=== alu_arbiter ===
alu_arbiter/gate_families.png
Bar = 20 µm.
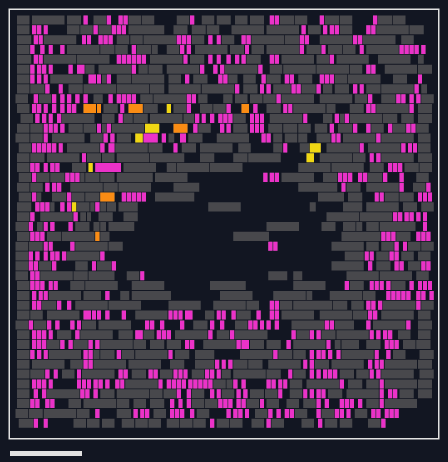

File: config.mk
export PLATFORM = sky130hd
export DESIGN_NAME = alu_arbiter
export DESIGN_NICKNAME = d
export VERILOG_FILES = /design/src/rtl/alu_arbiter.sv
export SDC_FILE = /design/constraint.sdc
export NUM_CORES = 1
export LEC_CHECK = 0
export ABC_AREA = 1
export CAP_MARGIN = 25
export CORE_MARGIN = 1
export CORE_UTILIZATION = 39
export DETAILED_ROUTE_END_ITERATION = 8
export GPL_TIMING_DRIVEN = 0
export PLACE_DENSITY = 0.93
export SYNTH_ARGS = -nofsm -noshare
export SYNTH_HDL_FRONTEND = slang
export SYNTH_SLANG_ARGS = --single-unit
File: constraint.sdc
create_clock -name clk -period 1.45 [get_ports clk]
set_clock_uncertainty 0.1 [all_clocks]
set_input_delay 0.2175 -clock clk [delete_from_list [all_inputs] [get_ports clk]]
set_output_delay 0.2175 -clock clk [all_outputs]
set_load 0.03 [all_outputs]
File: src/rtl/alu_arbiter.sv
// Two-requester arbiter in front of a single shared combinational ALU: one operation in flight.
// Define ALU_ARB_ROUND_ROBIN_EN for round-robin tie-breaking; the default build uses fixed priority (req0 wins).
module alu_arbiter (
    input  logic        clk,
    input  logic        rst_n,

    input  logic        req0_valid,
    output logic        req0_ready,
    input  logic [31:0] req0_src1,
    input  logic [31:0] req0_src2,
    input  logic [5:0]  req0_funct,
    input  logic [4:0]  req0_shamt,

    input  logic        req1_valid,
    output logic        req1_ready,
    input  logic [31:0] req1_src1,
    input  logic [31:0] req1_src2,
    input  logic [5:0]  req1_funct,
    input  logic [4:0]  req1_shamt,

    output logic [31:0] alu_src1,
    output logic [31:0] alu_src2,
    output logic [5:0]  alu_funct,
    output logic [4:0]  alu_shamt,
    input  logic [31:0] alu_result,
    input  logic        alu_zero,
    input  logic        alu_carry,

    output logic        rsp_valid,
    input  logic        rsp_ready,
    output logic        rsp_id,
    output logic [31:0] rsp_result,
    output logic        rsp_zero,
    output logic        rsp_carry
);

    typedef enum logic [1:0] {
        IDLE = 2'd0,
        EXEC = 2'd1,
        RESP = 2'd2
    } state_t;

    state_t state;
    logic   grant_any;
    logic   grant_sel;
    logic   grant_id;

`ifdef ALU_ARB_ROUND_ROBIN_EN
    logic   last_grant;
`endif

    // grant_sel is the index that would win if a grant happened this cycle
    always_comb begin
        grant_any = req0_valid | req1_valid;
`ifdef ALU_ARB_ROUND_ROBIN_EN
        if (req0_valid && req1_valid)
            grant_sel = ~last_grant;
        else
            grant_sel = ~req0_valid;
`else
        grant_sel = ~req0_valid;
`endif
    end

    // Ready is the accept strobe of the IDLE cycle; gated by rst_n so it is low throughout reset
    assign req0_ready = rst_n && (state == IDLE) && req0_valid && !grant_sel;
    assign req1_ready = rst_n && (state == IDLE) && req1_valid &&  grant_sel;

    always_ff @(posedge clk or negedge rst_n) begin
        if (!rst_n) begin
            state      <= IDLE;
            grant_id   <= 1'b0;
            alu_src1   <= 32'd0;
            alu_src2   <= 32'd0;
            alu_funct  <= 6'd0;
            alu_shamt  <= 5'd0;
            rsp_valid  <= 1'b0;
            rsp_id     <= 1'b0;
            rsp_result <= 32'd0;
            rsp_zero   <= 1'b0;
            rsp_carry  <= 1'b0;
`ifdef ALU_ARB_ROUND_ROBIN_EN
            last_grant <= 1'b1;
`endif
        end else begin
            case (state)
                IDLE: begin
                    if (grant_any) begin
                        if (grant_sel) begin
                            alu_src1  <= req1_src1;
                            alu_src2  <= req1_src2;
                            alu_funct <= req1_funct;
                            alu_shamt <= req1_shamt;
                        end else begin
                            alu_src1  <= req0_src1;
                            alu_src2  <= req0_src2;
                            alu_funct <= req0_funct;
                            alu_shamt <= req0_shamt;
                        end
                        grant_id <= grant_sel;
`ifdef ALU_ARB_ROUND_ROBIN_EN
                        last_grant <= grant_sel;
`endif
                        state <= EXEC;
                    end
                end
                EXEC: begin
                    rsp_result <= alu_result;
                    rsp_zero   <= alu_zero;
                    rsp_carry  <= alu_carry;
                    rsp_id     <= grant_id;
                    rsp_valid  <= 1'b1;
                    state      <= RESP;
                end
                RESP: begin
                    if (rsp_ready) begin
                        rsp_valid <= 1'b0;
                        state     <= IDLE;
                    end
                end
                default: state <= IDLE;
            endcase
        end
    end

endmodule

=== counter ===
`src/rtl/counter.sv`:
```
// ---------------------------------------------------------------------------
// counter
//   Free-running unsigned up-counter. It advances by one on every rising
//   clock edge and wraps to zero after the terminal value MAX_VALUE. A parent
//   block uses it as a cycle index or sequencing source.
//
// Parameters
//   WIDTH      bit width of the count (default 8)
//   MAX_VALUE  terminal count, legal range 1 .. 2^WIDTH-1 (default all ones)
//
// Ports
//   value  output [WIDTH-1:0]  current count, driven straight from a register
//   clk    input               rising-edge clock, the only clock of the block
//   reset  input               asynchronous, active-low; 0 holds count at 0
// ---------------------------------------------------------------------------
module counter #(
    parameter int              WIDTH     = 8,
    parameter logic [WIDTH-1:0] MAX_VALUE = {WIDTH{1'b1}}
) (
    output logic [WIDTH-1:0] value,
    input  logic             clk,
    input  logic             reset
);

    logic [WIDTH-1:0] count_r;
    logic [WIDTH-1:0] count_next_s;

    // Next-count logic: wrap at the terminal value, otherwise increment.
    // A count above MAX_VALUE cannot be reached from reset; should one ever
    // appear it takes the increment path and wraps by natural overflow.
    always_comb begin
        count_next_s = count_r;
        if (count_r == MAX_VALUE) begin
            count_next_s = {WIDTH{1'b0}};
        end else begin
            count_next_s = count_r + WIDTH'(1'b1);
        end
    end

    // Count register: asynchronous clear dominates any coincident clock edge.
    always_ff @(posedge clk or negedge reset) begin
        if (!reset) begin
            count_r <= {WIDTH{1'b0}};
        end else begin
            count_r <= count_next_s;
        end
    end

    // The output is the register itself, so no input reaches it combinationally.
    assign value = count_r;

endmodule

```
`config.mk`:
```
export PLATFORM = sky130hd
export DESIGN_NAME = counter
export DESIGN_NICKNAME = d
export VERILOG_FILES = /design/src/rtl/counter.sv
export SDC_FILE = /design/constraint.sdc
export NUM_CORES = 1
export LEC_CHECK = 0
export CORE_AREA = 2 2 39 41
export CTS_BUF_LIST = sky130_fd_sc_hd__clkbuf_16
export DETAILED_ROUTE_END_ITERATION = 10
export DIE_AREA = 0 0 41 43
export GPL_TIMING_DRIVEN = 0
export SETUP_SLACK_MARGIN = 0.02
export SKIP_CTS_REPAIR_TIMING = 1
export SLEW_MARGIN = 20
export SYNTH_ARGS = -nofsm -noshare
export SYNTH_HDL_FRONTEND = slang
export SYNTH_SLANG_ARGS = --single-unit
export TNS_END_PERCENT = 1
```
`constraint.sdc`:
```
create_clock -name clk -period 2.55 [get_ports clk]
set_input_delay 0.255 -clock clk [delete_from_list [all_inputs] [get_ports clk]]
set_output_delay 0.255 -clock clk [all_outputs]
set_load 0.03 [all_outputs]
```
=== itcm_port_arbiter ===
===== src/rtl/itcm_port_arbiter_pkg.sv =====
// Shared definitions for the ITCM port arbiter: owner encoding and defaults.
package itcm_port_arbiter_pkg;

  // Which requester the read data returning next cycle belongs to.
  typedef enum logic [1:0] {
    OWN_NONE = 2'd0,
    OWN_IF   = 2'd1,
    OWN_LS   = 2'd2,
    OWN_DBG  = 2'd3
  } owner_e;

  localparam int unsigned ADDR_WIDTH_DEF   = 32;
  localparam int unsigned ITCM_AW_DEF      = 14;
  localparam int unsigned STARVE_LIMIT_DEF = 4;
  localparam int unsigned STARVE_CW        = 4;
  localparam int unsigned DATA_W           = 32;
  localparam int unsigned BE_W             = 4;
  localparam int unsigned PERF_CW          = 32;

endpackage


===== src/rtl/en_cnt.sv =====
// Free-running enable counter, wraps at 2^WIDTH.
// Ports: clk, rst_n (async active-low), en (count this cycle), cnt (value).
module en_cnt #(
  parameter int unsigned WIDTH = 32
) (
  input  logic             clk,
  input  logic             rst_n,
  input  logic             en,
  output logic [WIDTH-1:0] cnt
);

  logic [WIDTH-1:0] cnt_q;
  logic [WIDTH-1:0] cnt_d;

  always_comb begin
    cnt_d = cnt_q;
    if (en) cnt_d = cnt_q + WIDTH'(1);
  end

  always_ff @(posedge clk or negedge rst_n) begin
    if (!rst_n) cnt_q <= '0;
    else        cnt_q <= cnt_d;
  end

  assign cnt = cnt_q;

endmodule


===== src/rtl/itcm_port_arbiter.sv =====
// Shares the single-port ITCM SRAM between fetch (IF), load/store (LS) and
// debug (DBG). Fixed priority DBG > LS > IF with a starvation guard for IF.
// Grant and SRAM drive are combinational in the request cycle; read data is
// returned the next cycle to the owner recorded at grant.
// Ports:
//   cpu_clk, cpu_rstn          clock, async active-low reset
//   if_*                       fetch request/grant/response, if_kill flush
//   ls_*                       load/store request/grant/response
//   dbg_*                      debug request/grant/response
//   itcm_*                     SRAM macro interface
//   if_starve_cnt              count of cycles IF requested but was denied
module itcm_port_arbiter
  import itcm_port_arbiter_pkg::*;
#(
  parameter int unsigned ADDR_WIDTH   = ADDR_WIDTH_DEF,
  parameter int unsigned ITCM_AW      = ITCM_AW_DEF,
  parameter int unsigned STARVE_LIMIT = STARVE_LIMIT_DEF
) (
  input  logic                  cpu_clk,
  input  logic                  cpu_rstn,
  input  logic                  if_req,
  input  logic [ADDR_WIDTH-1:0] if_addr,
  input  logic                  if_kill,
  output logic                  if_gnt,
  output logic [31:0]           if_rdata,
  output logic                  if_rdata_valid,
  input  logic                  ls_req,
  input  logic                  ls_we,
  input  logic [3:0]            ls_be,
  input  logic [ADDR_WIDTH-1:0] ls_addr,
  input  logic [31:0]           ls_wdata,
  output logic                  ls_gnt,
  output logic [31:0]           ls_rdata,
  output logic                  ls_rdata_valid,
  input  logic                  dbg_req,
  input  logic                  dbg_we,
  input  logic [ADDR_WIDTH-1:0] dbg_addr,
  input  logic [31:0]           dbg_wdata,
  output logic                  dbg_gnt,
  output logic [31:0]           dbg_rdata,
  output logic                  dbg_rdata_valid,
  output logic                  itcm_cs,
  output logic                  itcm_we,
  output logic [3:0]            itcm_be,
  output logic [ITCM_AW-1:0]    itcm_addr,
  output logic [31:0]           itcm_wdata,
  input  logic [31:0]           itcm_rdata,
  output logic [31:0]           if_starve_cnt
);

  owner_e                 owner_q;
  owner_e                 owner_d;
  logic                   kill_q;
  logic                   kill_d;
  logic [STARVE_CW-1:0]   starve_cnt_q;
  logic [STARVE_CW-1:0]   starve_cnt_d;
  logic                   starving_c;
  logic                   perf_en_c;
  logic                   unused_addr_bits;

  // Byte-lane and out-of-window address bits carry no meaning for the SRAM.
  assign unused_addr_bits = ^{if_addr[ADDR_WIDTH-1:ITCM_AW+2], if_addr[1:0],
                              ls_addr[ADDR_WIDTH-1:ITCM_AW+2], ls_addr[1:0],
                              dbg_addr[ADDR_WIDTH-1:ITCM_AW+2], dbg_addr[1:0]};

  // Grant: one winner per cycle, IF overrides LS only once starved.
  assign starving_c = (starve_cnt_q == STARVE_CW'(STARVE_LIMIT));
  assign dbg_gnt    = dbg_req;
  assign ls_gnt     = ls_req && !dbg_req && !(starving_c && if_req);
  assign if_gnt     = if_req && !dbg_req && !ls_gnt;

  // SRAM drive from the granted requester; quiet bus when idle.
  always_comb begin
    itcm_cs    = 1'b0;
    itcm_we    = 1'b0;
    itcm_be    = '0;
    itcm_addr  = '0;
    itcm_wdata = '0;
    if (dbg_gnt) begin
      itcm_cs    = 1'b1;
      itcm_we    = dbg_we;
      itcm_be    = 4'hF;
      itcm_addr  = dbg_addr[ITCM_AW+1:2];
      itcm_wdata = dbg_wdata;
    end else if (ls_gnt) begin
      itcm_cs    = 1'b1;
      itcm_we    = ls_we;
      itcm_be    = ls_be;
      itcm_addr  = ls_addr[ITCM_AW+1:2];
      itcm_wdata = ls_wdata;
    end else if (if_gnt) begin
      itcm_cs    = 1'b1;
      itcm_be    = 4'hF;
      itcm_addr  = if_addr[ITCM_AW+1:2];
    end
  end

  // Next owner, fetch-kill flag and starvation count.
  always_comb begin
    owner_d      = OWN_NONE;
    kill_d       = if_gnt && if_kill;
    starve_cnt_d = starve_cnt_q;
    if (dbg_gnt && !dbg_we)     owner_d = OWN_DBG;
    else if (ls_gnt && !ls_we)  owner_d = OWN_LS;
    else if (if_gnt)            owner_d = OWN_IF;

    // Debug traffic freezes the count so it never looks like starvation.
    if (dbg_req) begin
      starve_cnt_d = starve_cnt_q;
    end else if (if_gnt || !if_req) begin
      starve_cnt_d = '0;
    end else if (!starving_c) begin
      starve_cnt_d = starve_cnt_q + STARVE_CW'(1);
    end
  end

  always_ff @(posedge cpu_clk or negedge cpu_rstn) begin
    if (!cpu_rstn) begin
      owner_q      <= OWN_NONE;
      kill_q       <= 1'b0;
      starve_cnt_q <= '0;
    end else begin
      owner_q      <= owner_d;
      kill_q       <= kill_d;
      starve_cnt_q <= starve_cnt_d;
    end
  end

  // Response: valid follows the registered owner; a kill in either the
  // grant cycle (kill_q) or the response cycle (if_kill) drops the fetch.
  assign if_rdata_valid  = (owner_q == OWN_IF) && !kill_q && !if_kill;
  assign ls_rdata_valid  = (owner_q == OWN_LS);
  assign dbg_rdata_valid = (owner_q == OWN_DBG);
  assign if_rdata        = if_rdata_valid  ? itcm_rdata : '0;
  assign ls_rdata        = ls_rdata_valid  ? itcm_rdata : '0;
  assign dbg_rdata       = dbg_rdata_valid ? itcm_rdata : '0;

  // Performance counter counts every denied fetch cycle, debug included.
  assign perf_en_c = if_req && !if_gnt;

  en_cnt #(
    .WIDTH (PERF_CW)
  ) u_starve_perf (
    .clk   (cpu_clk),
    .rst_n (cpu_rstn),
    .en    (perf_en_c),
    .cnt   (if_starve_cnt)
  );

endmodule


===== config.mk =====
export PLATFORM = sky130hd
export DESIGN_NAME = itcm_port_arbiter
export DESIGN_NICKNAME = d
export VERILOG_FILES = /design/src/rtl/itcm_port_arbiter_pkg.sv /design/src/rtl/en_cnt.sv /design/src/rtl/itcm_port_arbiter.sv
export SDC_FILE = /design/constraint.sdc
export NUM_CORES = 1
export LEC_CHECK = 0
export CAP_MARGIN = 10
export CELL_PAD_IN_SITES_DETAIL_PLACEMENT = 0
export CELL_PAD_IN_SITES_GLOBAL_PLACEMENT = 1
export CORE_MARGIN = 4
export CORE_UTILIZATION = 17
export DETAILED_ROUTE_END_ITERATION = 7
export PLACE_DENSITY_LB_ADDON = 0.05
export SYNTH_ARGS = -nofsm -noshare
export SYNTH_HDL_FRONTEND = slang
export SYNTH_SLANG_ARGS = --single-unit

===== constraint.sdc =====
create_clock -name cpu_clk -period 2.32 [get_ports cpu_clk]
set_input_delay 0.348 -clock cpu_clk [delete_from_list [all_inputs] [get_ports cpu_clk]]
set_output_delay 0.348 -clock cpu_clk [all_outputs]
set_load 0.01 [all_outputs]

=== adc_cmd_responder ===
File: src/rtl/adc_cmd_responder.sv
// adc_cmd_responder
//   UART command/response engine for NUM_CH ADC channels. Tracks the latest
//   sample and a running unsigned peak per channel. It decodes one opcode byte
//   received in IDLE and streams a framed response, MSB byte first, to the UART
//   transmitter through a tx_ready / tx_write_en handshake.
// Ports
//   clk, reset     system clock, asynchronous active-high reset
//   ch_data        packed samples, channel k at [k*DATA_W +: DATA_W]
//   ch_valid       per-channel new-sample strobe
//   rx_data        received opcode byte, qualified by the rx_ready strobe
//   tx_ready       UART TX idle level
//   tx_data        byte presented to the UART (held from LOAD to next LOAD)
//   tx_write_en    one-cycle load strobe to the UART
//   busy           FSM not in IDLE
//   drop_count     saturating count of opcodes ignored while busy
//   timeout_flag   sticky TX timeout flag, cleared by opcode 0xC0

// Per-channel latest/peak tracker
module adc_ch_track #(
  parameter int DATA_W = 10
) (
  input  logic              clk,
  input  logic              reset,
  input  logic [DATA_W-1:0] sample,
  input  logic              valid,
  input  logic              clr,
  output logic [DATA_W-1:0] latest,
  output logic [DATA_W-1:0] peak
);
  always_ff @(posedge clk or posedge reset) begin
    if (reset) begin
      latest <= '0;
      peak   <= '0;
    end else begin
      if (valid) latest <= sample;
      // A sample arriving with a clear becomes the new peak outright.
      if (valid && (clr || sample > peak)) peak <= sample;
      else if (clr)                        peak <= '0;
    end
  end
endmodule

module adc_cmd_responder #(
  parameter int NUM_CH     = 4,
  parameter int DATA_W     = 10,
  parameter int TX_TIMEOUT = 65535
) (
  input  logic                     clk,
  input  logic                     reset,
  input  logic [NUM_CH*DATA_W-1:0] ch_data,
  input  logic [NUM_CH-1:0]        ch_valid,
  input  logic [7:0]               rx_data,
  input  logic                     rx_ready,
  input  logic                     tx_ready,
  output logic [7:0]               tx_data,
  output logic                     tx_write_en,
  output logic                     busy,
  output logic [7:0]               drop_count,
  output logic                     timeout_flag
);
  localparam int BYTES = (DATA_W + 7) / 8;
  localparam int MAXB  = 1 + NUM_CH * BYTES;
  localparam int LEN_W = $clog2(MAXB + 1);
  localparam int TMO_W = $clog2(TX_TIMEOUT + 1);
  localparam int CH_W  = (NUM_CH > 1) ? $clog2(NUM_CH) : 1;

  typedef enum logic [2:0] {IDLE, LOAD, SEND, WAIT_LO, WAIT_HI} state_t;

  state_t                         state;
  logic [NUM_CH-1:0][DATA_W-1:0]  latest, peak;
  logic [MAXB-1:0][7:0]           fbuf, nbuf;
  logic [LEN_W-1:0]               len, nlen, idx;
  logic [TMO_W-1:0]               tmo_cnt;
  logic                           tmo_hit, accept, clr_pk;
  logic                           ch_ok, op_lat, op_pk, op_dump, op_clr;
  logic [CH_W-1:0]                sel;

  // ---- channel trackers ----
  for (genvar k = 0; k < NUM_CH; k++) begin : g_ch
    adc_ch_track #(.DATA_W(DATA_W)) u_trk (
      .clk    (clk),
      .reset  (reset),
      .sample (ch_data[k*DATA_W +: DATA_W]),
      .valid  (ch_valid[k]),
      .clr    (clr_pk),
      .latest (latest[k]),
      .peak   (peak[k])
    );
  end

  // ---- opcode decode ----
  assign accept  = (state == IDLE) && rx_ready;
  assign sel     = rx_data[CH_W-1:0];
  assign ch_ok   = ({2'b00, rx_data[5:0]} < 8'(NUM_CH));
  assign op_lat  = (rx_data[7:6] == 2'b00) && ch_ok;
  assign op_pk   = (rx_data[7:6] == 2'b01) && ch_ok;
  assign op_dump = (rx_data == 8'h80);
  assign op_clr  = (rx_data == 8'hC0);
  assign clr_pk  = accept && op_clr;

  // Byte j (0 = most significant) of a sample zero-extended to BYTES*8 bits
  function automatic logic [7:0] byte_of(input logic [DATA_W-1:0] s, input int j);
    logic [BYTES*8-1:0] ext;
    ext           = '0;
    ext[DATA_W-1:0] = s;
    return ext[(BYTES-1-j)*8 +: 8];
  endfunction

  // Candidate frame, captured into fbuf in the accept cycle so later samples
  // cannot disturb a response in flight.
  always_comb begin
    nbuf    = '0;
    nlen    = LEN_W'(2);
    nbuf[0] = rx_data;
    if (op_lat) begin
      for (int j = 0; j < BYTES; j++) nbuf[1+j] = byte_of(latest[sel], j);
      nlen = LEN_W'(1 + BYTES);
    end else if (op_pk) begin
      for (int j = 0; j < BYTES; j++) nbuf[1+j] = byte_of(peak[sel], j);
      nlen = LEN_W'(1 + BYTES);
    end else if (op_dump) begin
      for (int k = 0; k < NUM_CH; k++)
        for (int j = 0; j < BYTES; j++) nbuf[1+k*BYTES+j] = byte_of(latest[k], j);
      nlen = LEN_W'(MAXB);
    end else if (op_clr) begin
      nlen = LEN_W'(1);
    end else begin
      nbuf[0] = 8'hEE;
      nbuf[1] = rx_data;
    end
  end

  assign tmo_hit = (tmo_cnt == TMO_W'(TX_TIMEOUT - 1));

  // ---- response FSM ----
  always_ff @(posedge clk or posedge reset) begin
    if (reset) begin
      state        <= IDLE;
      tx_data      <= '0;
      fbuf         <= '0;
      len          <= '0;
      idx          <= '0;
      tmo_cnt      <= '0;
      drop_count   <= '0;
      timeout_flag <= 1'b0;
    end else begin
      if (rx_ready && state != IDLE && drop_count != 8'hFF)
        drop_count <= drop_count + 8'd1;
      case (state)
        IDLE: if (rx_ready) begin
          fbuf  <= nbuf;
          len   <= nlen;
          idx   <= '0;
          state <= LOAD;
          if (op_clr) timeout_flag <= 1'b0;
        end
        LOAD: begin
          tx_data <= fbuf[idx];
          idx     <= idx + LEN_W'(1);
          tmo_cnt <= '0;
          state   <= SEND;
        end
        SEND: if (tx_ready) begin
          tmo_cnt <= '0;
          state   <= WAIT_LO;
        end else if (tmo_hit) begin
          timeout_flag <= 1'b1;
          state        <= IDLE;
        end else tmo_cnt <= tmo_cnt + TMO_W'(1);
        WAIT_LO: if (!tx_ready) begin
          tmo_cnt <= '0;
          state   <= WAIT_HI;
        end else if (tmo_hit) begin
          timeout_flag <= 1'b1;
          state        <= IDLE;
        end else tmo_cnt <= tmo_cnt + TMO_W'(1);
        WAIT_HI: if (tx_ready) begin
          tmo_cnt <= '0;
          state   <= (idx == len) ? IDLE : LOAD;
        end else if (tmo_hit) begin
          timeout_flag <= 1'b1;
          state        <= IDLE;
        end else tmo_cnt <= tmo_cnt + TMO_W'(1);
        default: state <= IDLE;
      endcase
    end
  end

  // The strobe is gated by tx_ready in the same cycle, so it can never fire
  // into a busy UART and still lands two cycles after the accepting rx_ready.
  // SEND is left on the same edge, which keeps it one cycle wide.
  assign tx_write_en = (state == SEND) && tx_ready;
  assign busy        = (state != IDLE);

endmodule

File: config.mk
export PLATFORM = sky130hd
export DESIGN_NAME = adc_cmd_responder
export DESIGN_NICKNAME = d
export VERILOG_FILES = /design/src/rtl/adc_cmd_responder.sv
export SDC_FILE = /design/constraint.sdc
export NUM_CORES = 1
export LEC_CHECK = 0
export CORE_ASPECT_RATIO = 0.5
export CORE_MARGIN = 1.5
export CORE_UTILIZATION = 55
export CTS_BUF_LIST = sky130_fd_sc_hd__clkbuf_2
export CTS_CLUSTER_SIZE = 8
export DETAILED_ROUTE_END_ITERATION = 8
export GPL_ROUTABILITY_DRIVEN = 0
export PLACE_DENSITY = 0.84
export REMOVE_ABC_BUFFERS = 1
export SLEW_MARGIN = 10
export SYNTH_ARGS = -nofsm -noshare
export SYNTH_HDL_FRONTEND = slang
export SYNTH_SLANG_ARGS = --single-unit
File: constraint.sdc
create_clock -name clk -period 6 [get_ports clk]
set_input_delay 0.9 -clock clk [delete_from_list [all_inputs] [get_ports clk]]
set_output_delay 0.9 -clock clk [all_outputs]
set_load 0.05 [all_outputs]
alu_arbiter/met3.png
Cells faint in the background.
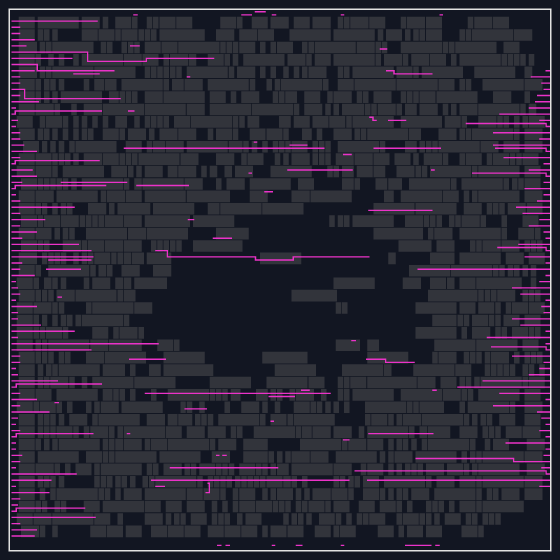
longest straight run: 43.7 µm
nets with wire on the layer: 184
WL final: 19.3 mm
vias after detailed routing: 5,971
met3 GRT Util: 8.45%

alu_arbiter/clock_map.png
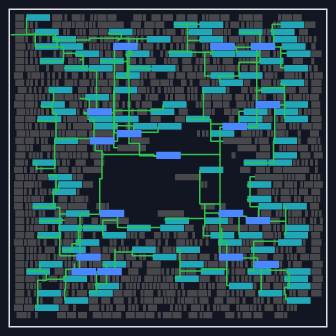
[blue] cells driving clock nets | count: 17
[cyan] flip-flops | count: 114
[green] clock wires | length: 1,480 µm
flops lie: widely spread
routed clock nets: 18
Clock group: 4.61 mW
clk ins delay skew pair: 0.41 ns
Clock power frac: 21.0%

About alu_arbiter/gate_families.png:
| colour | family | cells |
|---|---|---|
| yellow | inverters | 7 |
| orange | NOR gates | 7 |
| magenta | NAND gates | 564 |
fin cells: 1,272
most numerous logic cell after layout: nand2_1
Comb/total area: 22.5%

==> results.py, alu_arbiter <==
# Physical implementation metrics
metrics = {
    "status": {
        "status": "complete, but fails checks",
        "violations": "negative hold slack, negative setup slack",
    },
    "worst_setup_path": {
        "reg2reg_depth": 10,
        "path_cells": "nor2_4, nand2_2, nor3_2, buf_4",
        "cpPeakStageDelay_ns": 0.41,
        "arrival_ns": 1.34,
        "critPathLaunchType": "flip-flop",
        "worstSetupStartpoint": "state[0]",
        "endpoint": "req1_ready",
    },
    "pwr": {
        "p_comb_mw": 11.7,
        "power_density_nw_per_um2": 2220,
        "p_seq_share_pct": 25.6,
        "p_comb_share_pct": 53.4,
    },
    "final_timing": {
        "setup_viol": 112,
        "hold_viol": 42,
        "whs_ns": -0.371,
        "fin_ws_ns": -0.211,
        "maxSlewViolCount": 0,
    },
    "logic_synthesis": {
        "syn-num-nets": 920,
        "syn_area_um2": 5280,
        "ys.flops": 114,
    },
    "clock_network": {
        "cts_tree": "built",
        "cts_buffers": 17,
    },
    "detailed_routing": {
        "post-route-drc-count": 0,
    },
}
alu_arbiter: cell usage after synthesis:
master	instances
buf_2	22
buf_4	7
buf_6	5
clkbuf_1	5
dfrtp_1	114
inv_1	2
inv_2	4
nand2_1	561
nand2_2	1
nand3_1	2
nor2_1	2
nor2_2	2
nor2_4	1
nor3_1	1
o21ai_0	2
alu_arbiter: per-layer routing:
metal / track usage (%) / up-vias / share of wire, %
met5: 0 / - / 0
met4: 12.1 / 0 / 3.0
met3: 8.45 / 44 / 7.5
met2: 50.6 / 239 / 51
met1: 31.0 / 2782 / 38
li1: - / 2906 / -
itcm_port_arbiter/drive_strength.png
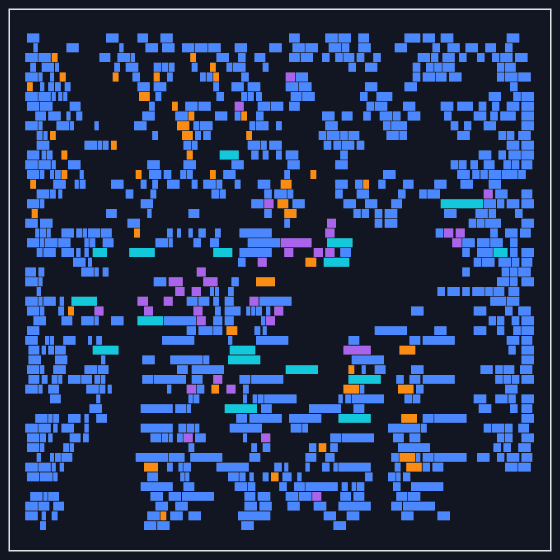
| colour | size | cells | share |
|---|---|---|---|
| blue | drive 1 or less | 723 | 88% |
| cyan | drive 6 and up | 17 | 2.1% |
| orange | drive 2 | 46 | 5.6% |
| purple | drive 3 to 4 | 35 | 4.3% |
post-route cell area: 7450 µm²
Signal buffers: 377
Synth-to-Final Area Change: 116%
PnR worst setup slack: 0.0859 ns

itcm_port_arbiter/gate_families.png
Bar = 50 µm.
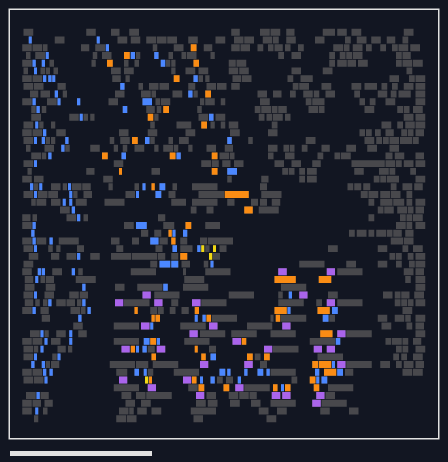
| colour | family | cells | most used |
|---|---|---|---|
| purple | XOR/XNOR gates | 31 | xor2_1 |
| yellow | inverters | 4 | inv_1 |
| blue | NAND gates | 121 | nand2_1 |
| orange | NOR gates | 52 | nor2b_1 |
Comb/total area: 31.6%
fin cells: 1,086
most numerous logic cell after layout: clkdlybuf4s50_1

==> results.py, itcm_port_arbiter <==
# Physical implementation metrics
metrics = {
    "floorplan": {
        "n_tap_cell": 265,
        "rows": 51,
        "die_y_um": 151,
    },
    "placed_design": {
        "dpl_worst_slack_ns": -0.288,
        "hpwl_mm": 14.5,
    },
    "detailed_routing": {
        "vias": 4619,
    },
    "pwr": {
        "seq-power_uw": 862,
        "power.switching_uw": 880,
    },
    "final_layout": {
        "inv_count": 4,
        "nets": 1027,
        "insertedDiodeCount": 0,
        "buffer_area_share_pct": 48.8,
        "seqCellArea_um2": 976,
    },
    "global_route": {
        "gr-usage-met3_pct": 4.76,
        "grt_pass1_wl_mm": 26.7,
        "use_met1_pct": 16.0,
    },
    "worst_setup_path": {
        "end_kind": "output port",
        "arrival_ns": 1.89,
        "r2r_end": "u_starve_perf.cnt[25]",
    },
    "logic_synthesis": {
        "flop_cell": "dfrtp_1",
        "topCellsByArea": "dfrtp_1 28%, and2_1 12%, nand2_1 9.3%, xor2_1 7.6%, and3_1 6.3%",
    },
    "final_timing": {
        "whs_ns": 0.476,
        "tightest_slew_ns": 0.487,
    },
    "clock_network": {
        "clockRootBuffer": "clkbuf_16",
        "cts_setup_buffers": 9,
    },
    "status": {
        "status": "complete, no violations",
    },
}
## itcm_port_arbiter: critical path, stage by stage
cell and delay, ns:
clkdlybuf4s50_1 0.42, buf_4 0.22, or3_4 0.39, clkdlybuf4s50_1 0.50
## itcm_port_arbiter: cell families after synthesis
logic type	Yosys count	share of synthesized area (%)
simple gates	284	45.5
compound gates	74	11.5
flops	39	28.2
fa+ha+maj	3	1.09
mux	1	0.326
buf+inv	46	5.50
xor+xnor	31	7.85
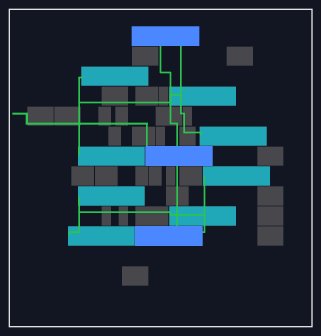
counter/clock_map.png
[cyan] flip-flops | count: 8
[blue] cells driving clock nets | count: 3
[green] clock wires | length: 137 µm
flops lie: centre
routed clock nets: 4
Clock power frac: 66.5%
clk ins delay skew pair: 0.23 ns
Clock group: 261 µW
Layout Skew: 0.00177 ns

==> results.py, counter <==
# Physical implementation metrics
metrics = {
    "logic_synthesis": {
        "syn-num-nets": 32,
        "adder_share_pct": 3.69,
        "ys_warn_count": 0,
        "synthMuxAreaShare_pct": 2.95,
        "netlist_logic_family_top": "simple AND/OR/NAND/NOR gates",
        "ys.flops": 8,
        "synthArstFlopShare_pct": 100,
        "yosysTopAreaCell": "dfrtp_1",
        "ys_seq_share_pct": 59.0,
        "top_cell_area_share_pct": 59.0,
        "yosysChipArea_um2": 339,
        "syn_area_um2": 339,
        "simple_gate_area_share_pct": 18.1,
        "avgSynthCellArea_um2": 11.7,
    },
    "clock_network": {
        "clock_sinks": 8,
        "clkTransAtPathRegs_ns": 0.04,
        "cts_max_path_buffers": 2,
    },
    "final_layout": {
        "drive_above_1_share_pct": 9.76,
        "largest_reg_flops": 8,
        "final_layout_top_logic_cell": "clkdlybuf4s50_1",
        "insertedDiodeCount": 0,
        "seqCellArea_um2": 200,
        "final_area_um2": 524,
        "synthToLayoutAreaGrowth_pct": 54.6,
    },
    "worst_setup_path": {
        "cp.depth": 1,
        "cp.required_ns": 2.30,
        "worstSetupStartpoint": "value[3]",
        "path_cells": "clkdlybuf4s50_1",
        "r2r_setup_slack_ns": 1.32,
    },
    "pwr": {
        "vdd_drop_max_mv": 0.281,
        "p_leak_nw": 0.236,
        "p_comb_share_pct": 1.0,
    },
    "detailed_routing": {
        "postRouteAntennaNets": 0,
    },
    "final_timing": {
        "relSlewSlack_pct": 74.3,
        "setup_viol": 0,
        "period_needed_ns": 1.62,
        "post-route-period-util_pct": 63.7,
    },
    "global_route": {
        "first_global_vias": 259,
        "grt_remaining_overflow": 0,
    },
    "floorplan": {
        "rows": 14,
    },
    "status": {
        "status": "complete, no violations",
    },
}
## counter: power by group through the flow
stage                     Combinational, mW  Sequential (mW)  Clock, mW
final                               0.00386            0.128      0.261
after global routing                0.00455            0.128      0.269
after CTS                           0.00395            0.128      0.267
after detailed placement            0.00390            0.129          0
after global placement              0.00399            0.129          0
after floorplan                0.0000000680            0.129          0
## counter: final cells by class
class,count,share of cell area (%)
Timing Repair Buffer,9,17.2
Tap cell,16,3.82
Sequential cell,8,38.2
Clock buffer,3,14.3
Multi-Input combinational cell,21,26.5
adc_cmd_responder/clock_map.png
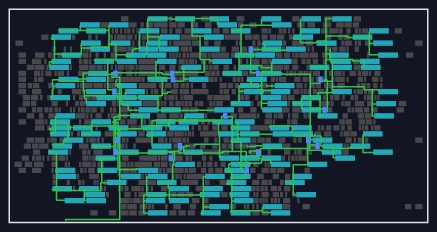
[green] clock wires | length: 2,010 µm
[cyan] flip-flops | count: 177
[blue] cells driving clock nets | count: 17
routed clock nets: 18
Clock group: 679 µW
Layout Skew: 0.0538 ns
Clock power frac: 15.9%
clk ins delay skew pair: 0.75 ns

==> results.py, adc_cmd_responder <==
# Physical implementation metrics
metrics = {
    "worst_setup_path": {
        "path_cells": "or3_1, clkdlybuf4s50_1",
        "end_kind": "output port",
    },
    "logic_synthesis": {
        "topCellsByArea": "dfrtp_1 47%, ha_1 5.9%, mux4_2 5.6%, o21ai_0 3.9%, inv_1 3.7%",
        "synthArstFlopShare_pct": 100,
    },
    "final_layout": {
        "final-clk-cell-share_pct": 2.51,
        "final_area_um2": 10500,
        "drive_above_1_share_pct": 7.88,
        "synthToLayoutAreaGrowth_pct": 12.2,
    },
    "status": {
        "status": "complete, no violations",
    },
    "pwr": {
        "p_seq_share_pct": 42.2,
        "p_leak_nw": 4.64,
    },
    "detailed_routing": {
        "met1Wirelength_mm": 10.3,
    },
    "floorplan": {
        "core_um2": 16500,
    },
    "global_route": {
        "met2_usage_pct": 42.8,
        "use_met1_pct": 36.8,
    },
    "final_timing": {
        "maxSlewViolCount": 0,
        "fmax_mhz": 277,
    },
    "hold_path": {
        "holdPathEnd": "fbuf[2]",
    },
}
[adc_cmd_responder: worst register-to-register path: cells and delay by family (launching register included)]
kind	cells	cell delay, ns
and+or+nand+nor	3	1.47
DFF	1	0.58
buffers and inverters	1	0.41
AOI/OAI and AO/OA	2	0.55
[adc_cmd_responder: cell families after synthesis]
| logic type | synth area share (%) |
|---|---|
| multiplexers | 7.41 |
| XOR/XNOR | 2.35 |
| flip-flops | 47.5 |
| AND-OR/OR-AND | 20.1 |
| buffers and inverters | 6.38 |
| AND/OR/NAND/NOR | 10.4 |
| adder cells (fa/ha/maj) | 5.90 |

==> gallery <==
Routing congestion map.
Plate I
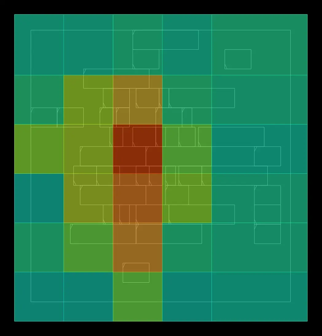
Plate II
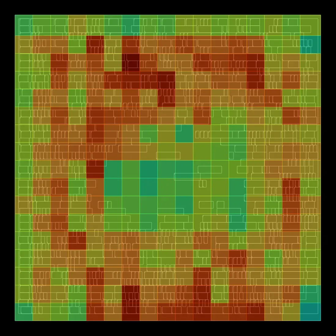
Plate III
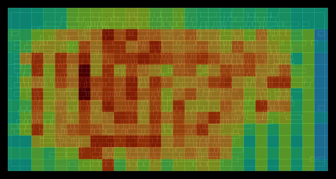
Plate IV
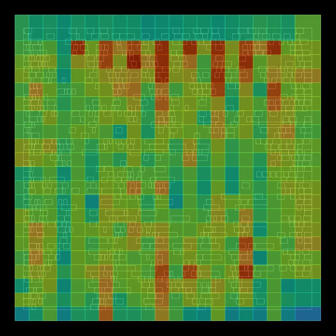
For adc_cmd_responder, see Plate III.
For alu_arbiter, see Plate II.
For counter, see Plate I.
For itcm_port_arbiter, see Plate IV.
- most wire per cell: Plate III
- lowest track usage: Plate I


=== hazard_stall_ctrl ===
hazard_stall_ctrl/drive_strength.png
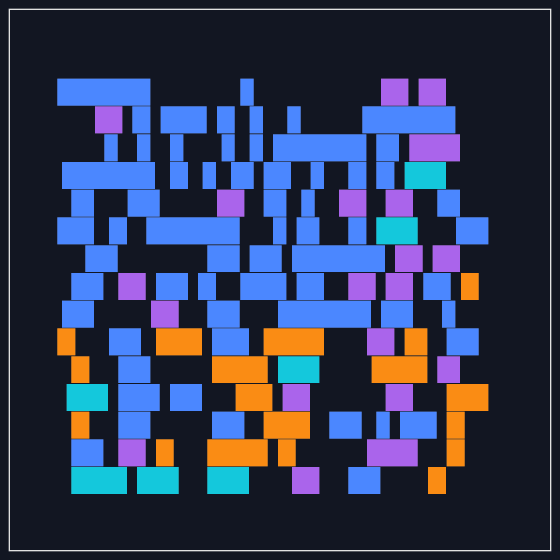

<file path="config.mk">
export PLATFORM = sky130hd
export DESIGN_NAME = hazard_stall_ctrl
export DESIGN_NICKNAME = d
export VERILOG_FILES = /design/src/rtl/hazard_stall_ctrl.sv
export SDC_FILE = /design/constraint.sdc
export NUM_CORES = 1
export LEC_CHECK = 0
export CELL_PAD_IN_SITES_DETAIL_PLACEMENT = 1
export CELL_PAD_IN_SITES_GLOBAL_PLACEMENT = 1
export CORE_MARGIN = 4
export CORE_UTILIZATION = 28
export DETAILED_ROUTE_END_ITERATION = 10
export PLACE_DENSITY_LB_ADDON = 0.1
export SETUP_SLACK_MARGIN = 0.1
export SYNTH_ARGS = -nofsm -noshare
export SYNTH_HDL_FRONTEND = slang
export SYNTH_SLANG_ARGS = --single-unit
</file>
<file path="constraint.sdc">
create_clock -name clk -period 2.02 [get_ports clk]
set_input_delay 0.505 -clock clk [delete_from_list [all_inputs] [get_ports clk]]
set_output_delay 0.505 -clock clk [all_outputs]
set_load 0.005 [all_outputs]
</file>
<file path="src/rtl/hazard_stall_ctrl.sv">
// Load-use / memory-wait / branch-flush / halt control for the 16-bit pipelined core.
// Optional STALL_CNT_EN adds a saturating stall_cycles counter output.
module hazard_stall_ctrl #(
  parameter int REG_W        = 4,
  parameter int MAX_MEM_WAIT = 8
`ifdef STALL_CNT_EN
  ,
  parameter int CNT_W        = 16
`endif
) (
  input  logic             clk,
  input  logic             rst_n,
  input  logic             idex_memread,
  input  logic [REG_W-1:0] idex_dstReg,
  input  logic [REG_W-1:0] ifid_srcReg1,
  input  logic [REG_W-1:0] ifid_srcReg2,
  input  logic             ifid_uses_src2,
  input  logic             mem_busy,
  input  logic             branch_taken,
  input  logic             halt_dec,
  output logic             stall_en,
  output logic             pc_wen,
  output logic             ifid_wen,
  output logic             ifid_flush,
  output logic             pipe_freeze,
  output logic             halted,
`ifdef STALL_CNT_EN
  output logic [CNT_W-1:0] stall_cycles,
`endif
  output logic             mem_timeout
);

  localparam logic [1:0] ST_RUN      = 2'd0;
  localparam logic [1:0] ST_MEM_WAIT = 2'd1;
  localparam logic [1:0] ST_HALT     = 2'd2;

  localparam int WCNT_W = $clog2(MAX_MEM_WAIT + 1);
  localparam logic [WCNT_W-1:0] WAIT_MAX = WCNT_W'(MAX_MEM_WAIT);

  logic [1:0]        r_state;
  logic [WCNT_W-1:0] r_wait_cnt;
  logic              r_mem_timeout;

  logic [1:0]        w_next;
  logic [WCNT_W-1:0] w_wait_nxt;
  logic              w_to_set;
  logic              w_lu;
  logic              w_stall;
  logic              w_pc_wen;
  logic              w_ifid_wen;
  logic              w_flush;
  logic              w_freeze;

  // A load into R0 never creates a dependency; src2 only matters if ID reads it.
  assign w_lu = idex_memread && (idex_dstReg != '0) &&
                ((idex_dstReg == ifid_srcReg1) ||
                 (ifid_uses_src2 && (idex_dstReg == ifid_srcReg2)));

  always_comb begin
    w_stall    = 1'b0;
    w_pc_wen   = 1'b1;
    w_ifid_wen = 1'b1;
    w_flush    = 1'b0;
    w_freeze   = 1'b0;
    w_next     = r_state;
    w_wait_nxt = r_wait_cnt;
    w_to_set   = 1'b0;
    case (r_state)
      ST_RUN: begin
        if (mem_busy) begin
          w_freeze   = 1'b1;
          w_pc_wen   = 1'b0;
          w_ifid_wen = 1'b0;
          w_next     = ST_MEM_WAIT;
          w_wait_nxt = WCNT_W'(1);
        end else if (w_lu) begin
          w_stall    = 1'b1;
          w_pc_wen   = 1'b0;
          w_ifid_wen = 1'b0;
        end else if (branch_taken) begin
          w_flush    = 1'b1;
        end else if (halt_dec) begin
          w_pc_wen   = 1'b0;
          w_ifid_wen = 1'b0;
          w_next     = ST_HALT;
        end
      end
      ST_MEM_WAIT: begin
        // The cycle memory answers releases the pipe; hazards are looked at again in RUN.
        if (mem_busy) begin
          w_freeze   = 1'b1;
          w_pc_wen   = 1'b0;
          w_ifid_wen = 1'b0;
          if (r_wait_cnt == WAIT_MAX) begin
            w_to_set = 1'b1;
            w_next   = ST_HALT;
          end else if (r_wait_cnt < WAIT_MAX) begin
            w_wait_nxt = r_wait_cnt + WCNT_W'(1);
          end
        end else begin
          w_next     = ST_RUN;
          w_wait_nxt = '0;
        end
      end
      ST_HALT: begin
        w_stall    = 1'b1;
        w_pc_wen   = 1'b0;
        w_ifid_wen = 1'b0;
      end
      default: begin
        w_next     = ST_RUN;
        w_wait_nxt = '0;
      end
    endcase
  end

  always_ff @(posedge clk or negedge rst_n) begin
    if (!rst_n) begin
      r_state       <= ST_RUN;
      r_wait_cnt    <= '0;
      r_mem_timeout <= 1'b0;
    end else begin
      r_state    <= w_next;
      r_wait_cnt <= w_wait_nxt;
      if (w_to_set) r_mem_timeout <= 1'b1;
    end
  end

  // Mealy outputs are forced to their reset values while rst_n is low.
  assign stall_en    = rst_n & w_stall;
  assign pc_wen      = ~rst_n | w_pc_wen;
  assign ifid_wen    = ~rst_n | w_ifid_wen;
  assign ifid_flush  = rst_n & w_flush;
  assign pipe_freeze = rst_n & w_freeze;
  assign halted      = (r_state == ST_HALT);
  assign mem_timeout = r_mem_timeout;

`ifdef STALL_CNT_EN
  logic [CNT_W-1:0] r_stall_cycles;

  always_ff @(posedge clk or negedge rst_n) begin
    if (!rst_n) begin
      r_stall_cycles <= '0;
    end else if ((w_stall || w_freeze) && (r_state != ST_HALT) && (r_stall_cycles != '1)) begin
      r_stall_cycles <= r_stall_cycles + CNT_W'(1);
    end
  end

  assign stall_cycles = r_stall_cycles;
`endif

endmodule

</file>
=== deskew_reg_file ===
===== src/rtl/deskew_reg_file.sv =====
// deskew_reg_file
// Register bank between the AXI-lite bridge and the deskew core. Decodes the
// bridge's single-cycle strobes, holds the core configuration, issues start
// pulses, captures completion, keeps sticky W1C status, runs a busy watchdog
// and drives a registered level interrupt.
//
// Register map (byte addresses, word aligned, upper address bits must be 0):
//   0x00 CTRL     RW  [0] enable, [1] start (write-1 pulse, reads 0), [2] irq_en
//   0x04 STATUS       [0] busy RO, [1] done W1C, [2] timeout W1C, [3] start_ovr W1C
//   0x08 SKEW_CFG RW  [7:0]
//   0x0C THRESH   RW  [15:0]
//   0x10 RESULT   RO  [31:0]
//
// Ports:
//   axis_clk, axis_rst      clock, synchronous active-high reset
//   write_reg/reg_waddr/reg_wdata   one-cycle write strobe, address, data
//   read_reg/reg_raddr      read strobe (may be held), address
//   reg_rdata               registered read data, loaded on each read_reg edge
//   core_enable/core_start/core_skew/core_thresh   configuration to the core
//   core_done/core_result   one-cycle completion pulse and its result word
//   irq                     irq_en & (done | timeout | start_ovr), registered
//
// Handshake: the bridge strobes are qualified only by write_reg/read_reg; there
// is no back-pressure. A write takes effect on the edge where write_reg=1; a
// read returns the register values as they were before that edge.

module deskew_reg_file #(
    parameter int REG_ADDR_WIDTH = 32,
    parameter int TIMEOUT_CYCLES = 65535
) (
    input  logic                      axis_clk,
    input  logic                      axis_rst,
    input  logic                      write_reg,
    input  logic [REG_ADDR_WIDTH-1:0] reg_waddr,
    input  logic [31:0]               reg_wdata,
    input  logic                      read_reg,
    input  logic [REG_ADDR_WIDTH-1:0] reg_raddr,
    output logic [31:0]               reg_rdata,
    output logic                      core_enable,
    output logic                      core_start,
    output logic [7:0]                core_skew,
    output logic [15:0]               core_thresh,
    input  logic                      core_done,
    input  logic [31:0]               core_result,
    output logic                      irq
);

    localparam logic [19:0] WD_LIMIT = 20'(TIMEOUT_CYCLES - 1);

    logic        r_enable;
    logic        r_irq_en;
    logic [7:0]  r_skew;
    logic [15:0] r_thresh;
    logic [31:0] r_result;
    logic        r_busy;
    logic        r_done;
    logic        r_timeout;
    logic        r_start_ovr;
    logic [19:0] r_wd;
    logic        r_start;
    logic        r_irq;
    logic [31:0] r_rdata;

    logic        w_waddr_ok;
    logic        w_raddr_ok;
    logic        w_wr_ctrl;
    logic        w_wr_status;
    logic        w_wr_skew;
    logic        w_wr_thresh;
    logic        w_start_req;
    logic        w_start_go;
    logic        w_ovr_set;
    logic        w_done_evt;
    logic        w_disable;
    logic        w_timeout_evt;
    logic [31:0] w_rmux;
    logic        w_unused;

    // Only word-aligned addresses with every bit above [4:2] clear decode.
    assign w_waddr_ok = (reg_waddr[1:0] == 2'b00) && ((reg_waddr >> 5) == '0);
    assign w_raddr_ok = (reg_raddr[1:0] == 2'b00) && ((reg_raddr >> 5) == '0);

    assign w_wr_ctrl   = write_reg && w_waddr_ok && (reg_waddr[4:2] == 3'd0);
    assign w_wr_status = write_reg && w_waddr_ok && (reg_waddr[4:2] == 3'd1);
    assign w_wr_skew   = write_reg && w_waddr_ok && (reg_waddr[4:2] == 3'd2);
    assign w_wr_thresh = write_reg && w_waddr_ok && (reg_waddr[4:2] == 3'd3);

    // A start request needs the enable bit carried in the same CTRL write.
    assign w_start_req = w_wr_ctrl && reg_wdata[1] && reg_wdata[0];
    assign w_start_go  = w_start_req && !r_busy;
    assign w_ovr_set   = w_start_req && r_busy;

    // Job-end priority: core completion, then software disable, then watchdog.
    assign w_done_evt    = core_done && r_busy;
    assign w_disable     = w_wr_ctrl && !reg_wdata[0] && r_busy && !core_done;
    assign w_timeout_evt = r_busy && !core_done && !w_disable && (r_wd == WD_LIMIT);

    assign w_unused = ^reg_wdata[31:16];

    always_comb begin
        w_rmux = '0;
        if (w_raddr_ok) begin
            case (reg_raddr[4:2])
                3'd0:    w_rmux = {29'd0, r_irq_en, 1'b0, r_enable};
                3'd1:    w_rmux = {28'd0, r_start_ovr, r_timeout, r_done, r_busy};
                3'd2:    w_rmux = {24'd0, r_skew};
                3'd3:    w_rmux = {16'd0, r_thresh};
                3'd4:    w_rmux = r_result;
                default: w_rmux = '0;
            endcase
        end
    end

    always_ff @(posedge axis_clk) begin
        if (axis_rst) begin
            r_enable    <= 1'b0;
            r_irq_en    <= 1'b0;
            r_skew      <= '0;
            r_thresh    <= '0;
            r_result    <= '0;
            r_busy      <= 1'b0;
            r_done      <= 1'b0;
            r_timeout   <= 1'b0;
            r_start_ovr <= 1'b0;
            r_wd        <= '0;
            r_start     <= 1'b0;
            r_irq       <= 1'b0;
            r_rdata     <= '0;
        end else begin
            r_start <= w_start_go;

            if (w_wr_ctrl) begin
                r_enable <= reg_wdata[0];
                r_irq_en <= reg_wdata[2];
            end
            if (w_wr_skew) begin
                r_skew <= reg_wdata[7:0];
            end
            if (w_wr_thresh) begin
                r_thresh <= reg_wdata[15:0];
            end

            // Job tracking. Every end event requires busy, so a start (which
            // requires !busy) never collides with them. The watchdog holds its
            // value once busy drops, so it cannot wrap.
            if (w_done_evt) begin
                r_busy   <= 1'b0;
                r_result <= core_result;
            end else if (w_disable || w_timeout_evt) begin
                r_busy <= 1'b0;
            end else if (w_start_go) begin
                r_busy <= 1'b1;
                r_wd   <= '0;
            end else if (r_busy) begin
                r_wd <= r_wd + 20'd1;
            end

            // Sticky flags: a set in the same cycle wins over a W1C.
            r_done      <= w_done_evt    || (r_done      && !(w_wr_status && reg_wdata[1]));
            r_timeout   <= w_timeout_evt || (r_timeout   && !(w_wr_status && reg_wdata[2]));
            r_start_ovr <= w_ovr_set     || (r_start_ovr && !(w_wr_status && reg_wdata[3]));

            r_irq <= r_irq_en && (r_done || r_timeout || r_start_ovr);

            if (read_reg) begin
                r_rdata <= w_rmux;
            end
        end
    end

    assign reg_rdata   = r_rdata;
    assign core_enable = r_enable;
    assign core_start  = r_start;
    assign core_skew   = r_skew;
    assign core_thresh = r_thresh;
    assign irq         = r_irq;

endmodule


===== config.mk =====
export PLATFORM = sky130hd
export DESIGN_NAME = deskew_reg_file
export DESIGN_NICKNAME = d
export VERILOG_FILES = /design/src/rtl/deskew_reg_file.sv
export SDC_FILE = /design/constraint.sdc
export NUM_CORES = 1
export LEC_CHECK = 0
export CAP_MARGIN = 20
export CORE_UTILIZATION = 45
export CTS_CLUSTER_DIAMETER = 200
export CTS_CLUSTER_SIZE = 12
export DETAILED_ROUTE_END_ITERATION = 8
export DONT_BUFFER_PORTS = 1
export HOLD_SLACK_MARGIN = 0.15
export MAX_ROUTING_LAYER = met4
export PLACE_DENSITY = 0.6
export SYNTH_ARGS = -nofsm -noshare
export SYNTH_HDL_FRONTEND = slang
export SYNTH_SLANG_ARGS = --single-unit

===== constraint.sdc =====
create_clock -name axis_clk -period 3 [get_ports axis_clk]
set_clock_uncertainty 0.05 [all_clocks]
set_input_delay 0.6 -clock axis_clk [delete_from_list [all_inputs] [get_ports axis_clk]]
set_output_delay 0.6 -clock axis_clk [all_outputs]
set_load 0.1 [all_outputs]

hazard_stall_ctrl/gate_families.png
Bar = 20 µm.
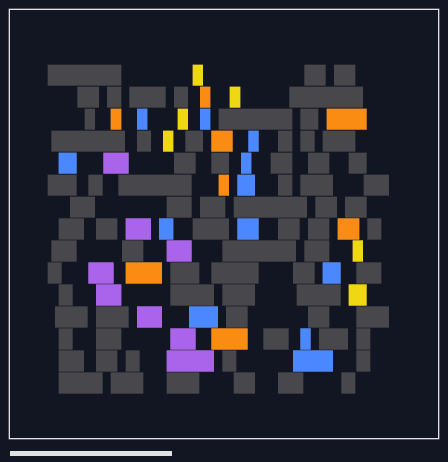
| colour | family | cells | most used |
|---|---|---|---|
| blue | NAND gates | 12 | nand2_1 |
| yellow | inverters | 6 | inv_1 |
| orange | NOR gates | 8 | nor2_1 |
| purple | XOR/XNOR gates | 8 | xnor2_1 |
most numerous logic cell after layout: buf_4
fin cells: 133
Comb/total area: 38.8%

hazard_stall_ctrl/clock_map.png
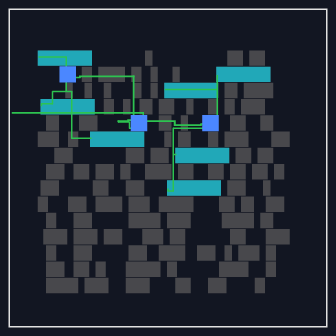
[blue] cells driving clock nets | count: 3
[green] clock wires | length: 130 µm
[cyan] flip-flops | count: 7
routed clock nets: 4
Clock power frac: 27.3%
Layout Skew: 0.00330 ns

Notes on hazard_stall_ctrl/drive_strength.png above:
| colour | size | cells | share |
|---|---|---|---|
| cyan | drive 6 and up | 7 | 6.5% |
| purple | drive 3 to 4 | 20 | 19% |
| blue | drive 1 or less | 63 | 58% |
| orange | drive 2 | 18 | 17% |
PnR worst setup slack: -0.126 ns
post-route cell area: 996 µm²
Synth-to-Final Area Change: 76.1%
Signal buffers: 43

==> results.py, hazard_stall_ctrl <==
# Physical implementation metrics
metrics = {
    "global_route": {
        "met2_usage_pct": 27.7,
        "grt_pass1_wl_mm": 3.25,
        "grt_max_degree": 9,
        "first_global_vias": 680,
    },
    "clock_network": {
        "cts_max_path_buffers": 2,
        "clk_latency_ns": 0.26,
        "cts_tree": "built",
    },
    "floorplan": {
        "io_pins": 26,
    },
    "final_layout": {
        "insertedDiodeCount": 0,
        "inv_count": 6,
        "final-clk-cell-share_pct": 2.64,
        "utilization_pct": 54.7,
        "largestClassByArea": "logic gates",
    },
    "worst_setup_path": {
        "critPathLaunchType": "primary input",
        "reg2reg_depth": 5,
        "end_kind": "output port",
    },
    "run": {
        "warning_count": 30,
        "maxCapViolations": 0,
    },
    "final_timing": {
        "fin_ws_ns": -0.126,
        "setup_viol": 4,
    },
    "pwr": {
        "p_leak_nw": 0.470,
        "p_comb_uw": 191,
    },
    "logic_synthesis": {
        "yosys.cell_types.count": 29,
        "avgSynthCellArea_um2": 8.98,
    },
    "status": {
        "violations": "negative setup slack",
        "status": "complete, but fails checks",
    },
    "detailed_routing": {
        "top_layer": "met4",
    },
}
==> hazard_stall_ctrl: sequential cells by signal, summed over array words and instances, names as in the netlist <==
register and cells:
r_wait_cnt 4, r_state 2, mem_timeout 1
==> hazard_stall_ctrl: cells by family (layout without fill, tap and decap cells) <==
| logic type | after synthesis | in the layout | share of synthesized area, % |
|---|---|---|---|
| DFF | 7 | 7 | 31.0 |
| AOI/OAI and AO/OA | 15 | 15 | 20.8 |
| and+or+nand+nor | 23 | 23 | 25.2 |
| xor gates and xnor gates | 8 | 8 | 12.4 |
| buffers and inverters | 8 | 53 | 6.19 |
| adders and majority gates | 2 | 2 | 4.42 |
deskew_reg_file/clock_map.png
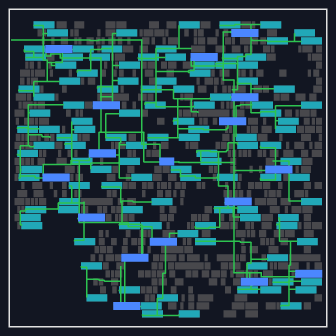
[blue] cells driving clock nets | count: 17
[cyan] flip-flops | count: 116
[green] clock wires | length: 1,540 µm
flops lie: widely spread
Clock power frac: 56.4%
clk ins delay skew pair: 0.54 ns
Clock group: 2.12 mW

==> results.py, deskew_reg_file <==
# Physical implementation metrics
metrics = {
    "final_timing": {
        "tightest_slew_ns": 1.05,
        "maxSlewViolCount": 0,
    },
    "final_layout": {
        "utilization_pct": 58.5,
        "nets": 744,
        "seqAreaFraction_pct": 37.8,
        "final-clk-cell-share_pct": 10.1,
        "seq_cells": 116,
        "drive_above_1_share_pct": 12.2,
        "nClkBuffers": 21,
        "mostFrequentLayoutCells": "116 x dfxtp_1, 80 x nand2_1, 62 x nor2_1",
        "largestClassByArea": "logic gates",
    },
    "floorplan": {
        "io_pins": 192,
        "die_y_um": 107,
        "die_w_um": 107,
    },
    "hold_path": {
        "hold_depth": 2,
        "holdPathEnd": "r_result[0]",
        "holdCritPathClass": "in2reg",
    },
    "clock_network": {
        "clockRootBuffer": "clkbuf_8",
        "cts_tree": "built",
        "cts_buffers": 17,
        "cts_max_level": 4,
        "clock_sinks": 116,
    },
    "global_route": {
        "grt_remaining_overflow": 0,
        "grt_max_degree": 99,
        "busiest_layer": "met2",
    },
    "worst_setup_path": {
        "path_class": "reg2out",
        "worstSetupStartpoint": "core_thresh[15]",
        "r2r_end": "r_wd[4]",
        "critPathLaunchType": "flip-flop",
    },
    "detailed_routing": {
        "post-route-drc-count": 0,
        "drt_wl_total_mm": 13.2,
        "routed_via_density": 5.68,
        "postRouteAntennaNets": 0,
    },
    "status": {
        "status": "complete, no violations",
    },
    "pwr": {
        "p_leak_nw": 2.14,
        "power.switching_uw": 776,
        "p_comb_uw": 101,
        "seq-power_mw": 1.54,
    },
    "logic_synthesis": {
        "synthMuxAreaShare_pct": 7.31,
        "simple_gate_area_share_pct": 24.2,
    },
    "placed_design": {
        "globalplace.congestion": 0.789,
    },
}
==> deskew_reg_file: state kept, by name, summed over array words and instances (netlist names) <==
signal,count
r_result,32
reg_rdata,32
r_wd,20
core_thresh,16
core_skew,8
core_enable,1
core_start,1
irq,1
r_busy,1
r_done,1
r_irq_en,1
r_start_ovr,1
r_timeout,1
==> deskew_reg_file: per-layer routing <==
layer | part of all wire (%) | up-vias
li1 | - | 2107
met1 | 42 | 2045
met2 | 50 | 135
met3 | 6.3 | 21
met4 | 1.4 | 0
met5 | 0 | -

==> screenshots <==
M3 wires.
Cells faint in the background.
panel A
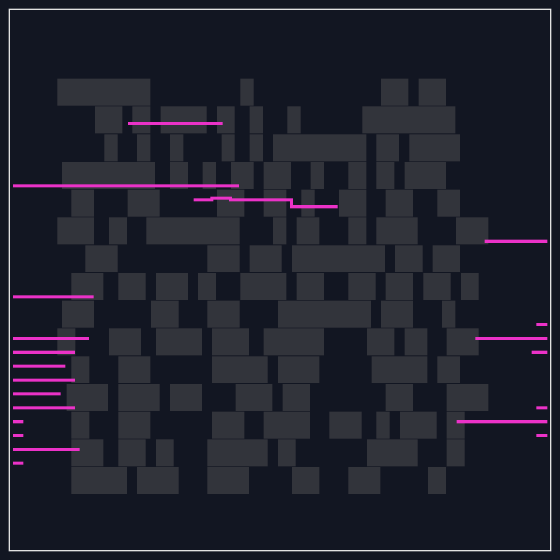
panel B
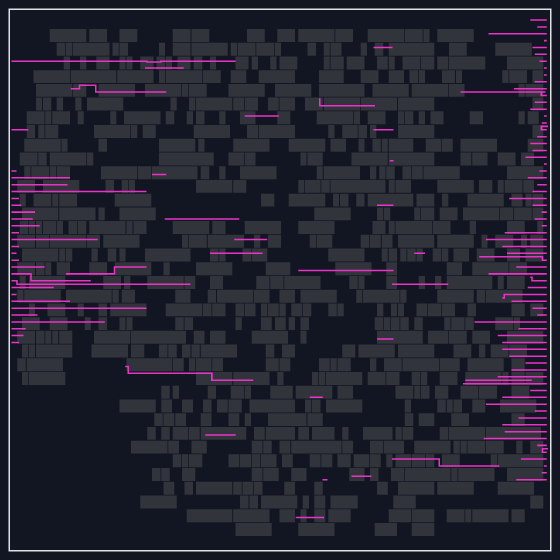
- hazard_stall_ctrl = panel A
- deskew_reg_file = panel B


=== inv_expand_key_flat ===
inv_expand_key_flat/drive_strength.png
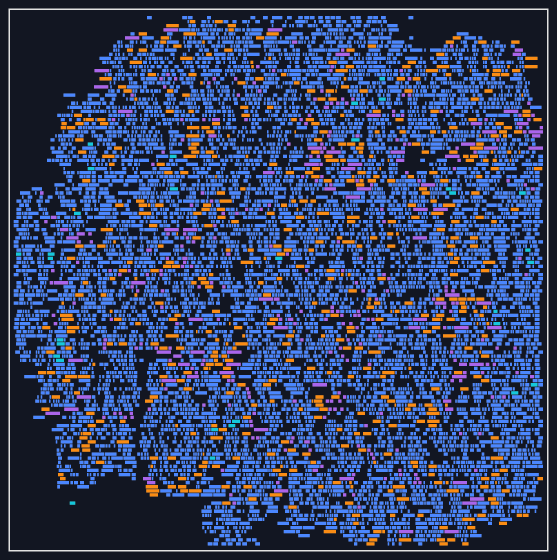

==> src/rtl/inv_expand_key_if.sv <==
// Stream bundle between the key loader / inverse-round engine (master) and the
// inverse AES-128 key schedule (slave).
interface inv_expand_key_if;
  logic         start;
  logic [0:127] key_last;
  logic         key_ready;
  logic [0:127] key_out;
  logic         key_valid;
  logic [3:0]   key_idx;
  logic         busy;
  logic         done;

  modport master (
    output start, key_last, key_ready,
    input  key_out, key_valid, key_idx, busy, done
  );

  modport slave (
    input  start, key_last, key_ready,
    output key_out, key_valid, key_idx, busy, done
  );
endinterface

==> src/rtl/inv_expand_key.sv <==
// Iterative AES-128 inverse key schedule: walks from the round-10 key back to
// the cipher key, one round key per accepted valid/ready beat.

module aes_sbox (
  input  logic [7:0] value,
  output logic [7:0] substituted
);
  function automatic logic [7:0] xtime(input logic [7:0] a);
    return {a[6:0], 1'b0} ^ (a[7] ? 8'h1b : 8'h00);
  endfunction

  function automatic logic [7:0] gf_mul(input logic [7:0] a, input logic [7:0] b);
    logic [7:0] acc;
    logic [7:0] p;
    p   = 8'h00;
    acc = a;
    for (int i = 0; i < 8; i++) begin
      if (b[i]) p = p ^ acc;
      acc = xtime(acc);
    end
    return p;
  endfunction

  // Multiplicative inverse as a^254 = a^2 * a^4 * ... * a^128; zero maps to zero.
  function automatic logic [7:0] gf_inv(input logic [7:0] a);
    logic [7:0] sq;
    logic [7:0] r;
    sq = a;
    r  = 8'h01;
    for (int i = 1; i < 8; i++) begin
      sq = gf_mul(sq, sq);
      r  = gf_mul(r, sq);
    end
    return r;
  endfunction

  logic [7:0] inv;

  always_comb begin
    inv         = gf_inv(value);
    substituted = inv ^ {inv[6:0], inv[7]} ^ {inv[5:0], inv[7:6]}
                      ^ {inv[4:0], inv[7:5]} ^ {inv[3:0], inv[7:4]} ^ 8'h63;
  end
endmodule

module inv_expand_key (
  input logic               clk,
  input logic               rst,
  inv_expand_key_if.slave   bus
);
  typedef enum logic {IDLE = 1'b0, RUN = 1'b1} state_t;

  state_t       state;
  state_t       state_next;
  logic [0:127] key_q;
  logic [0:127] key_next;
  logic [3:0]   idx_q;
  logic [3:0]   idx_next;
  logic         done_q;
  logic         done_next;

  logic [7:0]   rc;
  logic [0:31]  w0, w1, w2, w3, w4, w5, w6, w7;
  logic [0:31]  rot_w;
  logic [0:31]  sub_w;
  logic [0:127] step_key;

  // Round constant of the key being undone, indexed by its round number.
  always_comb begin
    rc = 8'h00;
    case (idx_q)
      4'd10:   rc = 8'h36;
      4'd9:    rc = 8'h1b;
      4'd8:    rc = 8'h80;
      4'd7:    rc = 8'h40;
      4'd6:    rc = 8'h20;
      4'd5:    rc = 8'h10;
      4'd4:    rc = 8'h08;
      4'd3:    rc = 8'h04;
      4'd2:    rc = 8'h02;
      4'd1:    rc = 8'h01;
      default: rc = 8'h00;
    endcase
  end

  assign w4 = key_q[0:31];
  assign w5 = key_q[32:63];
  assign w6 = key_q[64:95];
  assign w7 = key_q[96:127];

  assign w3 = w7 ^ w6;
  assign w2 = w6 ^ w5;
  assign w1 = w5 ^ w4;

  // g() runs on the recovered w3, so the forward S-box is the right one here.
  assign rot_w = {w3[8:31], w3[0:7]};

  for (genvar b = 0; b < 4; b++) begin : g_sbox
    aes_sbox u_sbox (
      .value       (rot_w[8*b +: 8]),
      .substituted (sub_w[8*b +: 8])
    );
  end

  assign w0       = w4 ^ sub_w ^ {rc, 24'h000000};
  assign step_key = {w0, w1, w2, w3};

  always_ff @(posedge clk) begin
    if (rst) begin
      state  <= IDLE;
      key_q  <= '0;
      idx_q  <= '0;
      done_q <= 1'b0;
    end else begin
      state  <= state_next;
      key_q  <= key_next;
      idx_q  <= idx_next;
      done_q <= done_next;
    end
  end

  // start is only looked at in IDLE, so a start during a run is simply dropped.
  always_comb begin
    state_next = state;
    key_next   = key_q;
    idx_next   = idx_q;
    done_next  = 1'b0;
    case (state)
      IDLE: begin
        if (bus.start) begin
          state_next = RUN;
          key_next   = bus.key_last;
          idx_next   = 4'd10;
        end
      end
      RUN: begin
        if (bus.key_ready) begin
          if (idx_q == 4'd0) begin
            state_next = IDLE;
            done_next  = 1'b1;
          end else begin
            key_next = step_key;
            idx_next = idx_q - 4'd1;
          end
        end
      end
      default: state_next = IDLE;
    endcase
  end

  assign bus.key_out   = key_q;
  assign bus.key_idx   = idx_q;
  assign bus.key_valid = (state == RUN);
  assign bus.busy      = (state == RUN);
  assign bus.done      = done_q;
endmodule

==> src/flat_wrapper.sv <==
// flat-port wrapper written by rule: the top's interface ports become plain ports
module inv_expand_key_flat 
  (clk, rst, bus_start, bus_key_last, bus_key_ready, bus_key_out, bus_key_valid, bus_key_idx, bus_busy, bus_done);
  inv_expand_key_if bus_i ();
  input logic clk;
  input logic rst;
  input wire logic [$bits(bus_i.start)-1:0] bus_start;
  input wire logic [$bits(bus_i.key_last)-1:0] bus_key_last;
  input wire logic [$bits(bus_i.key_ready)-1:0] bus_key_ready;
  output wire logic [$bits(bus_i.key_out)-1:0] bus_key_out;
  output wire logic [$bits(bus_i.key_valid)-1:0] bus_key_valid;
  output wire logic [$bits(bus_i.key_idx)-1:0] bus_key_idx;
  output wire logic [$bits(bus_i.busy)-1:0] bus_busy;
  output wire logic [$bits(bus_i.done)-1:0] bus_done;
  assign bus_i.start = bus_start;
  assign bus_i.key_last = bus_key_last;
  assign bus_i.key_ready = bus_key_ready;
  assign bus_key_out = bus_i.key_out;
  assign bus_key_valid = bus_i.key_valid;
  assign bus_key_idx = bus_i.key_idx;
  assign bus_busy = bus_i.busy;
  assign bus_done = bus_i.done;
  inv_expand_key u_core (.clk(clk), .rst(rst), .bus(bus_i));
endmodule
==> config.mk <==
export PLATFORM = sky130hd
export DESIGN_NAME = inv_expand_key_flat
export DESIGN_NICKNAME = d
export VERILOG_FILES = /design/src/rtl/inv_expand_key_if.sv /design/src/rtl/inv_expand_key.sv /design/src/flat_wrapper.sv
export SDC_FILE = /design/constraint.sdc
export NUM_CORES = 2
export LEC_CHECK = 0
export ABC_CLOCK_PERIOD_IN_PS = 21900
export CAP_MARGIN = 5
export CORE_AREA = 2 2 356 358
export CTS_BUF_LIST = sky130_fd_sc_hd__clkbuf_8
export DETAILED_ROUTE_END_ITERATION = 10
export DIE_AREA = 0 0 358 360
export PLACE_DENSITY = 0.73
export RECOVER_POWER = 25
export SYNTH_ARGS = -nofsm -noshare
export SYNTH_HDL_FRONTEND = slang
export SYNTH_HIERARCHICAL = 1
export SYNTH_SLANG_ARGS = --single-unit
export TNS_END_PERCENT = 20
==> constraint.sdc <==
create_clock -name clk -period 21.9 [get_ports clk]
set_clock_uncertainty 0.2 [all_clocks]
set_input_delay 3.285 -clock clk [delete_from_list [all_inputs] [get_ports clk]]
set_output_delay 3.285 -clock clk [all_outputs]
set_load 0.005 [all_outputs]
=== conv_window_assembler ===
File: src/rtl/conv_window_assembler.sv
// 3x3 window builder on two cascaded line-delay shift registers.
// Build option: STRIDE2_EN adds cfg_stride2 (even row/col windows only).

`ifndef FEATURE_WIDTH
`define FEATURE_WIDTH 8
`endif

module conv_window_assembler #(
   parameter int FEATURE_WIDTH = `FEATURE_WIDTH,
   localparam int DW = 2 * FEATURE_WIDTH
) (
   input  logic            system_clk,
   input  logic            rst_n,
   input  logic            start,
   input  logic [9:0]      cfg_row_size,
   input  logic [9:0]      cfg_img_rows,
`ifdef STRIDE2_EN
   input  logic            cfg_stride2,
`endif
   input  logic            in_valid,
   output logic            in_ready,
   input  logic [DW-1:0]   in_data,
   output logic            sr_wr_en,
   output logic [DW-1:0]   sr0_wr_data,
   output logic [DW-1:0]   sr1_wr_data,
   input  logic [DW-1:0]   sr0_tap,
   input  logic [DW-1:0]   sr1_tap,
   output logic [9:0]      sr_shift_size,
   output logic            out_valid,
   input  logic            out_ready,
   output logic [9*DW-1:0] out_window,
   output logic [9:0]      out_row,
   output logic [9:0]      out_col,
   output logic            frame_done
);

   typedef enum logic [1:0] {
      IDLE,
      RUN,
      DRAIN,
      DONE
   } state_t;

   state_t          state_q;
   logic [9:0]      row_size_q;
   logic [9:0]      img_rows_q;
   logic [9:0]      cnt_row_q;
   logic [9:0]      cnt_col_q;
   logic            frame_done_q;

   logic            p1_v_q;
   logic [DW-1:0]   p1_data_q;
   logic [9:0]      p1_row_q;
   logic [9:0]      p1_col_q;

   logic [9*DW-1:0] win_q;
   logic [9*DW-1:0] win_d;
   logic            out_valid_q;
   logic [9:0]      out_row_q;
   logic [9:0]      out_col_q;

   logic            stall;
   logic            xfer;
   logic            last_px;
   logic            stride_ok;
   logic            win_ok;

`ifdef STRIDE2_EN
   logic            stride2_q;
   assign stride_ok = ~stride2_q | (~p1_row_q[0] & ~p1_col_q[0]);
`else
   assign stride_ok = 1'b1;
`endif

   assign stall    = out_valid_q & ~out_ready;
   assign in_ready = (state_q == RUN) & ~stall;
   assign xfer     = in_valid & in_ready;
   assign last_px  = (cnt_row_q == img_rows_q - 10'd1) &
                     (cnt_col_q == row_size_q - 10'd1);
   assign win_ok   = p1_v_q & (p1_row_q >= 10'd2) &
                     (p1_col_q >= 10'd2) & stride_ok;

   // Data only carried alongside the strobe so idle outputs stay 0.
   assign sr_wr_en      = xfer;
   assign sr0_wr_data   = xfer ? in_data : '0;
   assign sr1_wr_data   = xfer ? sr0_tap : '0;
   assign sr_shift_size = row_size_q;
   assign out_valid     = out_valid_q;
   assign out_window    = win_q;
   assign out_row       = out_row_q;
   assign out_col       = out_col_q;
   assign frame_done    = frame_done_q;

   // Window shifts left; new right column is oldest row on top.
   always_comb begin
      win_d = win_q;
      win_d[0*DW +: DW] = win_q[1*DW +: DW];
      win_d[1*DW +: DW] = win_q[2*DW +: DW];
      win_d[2*DW +: DW] = sr1_tap;
      win_d[3*DW +: DW] = win_q[4*DW +: DW];
      win_d[4*DW +: DW] = win_q[5*DW +: DW];
      win_d[5*DW +: DW] = sr0_tap;
      win_d[6*DW +: DW] = win_q[7*DW +: DW];
      win_d[7*DW +: DW] = win_q[8*DW +: DW];
      win_d[8*DW +: DW] = p1_data_q;
   end

   // Frame control: cfg latch, raster position counters, done pulse.
   always_ff @(posedge system_clk or negedge rst_n) begin
      if (!rst_n) begin
         state_q      <= IDLE;
         row_size_q   <= '0;
         img_rows_q   <= '0;
         cnt_row_q    <= '0;
         cnt_col_q    <= '0;
         frame_done_q <= 1'b0;
`ifdef STRIDE2_EN
         stride2_q    <= 1'b0;
`endif
      end else begin
         frame_done_q <= 1'b0;
         unique case (state_q)
            IDLE: begin
               if (start) begin
                  state_q    <= RUN;
                  row_size_q <= cfg_row_size;
                  img_rows_q <= cfg_img_rows;
                  cnt_row_q  <= '0;
                  cnt_col_q  <= '0;
`ifdef STRIDE2_EN
                  stride2_q  <= cfg_stride2;
`endif
               end
            end
            RUN: begin
               if (xfer) begin
                  if (last_px) state_q <= DRAIN;
                  if (cnt_col_q == row_size_q - 10'd1) begin
                     cnt_col_q <= '0;
                     if (cnt_row_q != img_rows_q - 10'd1)
                        cnt_row_q <= cnt_row_q + 10'd1;
                  end else begin
                     cnt_col_q <= cnt_col_q + 10'd1;
                  end
               end
            end
            DRAIN: begin
               if (!p1_v_q && !out_valid_q) begin
                  state_q      <= DONE;
                  frame_done_q <= 1'b1;
               end
            end
            DONE: state_q <= IDLE;
            default: state_q <= IDLE;
         endcase
      end
   end

   // Two-stage pixel/window pipeline, frozen while output stalls.
   always_ff @(posedge system_clk or negedge rst_n) begin
      if (!rst_n) begin
         p1_v_q      <= 1'b0;
         p1_data_q   <= '0;
         p1_row_q    <= '0;
         p1_col_q    <= '0;
         win_q       <= '0;
         out_valid_q <= 1'b0;
         out_row_q   <= '0;
         out_col_q   <= '0;
      end else if (!stall) begin
         p1_v_q <= xfer;
         if (xfer) begin
            p1_data_q <= in_data;
            p1_row_q  <= cnt_row_q;
            p1_col_q  <= cnt_col_q;
         end
         out_valid_q <= win_ok;
         if (p1_v_q) begin
            win_q     <= win_d;
            out_row_q <= p1_row_q - 10'd2;
            out_col_q <= p1_col_q - 10'd2;
         end
      end
   end

endmodule
File: config.mk
export PLATFORM = sky130hd
export DESIGN_NAME = conv_window_assembler
export DESIGN_NICKNAME = d
export VERILOG_FILES = /design/src/rtl/conv_window_assembler.sv
export SDC_FILE = /design/constraint.sdc
export NUM_CORES = 1
export LEC_CHECK = 0
export ABC_AREA = 1
export CORE_ASPECT_RATIO = 0.9
export CORE_MARGIN = 8
export CORE_UTILIZATION = 45
export DETAILED_ROUTE_END_ITERATION = 16
export PLACE_DENSITY = 0.75
export SYNTH_ARGS = -nofsm -noshare
export SYNTH_HDL_FRONTEND = slang
export SYNTH_SLANG_ARGS = --single-unit
File: constraint.sdc
create_clock -name system_clk -period 2.6 [get_ports system_clk]
set_input_delay 0.65 -clock system_clk [delete_from_list [all_inputs] [get_ports system_clk]]
set_output_delay 0.65 -clock system_clk [all_outputs]
set_load 0.05 [all_outputs]
conv_window_assembler/drive_strength.png
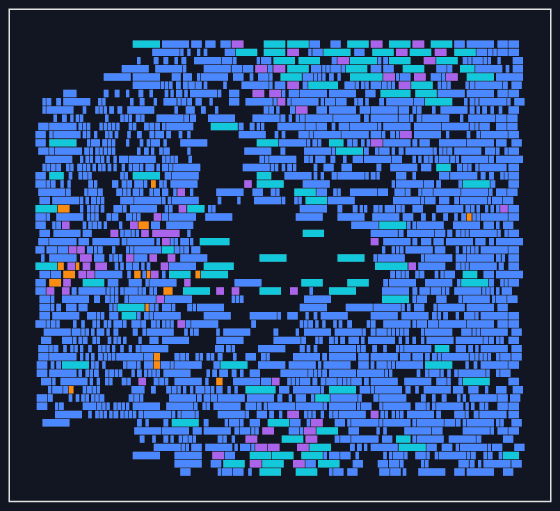
| colour | size | cells | share |
|---|---|---|---|
| orange | drive 2 | 17 | 1.1% |
| purple | drive 3 to 4 | 71 | 4.4% |
| cyan | drive 6 and up | 90 | 5.6% |
| blue | drive 1 or less | 1,429 | 89% |
post-route cell area: 15,800 µm²
Signal buffers: 331
PnR worst setup slack: -0.0515 ns
Synth-to-Final Area Change: 47.7%

==> results.py, conv_window_assembler <==
# Physical implementation metrics
metrics = {
    "status": {
        "status": "complete, but fails checks",
        "violations": "negative setup slack",
    },
    "final_layout": {
        "nets": 1671,
        "final_layout_top_logic_cell": "nand2_1",
        "drive_above_1_share_pct": 11.1,
    },
    "placed_design": {
        "placed_cells": 1844,
    },
    "clock_network": {
        "clock_sinks": 245,
        "cts_tree": "built",
    },
    "final_timing": {
        "post-route-period-util_pct": 102,
        "hold_viol": 0,
        "fin_ws_ns": -0.0515,
        "relSlewSlack_pct": 59.3,
        "setup_viol": 26,
    },
    "global_route": {
        "antenna_found_initial": 0,
    },
    "logic_synthesis": {
        "yosys.cell_types.count": 30,
    },
    "worst_setup_path": {
        "worstSetupStartpoint": "state_q[1]",
    },
    "detailed_routing": {
        "post-route-drc-count": 0,
    },
    "floorplan": {
        "fp_util_pct": 45.8,
    },
}
-- conv_window_assembler: cell usage after synthesis --
master	number
or3_1	1
mux2_2	3
nand4_1	16
a21oi_1	18
ha_1	10
nor2_2	2
nor2_1	122
clkbuf_2	1
o21ai_0	168
clkbuf_1	44
dfrtp_1	245
xor2_1	21
and3_1	2
nand3_1	31
or2_0	1
o221ai_1	1
nand2_2	1
or2_2	2
nand3b_1	1
a31oi_1	6
buf_2	6
inv_2	2
buf_1	5
inv_1	149
nand2_1	405
nor3_1	11
xnor2_1	9
buf_4	1
a21oi_2	1
nand3_2	1
inv_expand_key_flat/clock_map.png
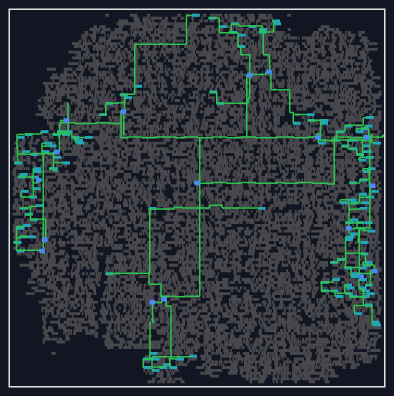
[cyan] flip-flops | count: 142
[green] clock wires | length: 3,480 µm
[blue] cells driving clock nets | count: 17
routed clock nets: 18
clk ins delay skew pair: 0.69 ns

Notes on inv_expand_key_flat/drive_strength.png above:
| colour | size | cells | share |
|---|---|---|---|
| blue | drive 1 or less | 7,760 | 89% |
| orange | drive 2 | 546 | 6.3% |
| cyan | drive 6 and up | 31 | 0.36% |
| purple | drive 3 to 4 | 358 | 4.1% |
Synth-to-Final Area Change: 6.88%
post-route cell area: 73,000 µm²

==> results.py, inv_expand_key_flat <==
# Physical implementation metrics
metrics = {
    "final_timing": {
        "period_needed_ns": 19.29,
        "setup_viol": 0,
        "maxSlewViolCount": 118,
    },
    "worst_setup_path": {
        "reg2reg_from": "u_core/bus.key_out[73]",
        "crit_fanout": 20,
        "worstSetupStartpoint": "u_core/bus.key_out[73]",
        "cp_slowest_cell": "xnor2_2",
        "r2r_end": "u_core/bus.key_out[7]",
    },
    "floorplan": {
        "fp_util_pct": 54.6,
    },
    "logic_synthesis": {
        "synth-edff-count": 0,
        "flop_cell": "dfxtp_1",
        "xor_share_pct": 46.1,
        "ys_warn_count": 6,
        "simple_gate_area_share_pct": 21.0,
        "top_cell": "xnor2_1",
    },
    "final_layout": {
        "mostFrequentLayoutCells": "1,350 x xnor2_1, 1,210 x nor2_1, 963 x nand2_1",
        "seqAreaFraction_pct": 3.90,
    },
    "hold_path": {
        "holdCritPathClass": "reg2reg",
    },
    "run": {
        "maxCapViolations": 2,
    },
    "status": {
        "violations": "max-capacitance violations, max-slew violations",
        "status": "complete, but fails checks",
    },
    "global_route": {
        "grt_pass1_wl_mm": 332,
        "grt_max_degree": 93,
        "grt_remaining_overflow": 0,
    },
}
==> inv_expand_key_flat: layer usage <==
layer	wire [µm]	track usage, %
met1	90700	43.3
met2	94100	49.5
met3	17200	4.73
met4	5370	8.98
met5	41	0
==> inv_expand_key_flat: worst max-delay path: cells and delay by family, from the launching register on <==
family	cells	cell delay [ns]
xor gates and xnor gates	32	12.90
adders and majority gates	2	1.02
buffers and inverters	2	0.77
and+or+nand+nor	10	2.24
muxes	1	0.27
AOI/OAI and AO/OA	5	1.29
DFF	1	0.43

=== muldiv_seq ===
muldiv_seq/gate_families.png
Bar = 50 µm.
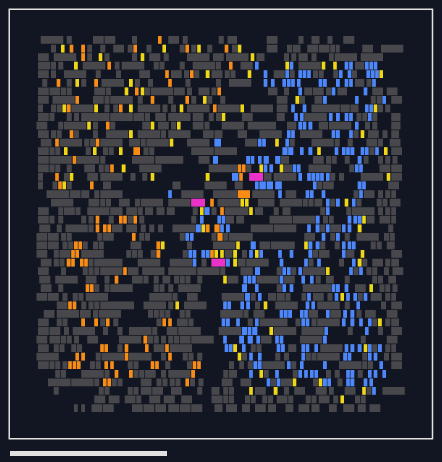

`src/rtl/muldiv_seq.sv`:
```
// Multi-cycle MULTU/DIVU sequencer that borrows the execute-stage ALU:
// 32 shift-add (multiply) or restoring-subtract (divide) steps into HI/LO.
module muldiv_seq #(
    parameter int WORD_W = 32
) (
    input  logic              CLK,
    input  logic              RST,
    input  logic              start,
    input  logic              op,
    input  logic [WORD_W-1:0] rs,
    input  logic [WORD_W-1:0] rt,
    output logic              busy,
    output logic              done,
    output logic [WORD_W-1:0] hi,
    output logic [WORD_W-1:0] lo,
    output logic              alu_own,
    output logic [WORD_W-1:0] alu_a,
    output logic [WORD_W-1:0] alu_b,
    output logic [3:0]        alu_op,
    input  logic [WORD_W-1:0] alu_out
);

    localparam logic [3:0] ALU_ADD = 4'd0;
    localparam logic [3:0] ALU_SUB = 4'd1;

    typedef enum logic [1:0] {S_IDLE, S_RUN, S_DONE} state_t;

    state_t            state_q;
    logic [4:0]        count_q;
    logic              op_q;
    logic [WORD_W-1:0] opnd_q;
    logic [WORD_W-1:0] hi_q, lo_q;
    logic [WORD_W-1:0] hi_d, lo_d;
    logic [WORD_W-1:0] r_sh;
    logic              carry, borrow;

    // The ALU is only 32 bits wide, so carry/borrow are rebuilt from the sign bits.
    assign r_sh   = {hi_q[WORD_W-2:0], lo_q[WORD_W-1]};
    assign carry  = (hi_q[WORD_W-1] & opnd_q[WORD_W-1]) |
                    ((hi_q[WORD_W-1] | opnd_q[WORD_W-1]) & ~alu_out[WORD_W-1]);
    assign borrow = (~r_sh[WORD_W-1] & opnd_q[WORD_W-1]) |
                    (~(r_sh[WORD_W-1] ^ opnd_q[WORD_W-1]) & alu_out[WORD_W-1]);

    always_comb begin
        alu_a  = '0;
        alu_b  = '0;
        alu_op = ALU_ADD;
        if (state_q == S_RUN) begin
            alu_b = opnd_q;
            if (op_q) begin
                alu_a  = r_sh;
                alu_op = ALU_SUB;
            end else begin
                alu_a  = hi_q;
            end
        end
    end

    always_comb begin
        hi_d = hi_q;
        lo_d = lo_q;
        if (op_q) begin
            // hi[31] set means the 33-bit partial remainder always exceeds the divisor.
            if (hi_q[WORD_W-1] | ~borrow) begin
                hi_d = alu_out;
                lo_d = {lo_q[WORD_W-2:0], 1'b1};
            end else begin
                hi_d = r_sh;
                lo_d = {lo_q[WORD_W-2:0], 1'b0};
            end
        end else if (lo_q[0]) begin
            hi_d = {carry, alu_out[WORD_W-1:1]};
            lo_d = {alu_out[0], lo_q[WORD_W-1:1]};
        end else begin
            hi_d = {1'b0, hi_q[WORD_W-1:1]};
            lo_d = {hi_q[0], lo_q[WORD_W-1:1]};
        end
    end

    always_ff @(posedge CLK) begin
        if (RST) begin
            state_q <= S_IDLE;
            count_q <= '0;
            op_q    <= 1'b0;
            opnd_q  <= '0;
            hi_q    <= '0;
            lo_q    <= '0;
        end else begin
            case (state_q)
                S_RUN: begin
                    hi_q <= hi_d;
                    lo_q <= lo_d;
                    if (count_q == 5'd31) begin
                        state_q <= S_DONE;
                    end else begin
                        count_q <= count_q + 5'd1;
                    end
                end
                default: begin
                    if (start) begin
                        state_q <= S_RUN;
                        op_q    <= op;
                        opnd_q  <= rt;
                        count_q <= '0;
                        hi_q    <= '0;
                        lo_q    <= rs;
                    end else begin
                        state_q <= S_IDLE;
                    end
                end
            endcase
        end
    end

    assign busy    = (state_q == S_RUN);
    assign done    = (state_q == S_DONE);
    assign alu_own = busy;
    assign hi      = hi_q;
    assign lo      = lo_q;

endmodule

```
`config.mk`:
```
export PLATFORM = sky130hd
export DESIGN_NAME = muldiv_seq
export DESIGN_NICKNAME = d
export VERILOG_FILES = /design/src/rtl/muldiv_seq.sv
export SDC_FILE = /design/constraint.sdc
export NUM_CORES = 1
export LEC_CHECK = 0
export ABC_AREA = 1
export CORE_AREA = 8 8 126 128
export CTS_CLUSTER_SIZE = 28
export DETAILED_ROUTE_END_ITERATION = 8
export DIE_AREA = 0 0 134 136
export PLACE_DENSITY_LB_ADDON = 0.1
export SLEW_MARGIN = 40
export SYNTH_ARGS = -nofsm -noshare
export SYNTH_HDL_FRONTEND = slang
export SYNTH_SLANG_ARGS = --single-unit
```
`constraint.sdc`:
```
create_clock -name CLK -period 1.76 [get_ports CLK]
set_clock_uncertainty 0.05 [all_clocks]
set_input_delay 0.176 -clock CLK [delete_from_list [all_inputs] [get_ports CLK]]
set_output_delay 0.176 -clock CLK [all_outputs]
set_load 0.02 [all_outputs]
```
=== memory_arbiter ===
===== config.mk =====
export PLATFORM = sky130hd
export DESIGN_NAME = memory_arbiter
export DESIGN_NICKNAME = d
export VERILOG_FILES = /design/src/rtl/memory_arbiter.sv
export SDC_FILE = /design/constraint.sdc
export NUM_CORES = 1
export LEC_CHECK = 0
export CAP_MARGIN = 20
export CORE_MARGIN = 8
export CORE_UTILIZATION = 29
export CTS_BUF_LIST = sky130_fd_sc_hd__clkbuf_8
export DETAILED_ROUTE_END_ITERATION = 8
export PLACE_DENSITY = 0.66
export SLEW_MARGIN = 40
export SYNTH_ARGS = -nofsm -noshare
export SYNTH_HDL_FRONTEND = slang
export SYNTH_SLANG_ARGS = --single-unit

===== constraint.sdc =====
create_clock -name clk -period 1.5 [get_ports clk]
set_input_delay 0.225 -clock clk [delete_from_list [all_inputs] [get_ports clk]]
set_output_delay 0.225 -clock clk [all_outputs]
set_load 0.02 [all_outputs]

===== src/rtl/memory_arbiter.sv =====
// Two-port (instruction fetch A, data B) arbiter in front of a single 256-word memory block.
// Define ARB_ROUND_ROBIN_EN for alternating tie-breaks; otherwise port A wins every tie.
module memory_arbiter #(
    parameter int WIDTH = 8
) (
    input  logic                 clk,
    input  logic                 reset,
    input  logic                 aReq,
    input  logic                 aWrite,
    input  logic [7:0]           aAddr,
    input  logic [2*WIDTH-1:0]   aWData,
    output logic [2*WIDTH-1:0]   aRData,
    output logic                 aAck,
    input  logic                 bReq,
    input  logic                 bWrite,
    input  logic [7:0]           bAddr,
    input  logic [2*WIDTH-1:0]   bWData,
    output logic [2*WIDTH-1:0]   bRData,
    output logic                 bAck,
    output logic                 grantB,
    output logic                 busy,
    output logic                 memoryWrite,
    output logic                 memoryRead,
    output logic [7:0]           memoryAddress,
    output logic [2*WIDTH-1:0]   memoryWriteData,
    input  logic [2*WIDTH-1:0]   memoryOutData
);

    typedef enum logic [1:0] {IDLE, ISSUE, CAPTURE, ACK} state_t;

    state_t               state, state_nxt;
    logic                 cmd_write;
    logic [7:0]           cmd_addr;
    logic [2*WIDTH-1:0]   cmd_wdata;
    logic                 grant_b;
    logic                 pick_b;
    logic                 any_req;

    assign any_req = aReq | bReq;

`ifdef ARB_ROUND_ROBIN_EN
    logic last_grant_b;

    // On a tie, hand the memory to whichever port lost the previous grant.
    always_comb pick_b = bReq & (~aReq | ~last_grant_b);

    always_ff @(posedge clk) begin
        if (reset) begin
            last_grant_b <= 1'b1;
        end else if (state == IDLE && any_req) begin
            last_grant_b <= pick_b;
        end
    end
`else
    always_comb pick_b = bReq & ~aReq;
`endif

    always_comb begin
        state_nxt = state;
        case (state)
            IDLE:    if (any_req) state_nxt = ISSUE;
            ISSUE:   state_nxt = CAPTURE;
            CAPTURE: state_nxt = ACK;
            ACK:     state_nxt = IDLE;
            default: state_nxt = IDLE;
        endcase
    end

    always_ff @(posedge clk) begin
        if (reset) begin
            state <= IDLE;
        end else begin
            state <= state_nxt;
        end
    end

    // Winner's command is frozen for the whole transaction so A/B may change freely afterwards.
    always_ff @(posedge clk) begin
        if (reset) begin
            grant_b   <= 1'b0;
            cmd_write <= 1'b0;
            cmd_addr  <= '0;
            cmd_wdata <= '0;
        end else if (state == IDLE && any_req) begin
            grant_b   <= pick_b;
            cmd_write <= pick_b ? bWrite : aWrite;
            cmd_addr  <= pick_b ? bAddr  : aAddr;
            cmd_wdata <= pick_b ? bWData : aWData;
        end
    end

    always_ff @(posedge clk) begin
        if (reset) begin
            aRData <= '0;
            bRData <= '0;
        end else if (state == CAPTURE && !cmd_write) begin
            if (grant_b) begin
                bRData <= memoryOutData;
            end else begin
                aRData <= memoryOutData;
            end
        end
    end

    assign grantB          = grant_b;
    assign busy            = (state != IDLE);
    assign memoryWrite     = (state == ISSUE) &  cmd_write;
    assign memoryRead      = (state == ISSUE) & ~cmd_write;
    assign memoryAddress   = cmd_addr;
    assign memoryWriteData = cmd_wdata;
    assign aAck            = (state == ACK) & ~grant_b;
    assign bAck            = (state == ACK) &  grant_b;

endmodule

=== loba_div_seq_flat ===
### config.mk
export PLATFORM = sky130hd
export DESIGN_NAME = loba_div_seq_flat
export DESIGN_NICKNAME = d
export VERILOG_FILES = /design/src/rtl/loba_div_seq_if.sv /design/src/rtl/loba_div_seq.sv /design/src/flat_wrapper.sv
export SDC_FILE = /design/constraint.sdc
export NUM_CORES = 1
export LEC_CHECK = 0
export ABC_CLOCK_PERIOD_IN_PS = 7000
export CORE_UTILIZATION = 55
export CTS_CLUSTER_DIAMETER = 50
export DETAILED_ROUTE_END_ITERATION = 8
export GPL_ROUTABILITY_DRIVEN = 1
export GPL_TIMING_DRIVEN = 0
export PLACE_DENSITY = 0.78
export SLEW_MARGIN = 0
export SYNTH_ARGS = -nofsm -noshare
export SYNTH_HDL_FRONTEND = slang
export SYNTH_SLANG_ARGS = --single-unit
### constraint.sdc
create_clock -name clk -period 7 [get_ports clk]
set_input_delay 1.75 -clock clk [delete_from_list [all_inputs] [get_ports clk]]
set_output_delay 1.75 -clock clk [all_outputs]
set_load 0.02 [all_outputs]
### src/rtl/loba_div_seq_if.sv
// Handshake bundle for loba_div_seq.
// Request side:  in_valid/in_ready carry the signed operands a (NA bits) and b (NB bits).
// Response side: out_valid/out_ready carry the quotient q (NA bits) and the
//                div_by_zero / ovf flags.
// master: the producer/consumer around the divider; slave: the divider itself.
interface loba_div_seq_if #(
  parameter int unsigned NA = 16,
  parameter int unsigned NB = 8
);
  logic          in_valid;
  logic          in_ready;
  logic [NA-1:0] a;
  logic [NB-1:0] b;
  logic          out_valid;
  logic          out_ready;
  logic [NA-1:0] q;
  logic          div_by_zero;
  logic          ovf;

  modport master (
    output in_valid, a, b, out_ready,
    input  in_ready, out_valid, q, div_by_zero, ovf
  );

  modport slave (
    input  in_valid, a, b, out_ready,
    output in_ready, out_valid, q, div_by_zero, ovf
  );
endinterface

### src/rtl/loba_div_seq.sv
// Sequential approximate signed divider using leading-one segments.
// Each operand magnitude is cut down to a K-bit segment at its leading one. The
// segments are divided by a K+P step restoring divider, and the quotient is
// rescaled by the difference of the leading-one positions, then saturated and
// signed.
// Ports:
//   clk    - clock, rising edge
//   rst_n  - asynchronous active-low reset
//   bus    - slave side of loba_div_seq_if (operand and result handshakes)
module loba_div_seq #(
  parameter int unsigned K  = 4,
  parameter int unsigned NA = 16,
  parameter int unsigned NB = 8,
  parameter int unsigned P  = 4
) (
  input logic           clk,
  input logic           rst_n,
  loba_div_seq_if.slave bus
);

  localparam int unsigned QW   = K + P;
  localparam int unsigned CntW = (QW > 1) ? $clog2(QW) : 1;
  localparam int unsigned IdxW = $clog2(NA);
  localparam int unsigned W    = NA + K + P;

  typedef enum logic [2:0] {StIdle, StNorm, StDiv, StScale, StDone} state_e;

  state_e          state_q, state_d;
  logic [NA-1:0]   a_q, a_d;
  logic [NB-1:0]   b_q, b_d;
  logic [K-1:0]    bh_q, bh_d;
  logic [QW-1:0]   dvd_q, dvd_d;
  logic [K:0]      rem_q, rem_d;
  logic [QW-1:0]   quo_q, quo_d;
  logic [CntW-1:0] cnt_q, cnt_d;
  logic [IdxW-1:0] ka_q, ka_d, kb_q, kb_d;
  logic            sign_q, sign_d;
  logic [NA-1:0]   q_q, q_d;
  logic            dz_q, dz_d;
  logic            ovf_q, ovf_d;

  logic [NA-1:0]   a_mag;
  logic [NB-1:0]   b_mag;
  int unsigned     ka_i, kb_i;
  logic [K:0]      rem_sh;
  int              s;
  logic [W-1:0]    mag_w, lim_w;

  // Leading-one index, clamped from below at K-1 (also covers a zero input).
  function automatic int unsigned lead_idx(input logic [NA-1:0] v);
    int unsigned idx;
    idx = K - 1;
    for (int i = int'(K); i < int'(NA); i++) begin
      if (v[i]) idx = unsigned'(i);
    end
    return idx;
  endfunction

  always_comb begin
    state_d = state_q;
    a_d     = a_q;
    b_d     = b_q;
    bh_d    = bh_q;
    dvd_d   = dvd_q;
    rem_d   = rem_q;
    quo_d   = quo_q;
    cnt_d   = cnt_q;
    ka_d    = ka_q;
    kb_d    = kb_q;
    sign_d  = sign_q;
    q_d     = q_q;
    dz_d    = dz_q;
    ovf_d   = ovf_q;

    a_mag  = a_q[NA-1] ? (~a_q + 1'b1) : a_q;
    b_mag  = b_q[NB-1] ? (~b_q + 1'b1) : b_q;
    ka_i   = lead_idx(a_mag);
    kb_i   = lead_idx(NA'(b_mag));
    rem_sh = {rem_q[K-1:0], dvd_q[QW-1]};
    s      = int'(ka_q) - int'(kb_q) - int'(P);
    mag_w  = W'(quo_q);
    lim_w  = '0;

    unique case (state_q)
      StIdle: begin
        if (bus.in_valid) begin
          a_d     = bus.a;
          b_d     = bus.b;
          state_d = StNorm;
        end
      end
      StNorm: begin
        sign_d = a_q[NA-1] ^ b_q[NB-1];
        dz_d   = (b_mag == '0);
        ovf_d  = 1'b0;
        q_d    = '0;
        ka_d   = IdxW'(ka_i);
        kb_d   = IdxW'(kb_i);
        bh_d   = K'(NA'(b_mag) >> (kb_i - (K - 1)));
        dvd_d  = {K'(a_mag >> (ka_i - (K - 1))), {P{1'b0}}};
        rem_d  = '0;
        quo_d  = '0;
        cnt_d  = '0;
        // Divide-by-zero also passes through SCALE so both paths share the
        // final output register stage.
        state_d = (b_mag == '0) ? StScale : StDiv;
      end
      StDiv: begin
        if (rem_sh >= {1'b0, bh_q}) begin
          rem_d = rem_sh - {1'b0, bh_q};
          quo_d = {quo_q[QW-2:0], 1'b1};
        end else begin
          rem_d = rem_sh;
          quo_d = {quo_q[QW-2:0], 1'b0};
        end
        dvd_d = dvd_q << 1;
        cnt_d = cnt_q + 1'b1;
        if (cnt_q == CntW'(QW - 1)) state_d = StScale;
      end
      StScale: begin
        if (dz_q) begin
          q_d   = '0;
          ovf_d = 1'b0;
        end else begin
          if (s >= 0) mag_w = mag_w << s;
          else        mag_w = mag_w >> (-s);
          // Negative results may reach one further than positive ones.
          lim_w = sign_q ? (W'(1) << (NA - 1)) : ((W'(1) << (NA - 1)) - 1'b1);
          if (mag_w > lim_w) begin
            mag_w = lim_w;
            ovf_d = 1'b1;
          end else begin
            ovf_d = 1'b0;
          end
          q_d = sign_q ? (~mag_w[NA-1:0] + 1'b1) : mag_w[NA-1:0];
        end
        state_d = StDone;
      end
      StDone: begin
        if (bus.out_ready) state_d = StIdle;
      end
      default: state_d = StIdle;
    endcase
  end

  always_ff @(posedge clk or negedge rst_n) begin
    if (!rst_n) begin
      state_q <= StIdle;
      a_q     <= '0;
      b_q     <= '0;
      bh_q    <= '0;
      dvd_q   <= '0;
      rem_q   <= '0;
      quo_q   <= '0;
      cnt_q   <= '0;
      ka_q    <= '0;
      kb_q    <= '0;
      sign_q  <= 1'b0;
      q_q     <= '0;
      dz_q    <= 1'b0;
      ovf_q   <= 1'b0;
    end else begin
      state_q <= state_d;
      a_q     <= a_d;
      b_q     <= b_d;
      bh_q    <= bh_d;
      dvd_q   <= dvd_d;
      rem_q   <= rem_d;
      quo_q   <= quo_d;
      cnt_q   <= cnt_d;
      ka_q    <= ka_d;
      kb_q    <= kb_d;
      sign_q  <= sign_d;
      q_q     <= q_d;
      dz_q    <= dz_d;
      ovf_q   <= ovf_d;
    end
  end

  assign bus.in_ready    = (state_q == StIdle);
  assign bus.out_valid   = (state_q == StDone);
  assign bus.q           = q_q;
  assign bus.div_by_zero = dz_q;
  assign bus.ovf         = ovf_q;

endmodule
### src/flat_wrapper.sv
// flat-port wrapper written by rule: the top's interface ports become plain ports
module loba_div_seq_flat 
#(
  parameter int unsigned K  = 4,
  parameter int unsigned NA = 16,
  parameter int unsigned NB = 8,
  parameter int unsigned P  = 4
)
  (clk, rst_n, bus_in_valid, bus_a, bus_b, bus_out_ready, bus_in_ready, bus_out_valid, bus_q, bus_div_by_zero, bus_ovf);
  loba_div_seq_if #(.NA(NA), .NB(NB)) bus_i ();
  input logic clk;
  input logic rst_n;
  input wire logic [$bits(bus_i.in_valid)-1:0] bus_in_valid;
  input wire logic [$bits(bus_i.a)-1:0] bus_a;
  input wire logic [$bits(bus_i.b)-1:0] bus_b;
  input wire logic [$bits(bus_i.out_ready)-1:0] bus_out_ready;
  output wire logic [$bits(bus_i.in_ready)-1:0] bus_in_ready;
  output wire logic [$bits(bus_i.out_valid)-1:0] bus_out_valid;
  output wire logic [$bits(bus_i.q)-1:0] bus_q;
  output wire logic [$bits(bus_i.div_by_zero)-1:0] bus_div_by_zero;
  output wire logic [$bits(bus_i.ovf)-1:0] bus_ovf;
  assign bus_i.in_valid = bus_in_valid;
  assign bus_i.a = bus_a;
  assign bus_i.b = bus_b;
  assign bus_i.out_ready = bus_out_ready;
  assign bus_in_ready = bus_i.in_ready;
  assign bus_out_valid = bus_i.out_valid;
  assign bus_q = bus_i.q;
  assign bus_div_by_zero = bus_i.div_by_zero;
  assign bus_ovf = bus_i.ovf;
  loba_div_seq #(.K(K), .NA(NA), .NB(NB), .P(P)) u_core (.clk(clk), .rst_n(rst_n), .bus(bus_i));
endmodule
=== multicycle_ctrl ===
## config.mk

```make
export PLATFORM = sky130hd
export DESIGN_NAME = multicycle_ctrl
export DESIGN_NICKNAME = d
export VERILOG_FILES = /design/src/rtl/multicycle_ctrl.sv
export SDC_FILE = /design/constraint.sdc
export NUM_CORES = 1
export LEC_CHECK = 0
export CAP_MARGIN = 20
export CORE_ASPECT_RATIO = 1.1
export CORE_MARGIN = 4
export CORE_UTILIZATION = 44
export CTS_CLUSTER_DIAMETER = 120
export DETAILED_ROUTE_END_ITERATION = 7
export PLACE_DENSITY = 0.84
export SLEW_MARGIN = 40
export SYNTH_ARGS = -nofsm -noshare
export SYNTH_HDL_FRONTEND = slang
export SYNTH_SLANG_ARGS = --single-unit
```

## constraint.sdc

```tcl
create_clock -name clk -period 6.8 [get_ports clk]
set_input_delay 1.36 -clock clk [delete_from_list [all_inputs] [get_ports clk]]
set_output_delay 1.36 -clock clk [all_outputs]
set_load 0.01 [all_outputs]
```

## src/rtl/multicycle_ctrl.sv

```systemverilog
// Multi-cycle CPU control FSM: sequences IF/ID/EXE/MEM/WB and drives every
// datapath strobe. Outputs are combinational from state, opcode and zero.
// Optional performance counters are enabled by defining MULTICYCLE_CTRL_PERF_EN.
module multicycle_ctrl #(
    parameter int OP_W = 6,
    parameter int ST_W = 4
) (
    input  logic            clk,
    input  logic            reset,
    input  logic [OP_W-1:0] decode,
    input  logic            zero,
    output logic            PCWre,
    output logic            IRWre,
    output logic            RegWre,
    output logic            DataMemRw,
    output logic            InsMemRW,
    output logic            ALUSrcB,
    output logic            ExtSel,
    output logic            SAExt,
    output logic            ALUM2Reg,
    output logic            WrRegData,
    output logic [1:0]      RegOut,
    output logic [1:0]      PCSrc,
    output logic [2:0]      ALUOp,
`ifdef MULTICYCLE_CTRL_PERF_EN
    output logic [31:0]     cycle_cnt,
    output logic [31:0]     instr_cnt,
`endif
    output logic [ST_W-1:0] state
);

    typedef enum logic [ST_W-1:0] {
        S_IF     = 4'b0000,
        S_ID     = 4'b0001,
        S_EXE_AL = 4'b0010,
        S_EXE_BR = 4'b0011,
        S_EXE_LS = 4'b0100,
        S_MEM    = 4'b0101,
        S_WB_AL  = 4'b0110,
        S_WB_LD  = 4'b0111,
        S_HALT   = 4'b1000
    } state_e;

    localparam logic [OP_W-1:0] OP_ADD  = 6'b000000, OP_SUB  = 6'b000001, OP_ADDI = 6'b000010;
    localparam logic [OP_W-1:0] OP_OR   = 6'b010000, OP_AND  = 6'b010001, OP_ORI  = 6'b010010;
    localparam logic [OP_W-1:0] OP_SLL  = 6'b011000, OP_SLT  = 6'b100110, OP_SLTI = 6'b100111;
    localparam logic [OP_W-1:0] OP_SW   = 6'b110000, OP_LW   = 6'b110001, OP_BEQ  = 6'b110100;
    localparam logic [OP_W-1:0] OP_J    = 6'b111000, OP_JR   = 6'b111001, OP_JAL  = 6'b111010;
    localparam logic [OP_W-1:0] OP_HALT = 6'b111111;

    state_e state_q, state_d;
    logic   is_imm;

    assign state    = state_q;
    assign InsMemRW = 1'b1;
    assign is_imm   = (decode == OP_ADDI) || (decode == OP_ORI) || (decode == OP_SLTI);

    // State register; reset drops straight back to IF
    always_ff @(posedge clk or posedge reset) begin
        if (reset) state_q <= S_IF;
        else       state_q <= state_d;
    end

    // Next-state and control strobes; write enables are gated by reset so
    // nothing partially commits once reset rises mid-instruction
    always_comb begin
        state_d   = S_IF;
        PCWre     = 1'b0;
        IRWre     = 1'b0;
        RegWre    = 1'b0;
        DataMemRw = 1'b0;
        ALUSrcB   = 1'b0;
        ExtSel    = 1'b0;
        SAExt     = 1'b0;
        ALUM2Reg  = 1'b0;
        WrRegData = 1'b0;
        RegOut    = 2'b00;
        PCSrc     = 2'b00;
        ALUOp     = 3'b000;
        case (state_q)
            S_IF: begin
                IRWre   = 1'b1;
                state_d = S_ID;
            end
            S_ID: begin
                case (decode)
                    OP_J:    begin PCWre = 1'b1; PCSrc = 2'b11; end
                    OP_JR:   begin PCWre = 1'b1; PCSrc = 2'b10; end
                    OP_JAL:  begin RegWre = 1'b1; PCWre = 1'b1; PCSrc = 2'b11; end
                    OP_HALT: state_d = S_HALT;
                    OP_BEQ:  state_d = S_EXE_BR;
                    OP_LW, OP_SW: state_d = S_EXE_LS;
                    OP_ADD, OP_SUB, OP_ADDI, OP_OR, OP_AND, OP_ORI,
                    OP_SLL, OP_SLT, OP_SLTI: state_d = S_EXE_AL;
                    default: PCWre = 1'b1;  // undefined opcode retires as a NOP
                endcase
            end
            S_EXE_AL: begin
                state_d = S_WB_AL;
                ALUSrcB = is_imm || (decode == OP_SLL);
                ExtSel  = (decode == OP_ADDI) || (decode == OP_SLTI);
                SAExt   = (decode == OP_SLL);
                case (decode)
                    OP_SUB:          ALUOp = 3'b001;
                    OP_SLT, OP_SLTI: ALUOp = 3'b010;
                    OP_OR, OP_ORI:   ALUOp = 3'b011;
                    OP_AND:          ALUOp = 3'b100;
                    OP_SLL:          ALUOp = 3'b101;
                    default:         ALUOp = 3'b000;
                endcase
            end
            S_WB_AL: begin
                RegWre    = 1'b1;
                WrRegData = 1'b1;
                PCWre     = 1'b1;
                RegOut    = is_imm ? 2'b01 : 2'b10;
            end
            S_EXE_BR: begin
                ALUOp  = 3'b001;
                ExtSel = 1'b1;
                PCWre  = 1'b1;
                PCSrc  = zero ? 2'b01 : 2'b00;
            end
            S_EXE_LS: begin
                ALUSrcB = 1'b1;
                ExtSel  = 1'b1;
                state_d = S_MEM;
            end
            S_MEM: begin
                // keep the address operands steady so ALUOut does not move
                ALUSrcB = 1'b1;
                ExtSel  = 1'b1;
                if (decode == OP_SW) begin
                    DataMemRw = 1'b1;
                    PCWre     = 1'b1;
                end else if (decode == OP_LW) begin
                    ALUM2Reg = 1'b1;
                    state_d  = S_WB_LD;
                end
            end
            S_WB_LD: begin
                RegWre    = 1'b1;
                RegOut    = 2'b01;
                WrRegData = 1'b1;
                PCWre     = 1'b1;
            end
            S_HALT: state_d = S_HALT;
            default: state_d = S_IF;  // illegal encodings recover with no enables
        endcase
        if (reset) begin
            PCWre     = 1'b0;
            IRWre     = 1'b0;
            RegWre    = 1'b0;
            DataMemRw = 1'b0;
        end
    end

`ifdef MULTICYCLE_CTRL_PERF_EN
    logic [31:0] cycle_cnt_q, cycle_cnt_d, instr_cnt_q, instr_cnt_d;

    assign cycle_cnt = cycle_cnt_q;
    assign instr_cnt = instr_cnt_q;

    // Counter next values: running cycles outside HALT, retired instructions
    always_comb begin
        cycle_cnt_d = cycle_cnt_q;
        instr_cnt_d = instr_cnt_q;
        if (state_q != S_HALT) cycle_cnt_d = cycle_cnt_q + 32'd1;
        if (PCWre)             instr_cnt_d = instr_cnt_q + 32'd1;
    end

    // Counter registers, cleared by reset and free to wrap
    always_ff @(posedge clk or posedge reset) begin
        if (reset) begin
            cycle_cnt_q <= '0;
            instr_cnt_q <= '0;
        end else begin
            cycle_cnt_q <= cycle_cnt_d;
            instr_cnt_q <= instr_cnt_d;
        end
    end
`endif

endmodule

```

multicycle_ctrl/met3.png
Cells faint in the background.
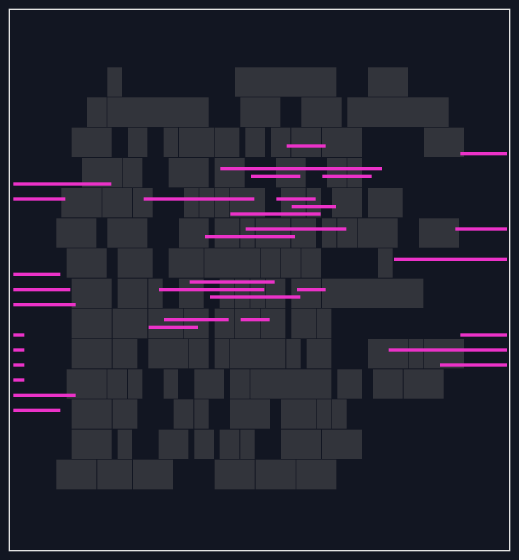
main direction: horizontal
nets with wire on the layer: 31
wire length on this layer: 182 µm
vias after detailed routing: 801
WL final: 1.90 mm
met3 GRT Util: 2.96%

==> results.py, multicycle_ctrl <==
# Physical implementation metrics
metrics = {
    "floorplan": {
        "core_um2": 1400,
        "fp_util_pct": 47.1,
    },
    "global_route": {
        "first_global_vias": 745,
        "track_usage_pct": 18.1,
        "busiest_layer": "met2",
        "grt_pass1_wl_mm": 3.18,
        "met2_usage_pct": 29.0,
        "grt_max_degree": 14,
    },
    "final_layout": {
        "finalNonFillerCells": 133,
        "final-clk-cell-share_pct": 2.43,
        "drive_above_1_share_pct": 6.84,
        "seqAreaFraction_pct": 10.8,
        "nets": 128,
        "mi_logic_area_um2": 483,
        "synthToLayoutAreaGrowth_pct": 40.5,
    },
    "worst_setup_path": {
        "end_kind": "output port",
        "arrival_ns": 3.84,
        "r2r_end": "state[0]",
        "worstSetupStartpoint": "decode[4]",
    },
    "logic_synthesis": {
        "ys_warn_count": 0,
        "synth-edff-count": 0,
        "topCellsByArea": "dfrtp_1 15%, nor2_1 6.8%, nor3_1 5.3%, a21oi_1 4.5%, and4b_1 4.5%",
        "ys_seq_share_pct": 15.2,
        "syn_area_um2": 661,
        "flop_cell": "dfrtp_1",
    },
    "clock_network": {
        "clock_sinks": 4,
    },
    "final_timing": {
        "relSlewSlack_pct": 62.5,
        "maxSlewViolCount": 0,
        "setup_viol": 0,
        "tightest_slew_ns": 0.554,
        "whs_ns": 0.652,
    },
    "detailed_routing": {
        "drt_iter0_drc": 31,
        "wl_met3_um": 182,
        "post-route-drc-count": 0,
    },
    "placed_design": {
        "placed_area_um2": 906,
        "dpl_worst_slack_ns": 1.62,
        "port-buffer-count": 28,
        "placed_cells": 130,
    },
    "status": {
        "status": "complete, no violations",
    },
    "hold_path": {
        "hold_depth": 1,
        "holdPathEnd": "state[3]",
        "holdCritPathClass": "reg2reg",
    },
}
[multicycle_ctrl: worst max-delay path, cell delays in order]
cell	delay [ns]
clkdlybuf4s50_1	0.67
nand2_1	0.20
nor4b_1	0.52
nor4b_1	0.46
clkdlybuf4s50_1	0.63
[multicycle_ctrl: cell usage in the layout (no fill, tap or decap), types with 3 or more instances in the layout]
cell type,synthesis,layout
inv_1,6,6
clkbuf_4,0,3
nor2_1,12,12
a21oi_1,6,6
nand2_1,6,6
o21ai_0,5,5
and4b_1,3,3
nor3_1,7,7
dfrtp_1,4,4
clkdlybuf4s50_1,0,28
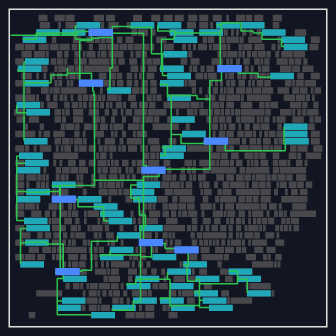
loba_div_seq_flat/clock_map.png
[blue] cells driving clock nets | count: 9
[cyan] flip-flops | count: 76
[green] clock wires | length: 1,180 µm
routed clock nets: 10
clk ins delay skew pair: 0.35 ns
Layout Skew: 0.00805 ns

==> results.py, loba_div_seq_flat <==
# Physical implementation metrics
metrics = {
    "logic_synthesis": {
        "top_cell_area_share_pct": 25.4,
        "synth_cells": 904,
        "xor_share_pct": 3.28,
    },
    "placed_design": {
        "port-buffer-count": 47,
    },
    "detailed_routing": {
        "postRouteAntennaNets": 0,
    },
    "final_timing": {
        "fin_ws_ns": 0.107,
        "tightest_slew_ns": 0.984,
    },
    "status": {
        "status": "complete, no violations",
    },
    "final_layout": {
        "seqCellArea_um2": 1900,
        "utilization_pct": 68.5,
        "comb_cells": 726,
    },
    "global_route": {
        "grt_pass1_wl_mm": 33.7,
    },
    "clock_network": {
        "cts_tree": "built",
        "cts_setup_buffers": 11,
    },
    "run": {
        "maxCapViolations": 0,
    },
    "worst_setup_path": {
        "worstSetupStartpoint": "u_core.kb_q[2]",
    },
}
==> loba_div_seq_flat: metal layers <==
metal	global-route usage, %	up-vias	wire length [µm]
met5	0	-	0
met2	47.5	352	9970
met4	14.2	0	744
met3	3.72	63	1280
met1	39.3	3637	8860
li1	-	3574	-
==> loba_div_seq_flat: registers in the layout, summed over array words and instances, names as in the netlist, 3 cells and up <==
signal          cells
u_core.a_q         16
u_core.bus.q       16
u_core.b_q          8
u_core.quo_q        8
u_core.bh_q         4
u_core.dvd_q        4
u_core.ka_q         4
u_core.rem_q        4
u_core.cnt_q        3
u_core.kb_q         3
u_core.state_q      3
memory_arbiter/met3.png
Cells faint in the background.
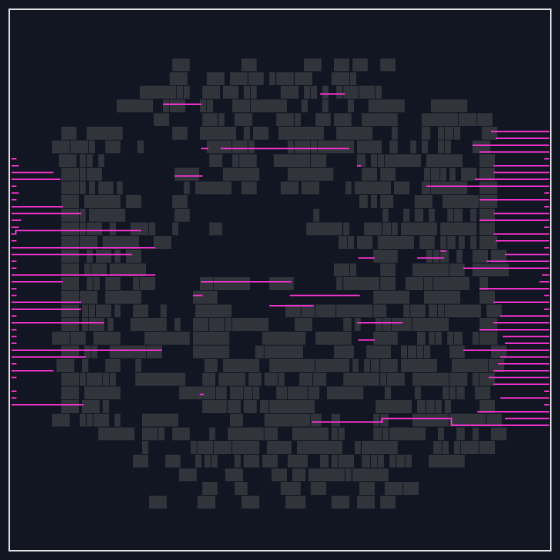
main direction: horizontal
nets with wire on the layer: 87
longest straight run: 29.7 µm
wire length on this layer: 833 µm
vias after detailed routing: 2,615
WL final: 8.47 mm
met3 GRT Util: 5.69%

memory_arbiter/drive_strength.png
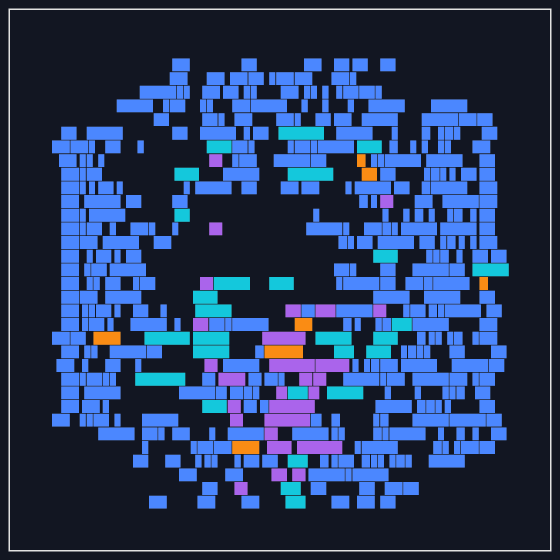
| colour | size | cells | share |
|---|---|---|---|
| orange | drive 2 | 7 | 1.6% |
| blue | drive 1 or less | 389 | 86% |
| purple | drive 3 to 4 | 27 | 6.0% |
| cyan | drive 6 and up | 27 | 6.0% |
Signal buffers: 152
PnR worst setup slack: 0.0244 ns
post-route cell area: 4270 µm²
Synth-to-Final Area Change: 76.0%

==> results.py, memory_arbiter <==
# Physical implementation metrics
metrics = {
    "final_layout": {
        "seq_cells": 60,
        "nClkBuffers": 9,
        "drive_above_1_share_pct": 13.6,
        "inv_count": 3,
        "buffer_area_share_pct": 36.6,
        "seqCellArea_um2": 1210,
    },
    "placed_design": {
        "globalplace.congestion": 0.744,
        "dpl_worst_slack_ns": -0.149,
    },
    "logic_synthesis": {
        "adder_share_pct": 2.06,
        "synth_cells": 306,
        "synthAoiAreaFrac_pct": 17.3,
        "yosys_cells": 306,
    },
    "floorplan": {
        "die_y_um": 107,
        "die_area_um2": 11600,
        "fp_util_pct": 29.7,
    },
    "global_route": {
        "met2_usage_pct": 21.6,
        "busiest_layer": "met2",
    },
    "hold_path": {
        "min_from": "reset",
    },
    "final_timing": {
        "hold_viol": 0,
    },
    "detailed_routing": {
        "dr.pass1.iters": 4,
        "wl_per_cell_um": 15.3,
    },
    "status": {
        "status": "complete, no violations",
    },
    "worst_setup_path": {
        "reg2reg_depth": 7,
    },
    "clock_network": {
        "cts_hold_buf": 0,
    },
}
-- memory_arbiter: worst max-delay path, delay by kind of cell, from the launching register on --
family                   cells  cell delay, ns
buffers and inverters        2            0.29
flip-flops                   1            0.36
AND/OR/NAND/NOR              1            0.14
adder cells (fa/ha/maj)      1            0.13
muldiv_seq/met3.png
Cells faint in the background.
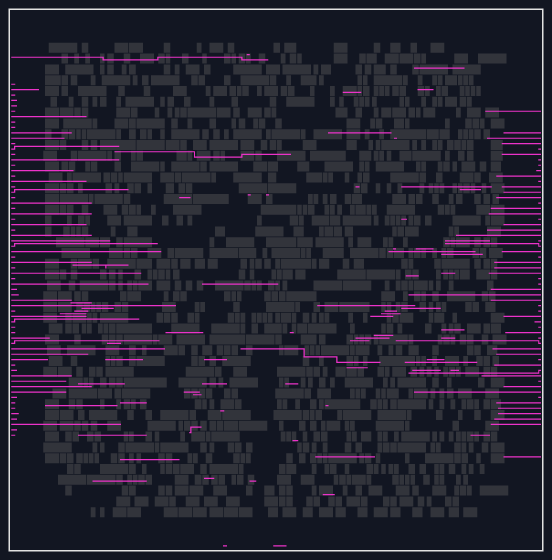
nets with wire on the layer: 167
share of all routed wire: 9.4%
WL final: 20.5 mm
met3 GRT Util: 8.06%
vias after detailed routing: 7,063

muldiv_seq/clock_map.png
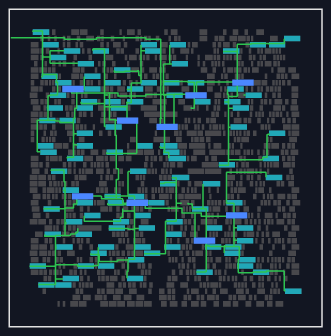
[green] clock wires | length: 1,390 µm
[cyan] flip-flops | count: 104
[blue] cells driving clock nets | count: 9
flops lie: widely spread
clk ins delay skew pair: 0.35 ns

About muldiv_seq/gate_families.png:
| colour | family | cells | most used |
|---|---|---|---|
| yellow | inverters | 83 | inv_1 |
| magenta | adder and majority cells | 3 | ha_1 |
| orange | NOR gates | 96 | nor2_1 |
| blue | NAND gates | 258 | nand2_1 |
Comb/total area: 37.0%
most numerous logic cell after layout: nand2_1
fin cells: 1,374

==> results.py, muldiv_seq <==
# Physical implementation metrics
metrics = {
    "status": {
        "status": "complete, no violations",
    },
    "final_timing": {
        "maxSlewViolCount": 0,
        "post-route-period-util_pct": 95.7,
        "fmax_mhz": 594,
    },
    "floorplan": {
        "io_pins": 235,
        "die_w_um": 134,
        "fp_util_pct": 42.6,
        "die_y_um": 136,
    },
    "clock_network": {
        "cts-resized-gates": 224,
        "cts_buffers": 9,
        "cts_max_level": 3,
        "cts_setup_buffers": 0,
        "clkTransAtPathRegs_ns": 0.08,
        "clock_sinks": 104,
    },
    "logic_synthesis": {
        "flop_cell": "dfxtp_1",
        "ys_seq_share_pct": 34.8,
        "common_cells": "239 x nand2_1, 213 x o21ai_0, 130 x a21oi_1, 104 x dfxtp_1, 93 x nor2_1",
        "adder_share_pct": 0.627,
        "synthArstFlopShare_pct": 0,
        "syn_area_um2": 5980,
        "synthAoiAreaFrac_pct": 30.0,
        "top_cell_area_share_pct": 34.8,
        "top_cell": "nand2_1",
        "yosysTopAreaCell": "dfxtp_1",
    },
    "final_layout": {
        "utilization_pct": 61.9,
        "fillers": 1372,
        "drive_above_1_share_pct": 12.3,
        "nClkBuffers": 9,
        "seqAreaFraction_pct": 24.0,
    },
    "placed_design": {
        "hpwl_mm": 14.6,
        "placed_cells": 1357,
    },
    "worst_setup_path": {
        "path_class": "reg2out",
        "path_cells": "clkdlybuf4s50_1",
        "cp_top_family": "buffers and inverters",
        "end_kind": "output port",
        "crit_fanout": 4,
        "arrival_ns": 1.46,
        "cp.depth": 1,
    },
    "global_route": {
        "grt_pass1_wl_mm": 32.5,
        "grt_remaining_overflow": 0,
    },
    "detailed_routing": {
        "routed_via_density": 5.14,
    },
}
[muldiv_seq: registers in the layout, summed over array words and instances, names as in the netlist]
name	cells
lo	32
op_q	1
count_q	5
opnd_q	32
state_q	2
hi	32
[muldiv_seq: stage by stage]
stage	TNS (ns)	area [µm²]
after CTS	-0.160	8870
after global placement	-0.0423	8630
final	0	8690
after global routing	-0.143	8690
after detailed placement	-0.197	8630
after floorplan	0	5990


==> notes/layouts.md <==
Pictures saved along the way, in no particular order.

Gate families picked out.
picture 1
Bar = 50 µm.
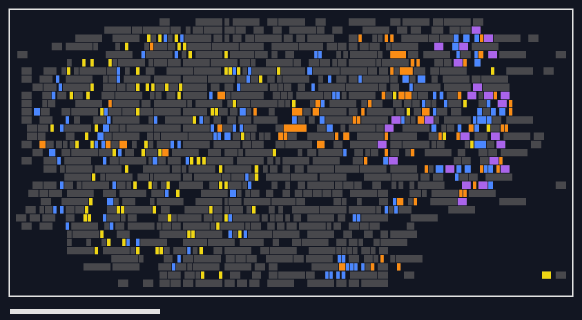
picture 2
Bar = 50 µm.
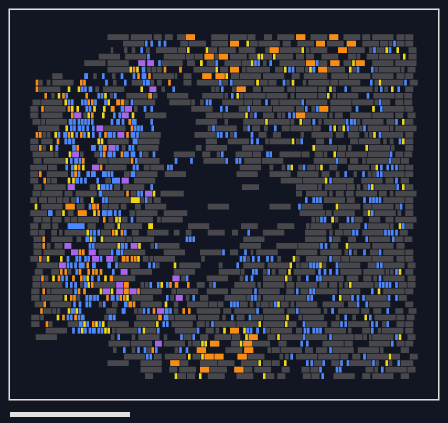
picture 3
Bar = 20 µm.
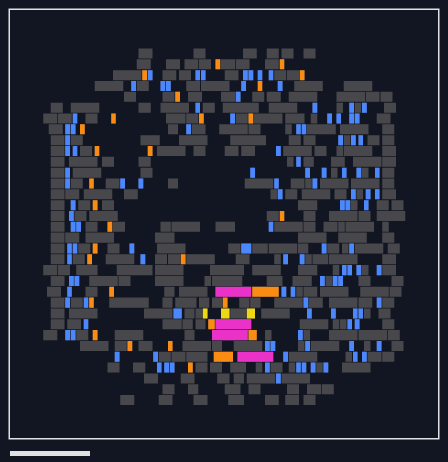
picture 4
Bar = 20 µm.
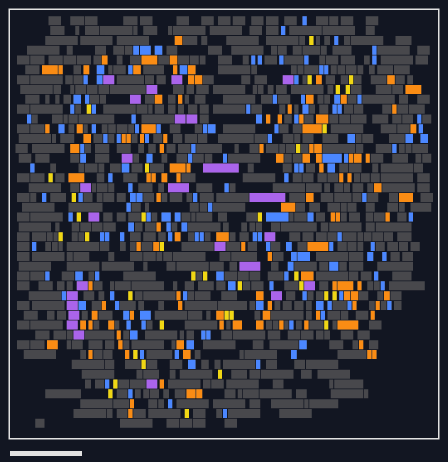
picture 5
Bar = 10 µm.
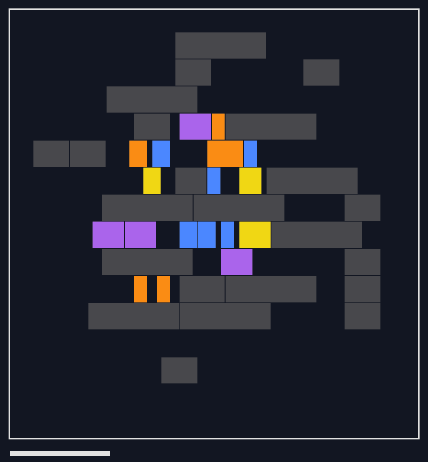
picture 6
Bar = 20 µm.
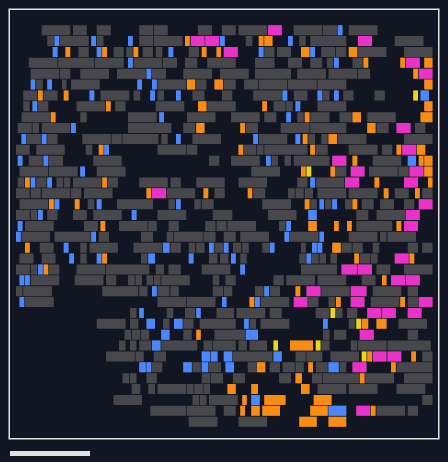
- fewest cells: picture 5
Picture 3 comes from memory_arbiter.
Picture 4 comes from loba_div_seq_flat.
Picture 5 comes from counter.
Picture 1 comes from adc_cmd_responder.
Picture 6 comes from deskew_reg_file.
Picture 2 comes from conv_window_assembler.

Key to picture 6:
| colour | family | cells | most used |
|---|---|---|---|
| blue | NAND gates | 101 | nand2_1 |
| orange | NOR gates | 96 | nor2_1 |
| magenta | multiplexers | 36 | mux2i_1 |
| yellow | inverters | 7 | inv_1 |


==> screenshots <==
M3 wires.
Cells faint in the background.
(a)
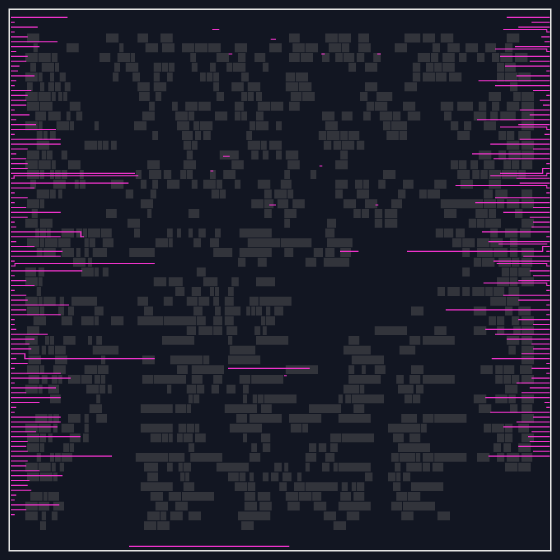
(b)
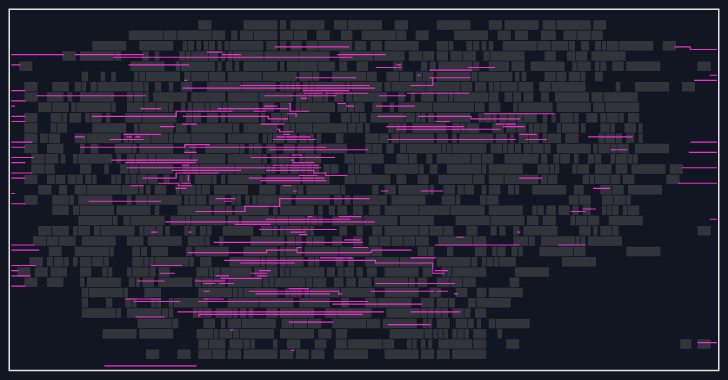
(c)
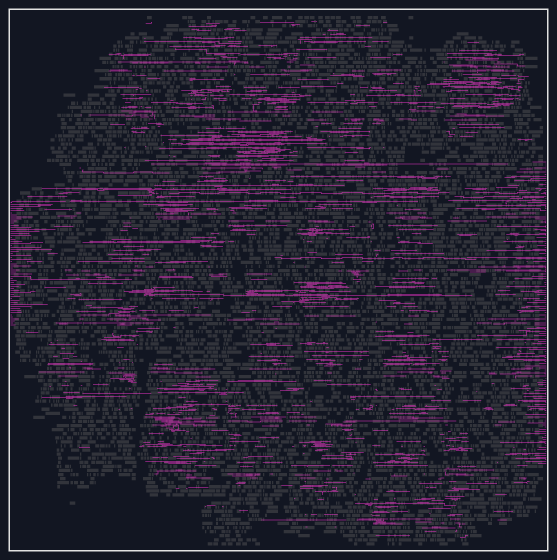
(d)
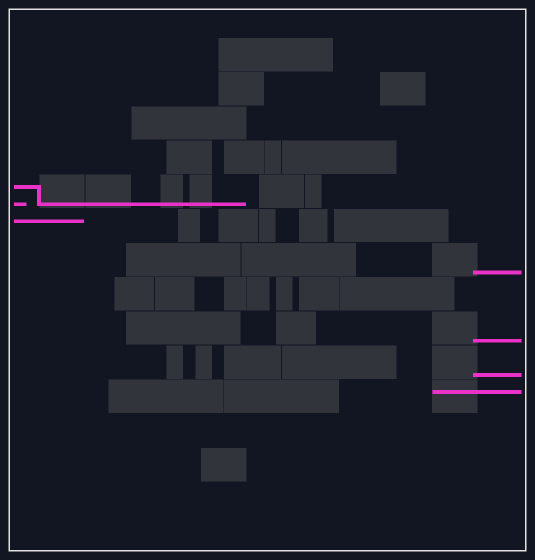
(e)
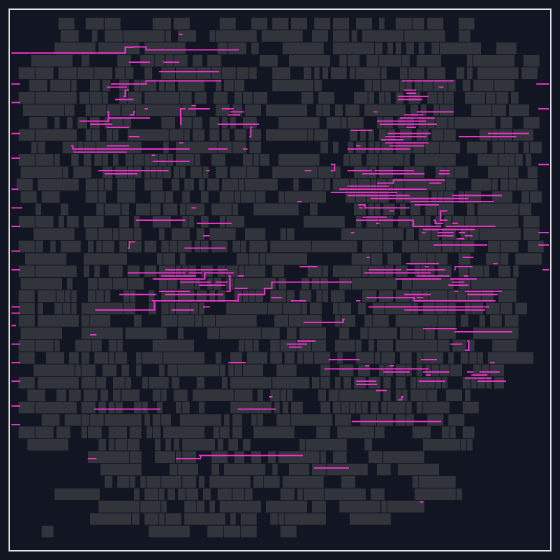
(f)
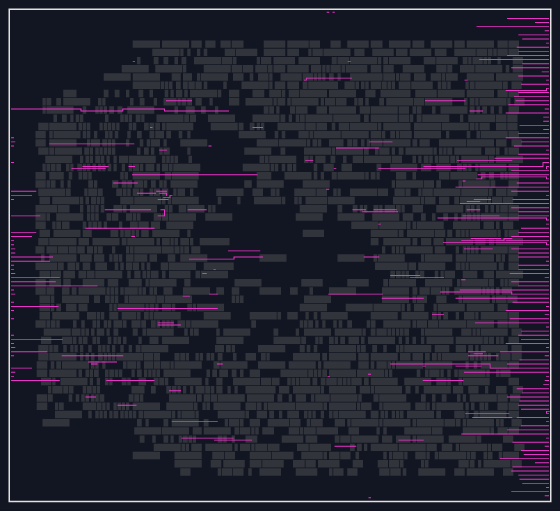
adc_cmd_responder: (b)
counter: (d)
conv_window_assembler: (f)
inv_expand_key_flat: (c)
itcm_port_arbiter: (a)
loba_div_seq_flat: (e)

No activity file was given, so power comes from the tool's default toggle rates.
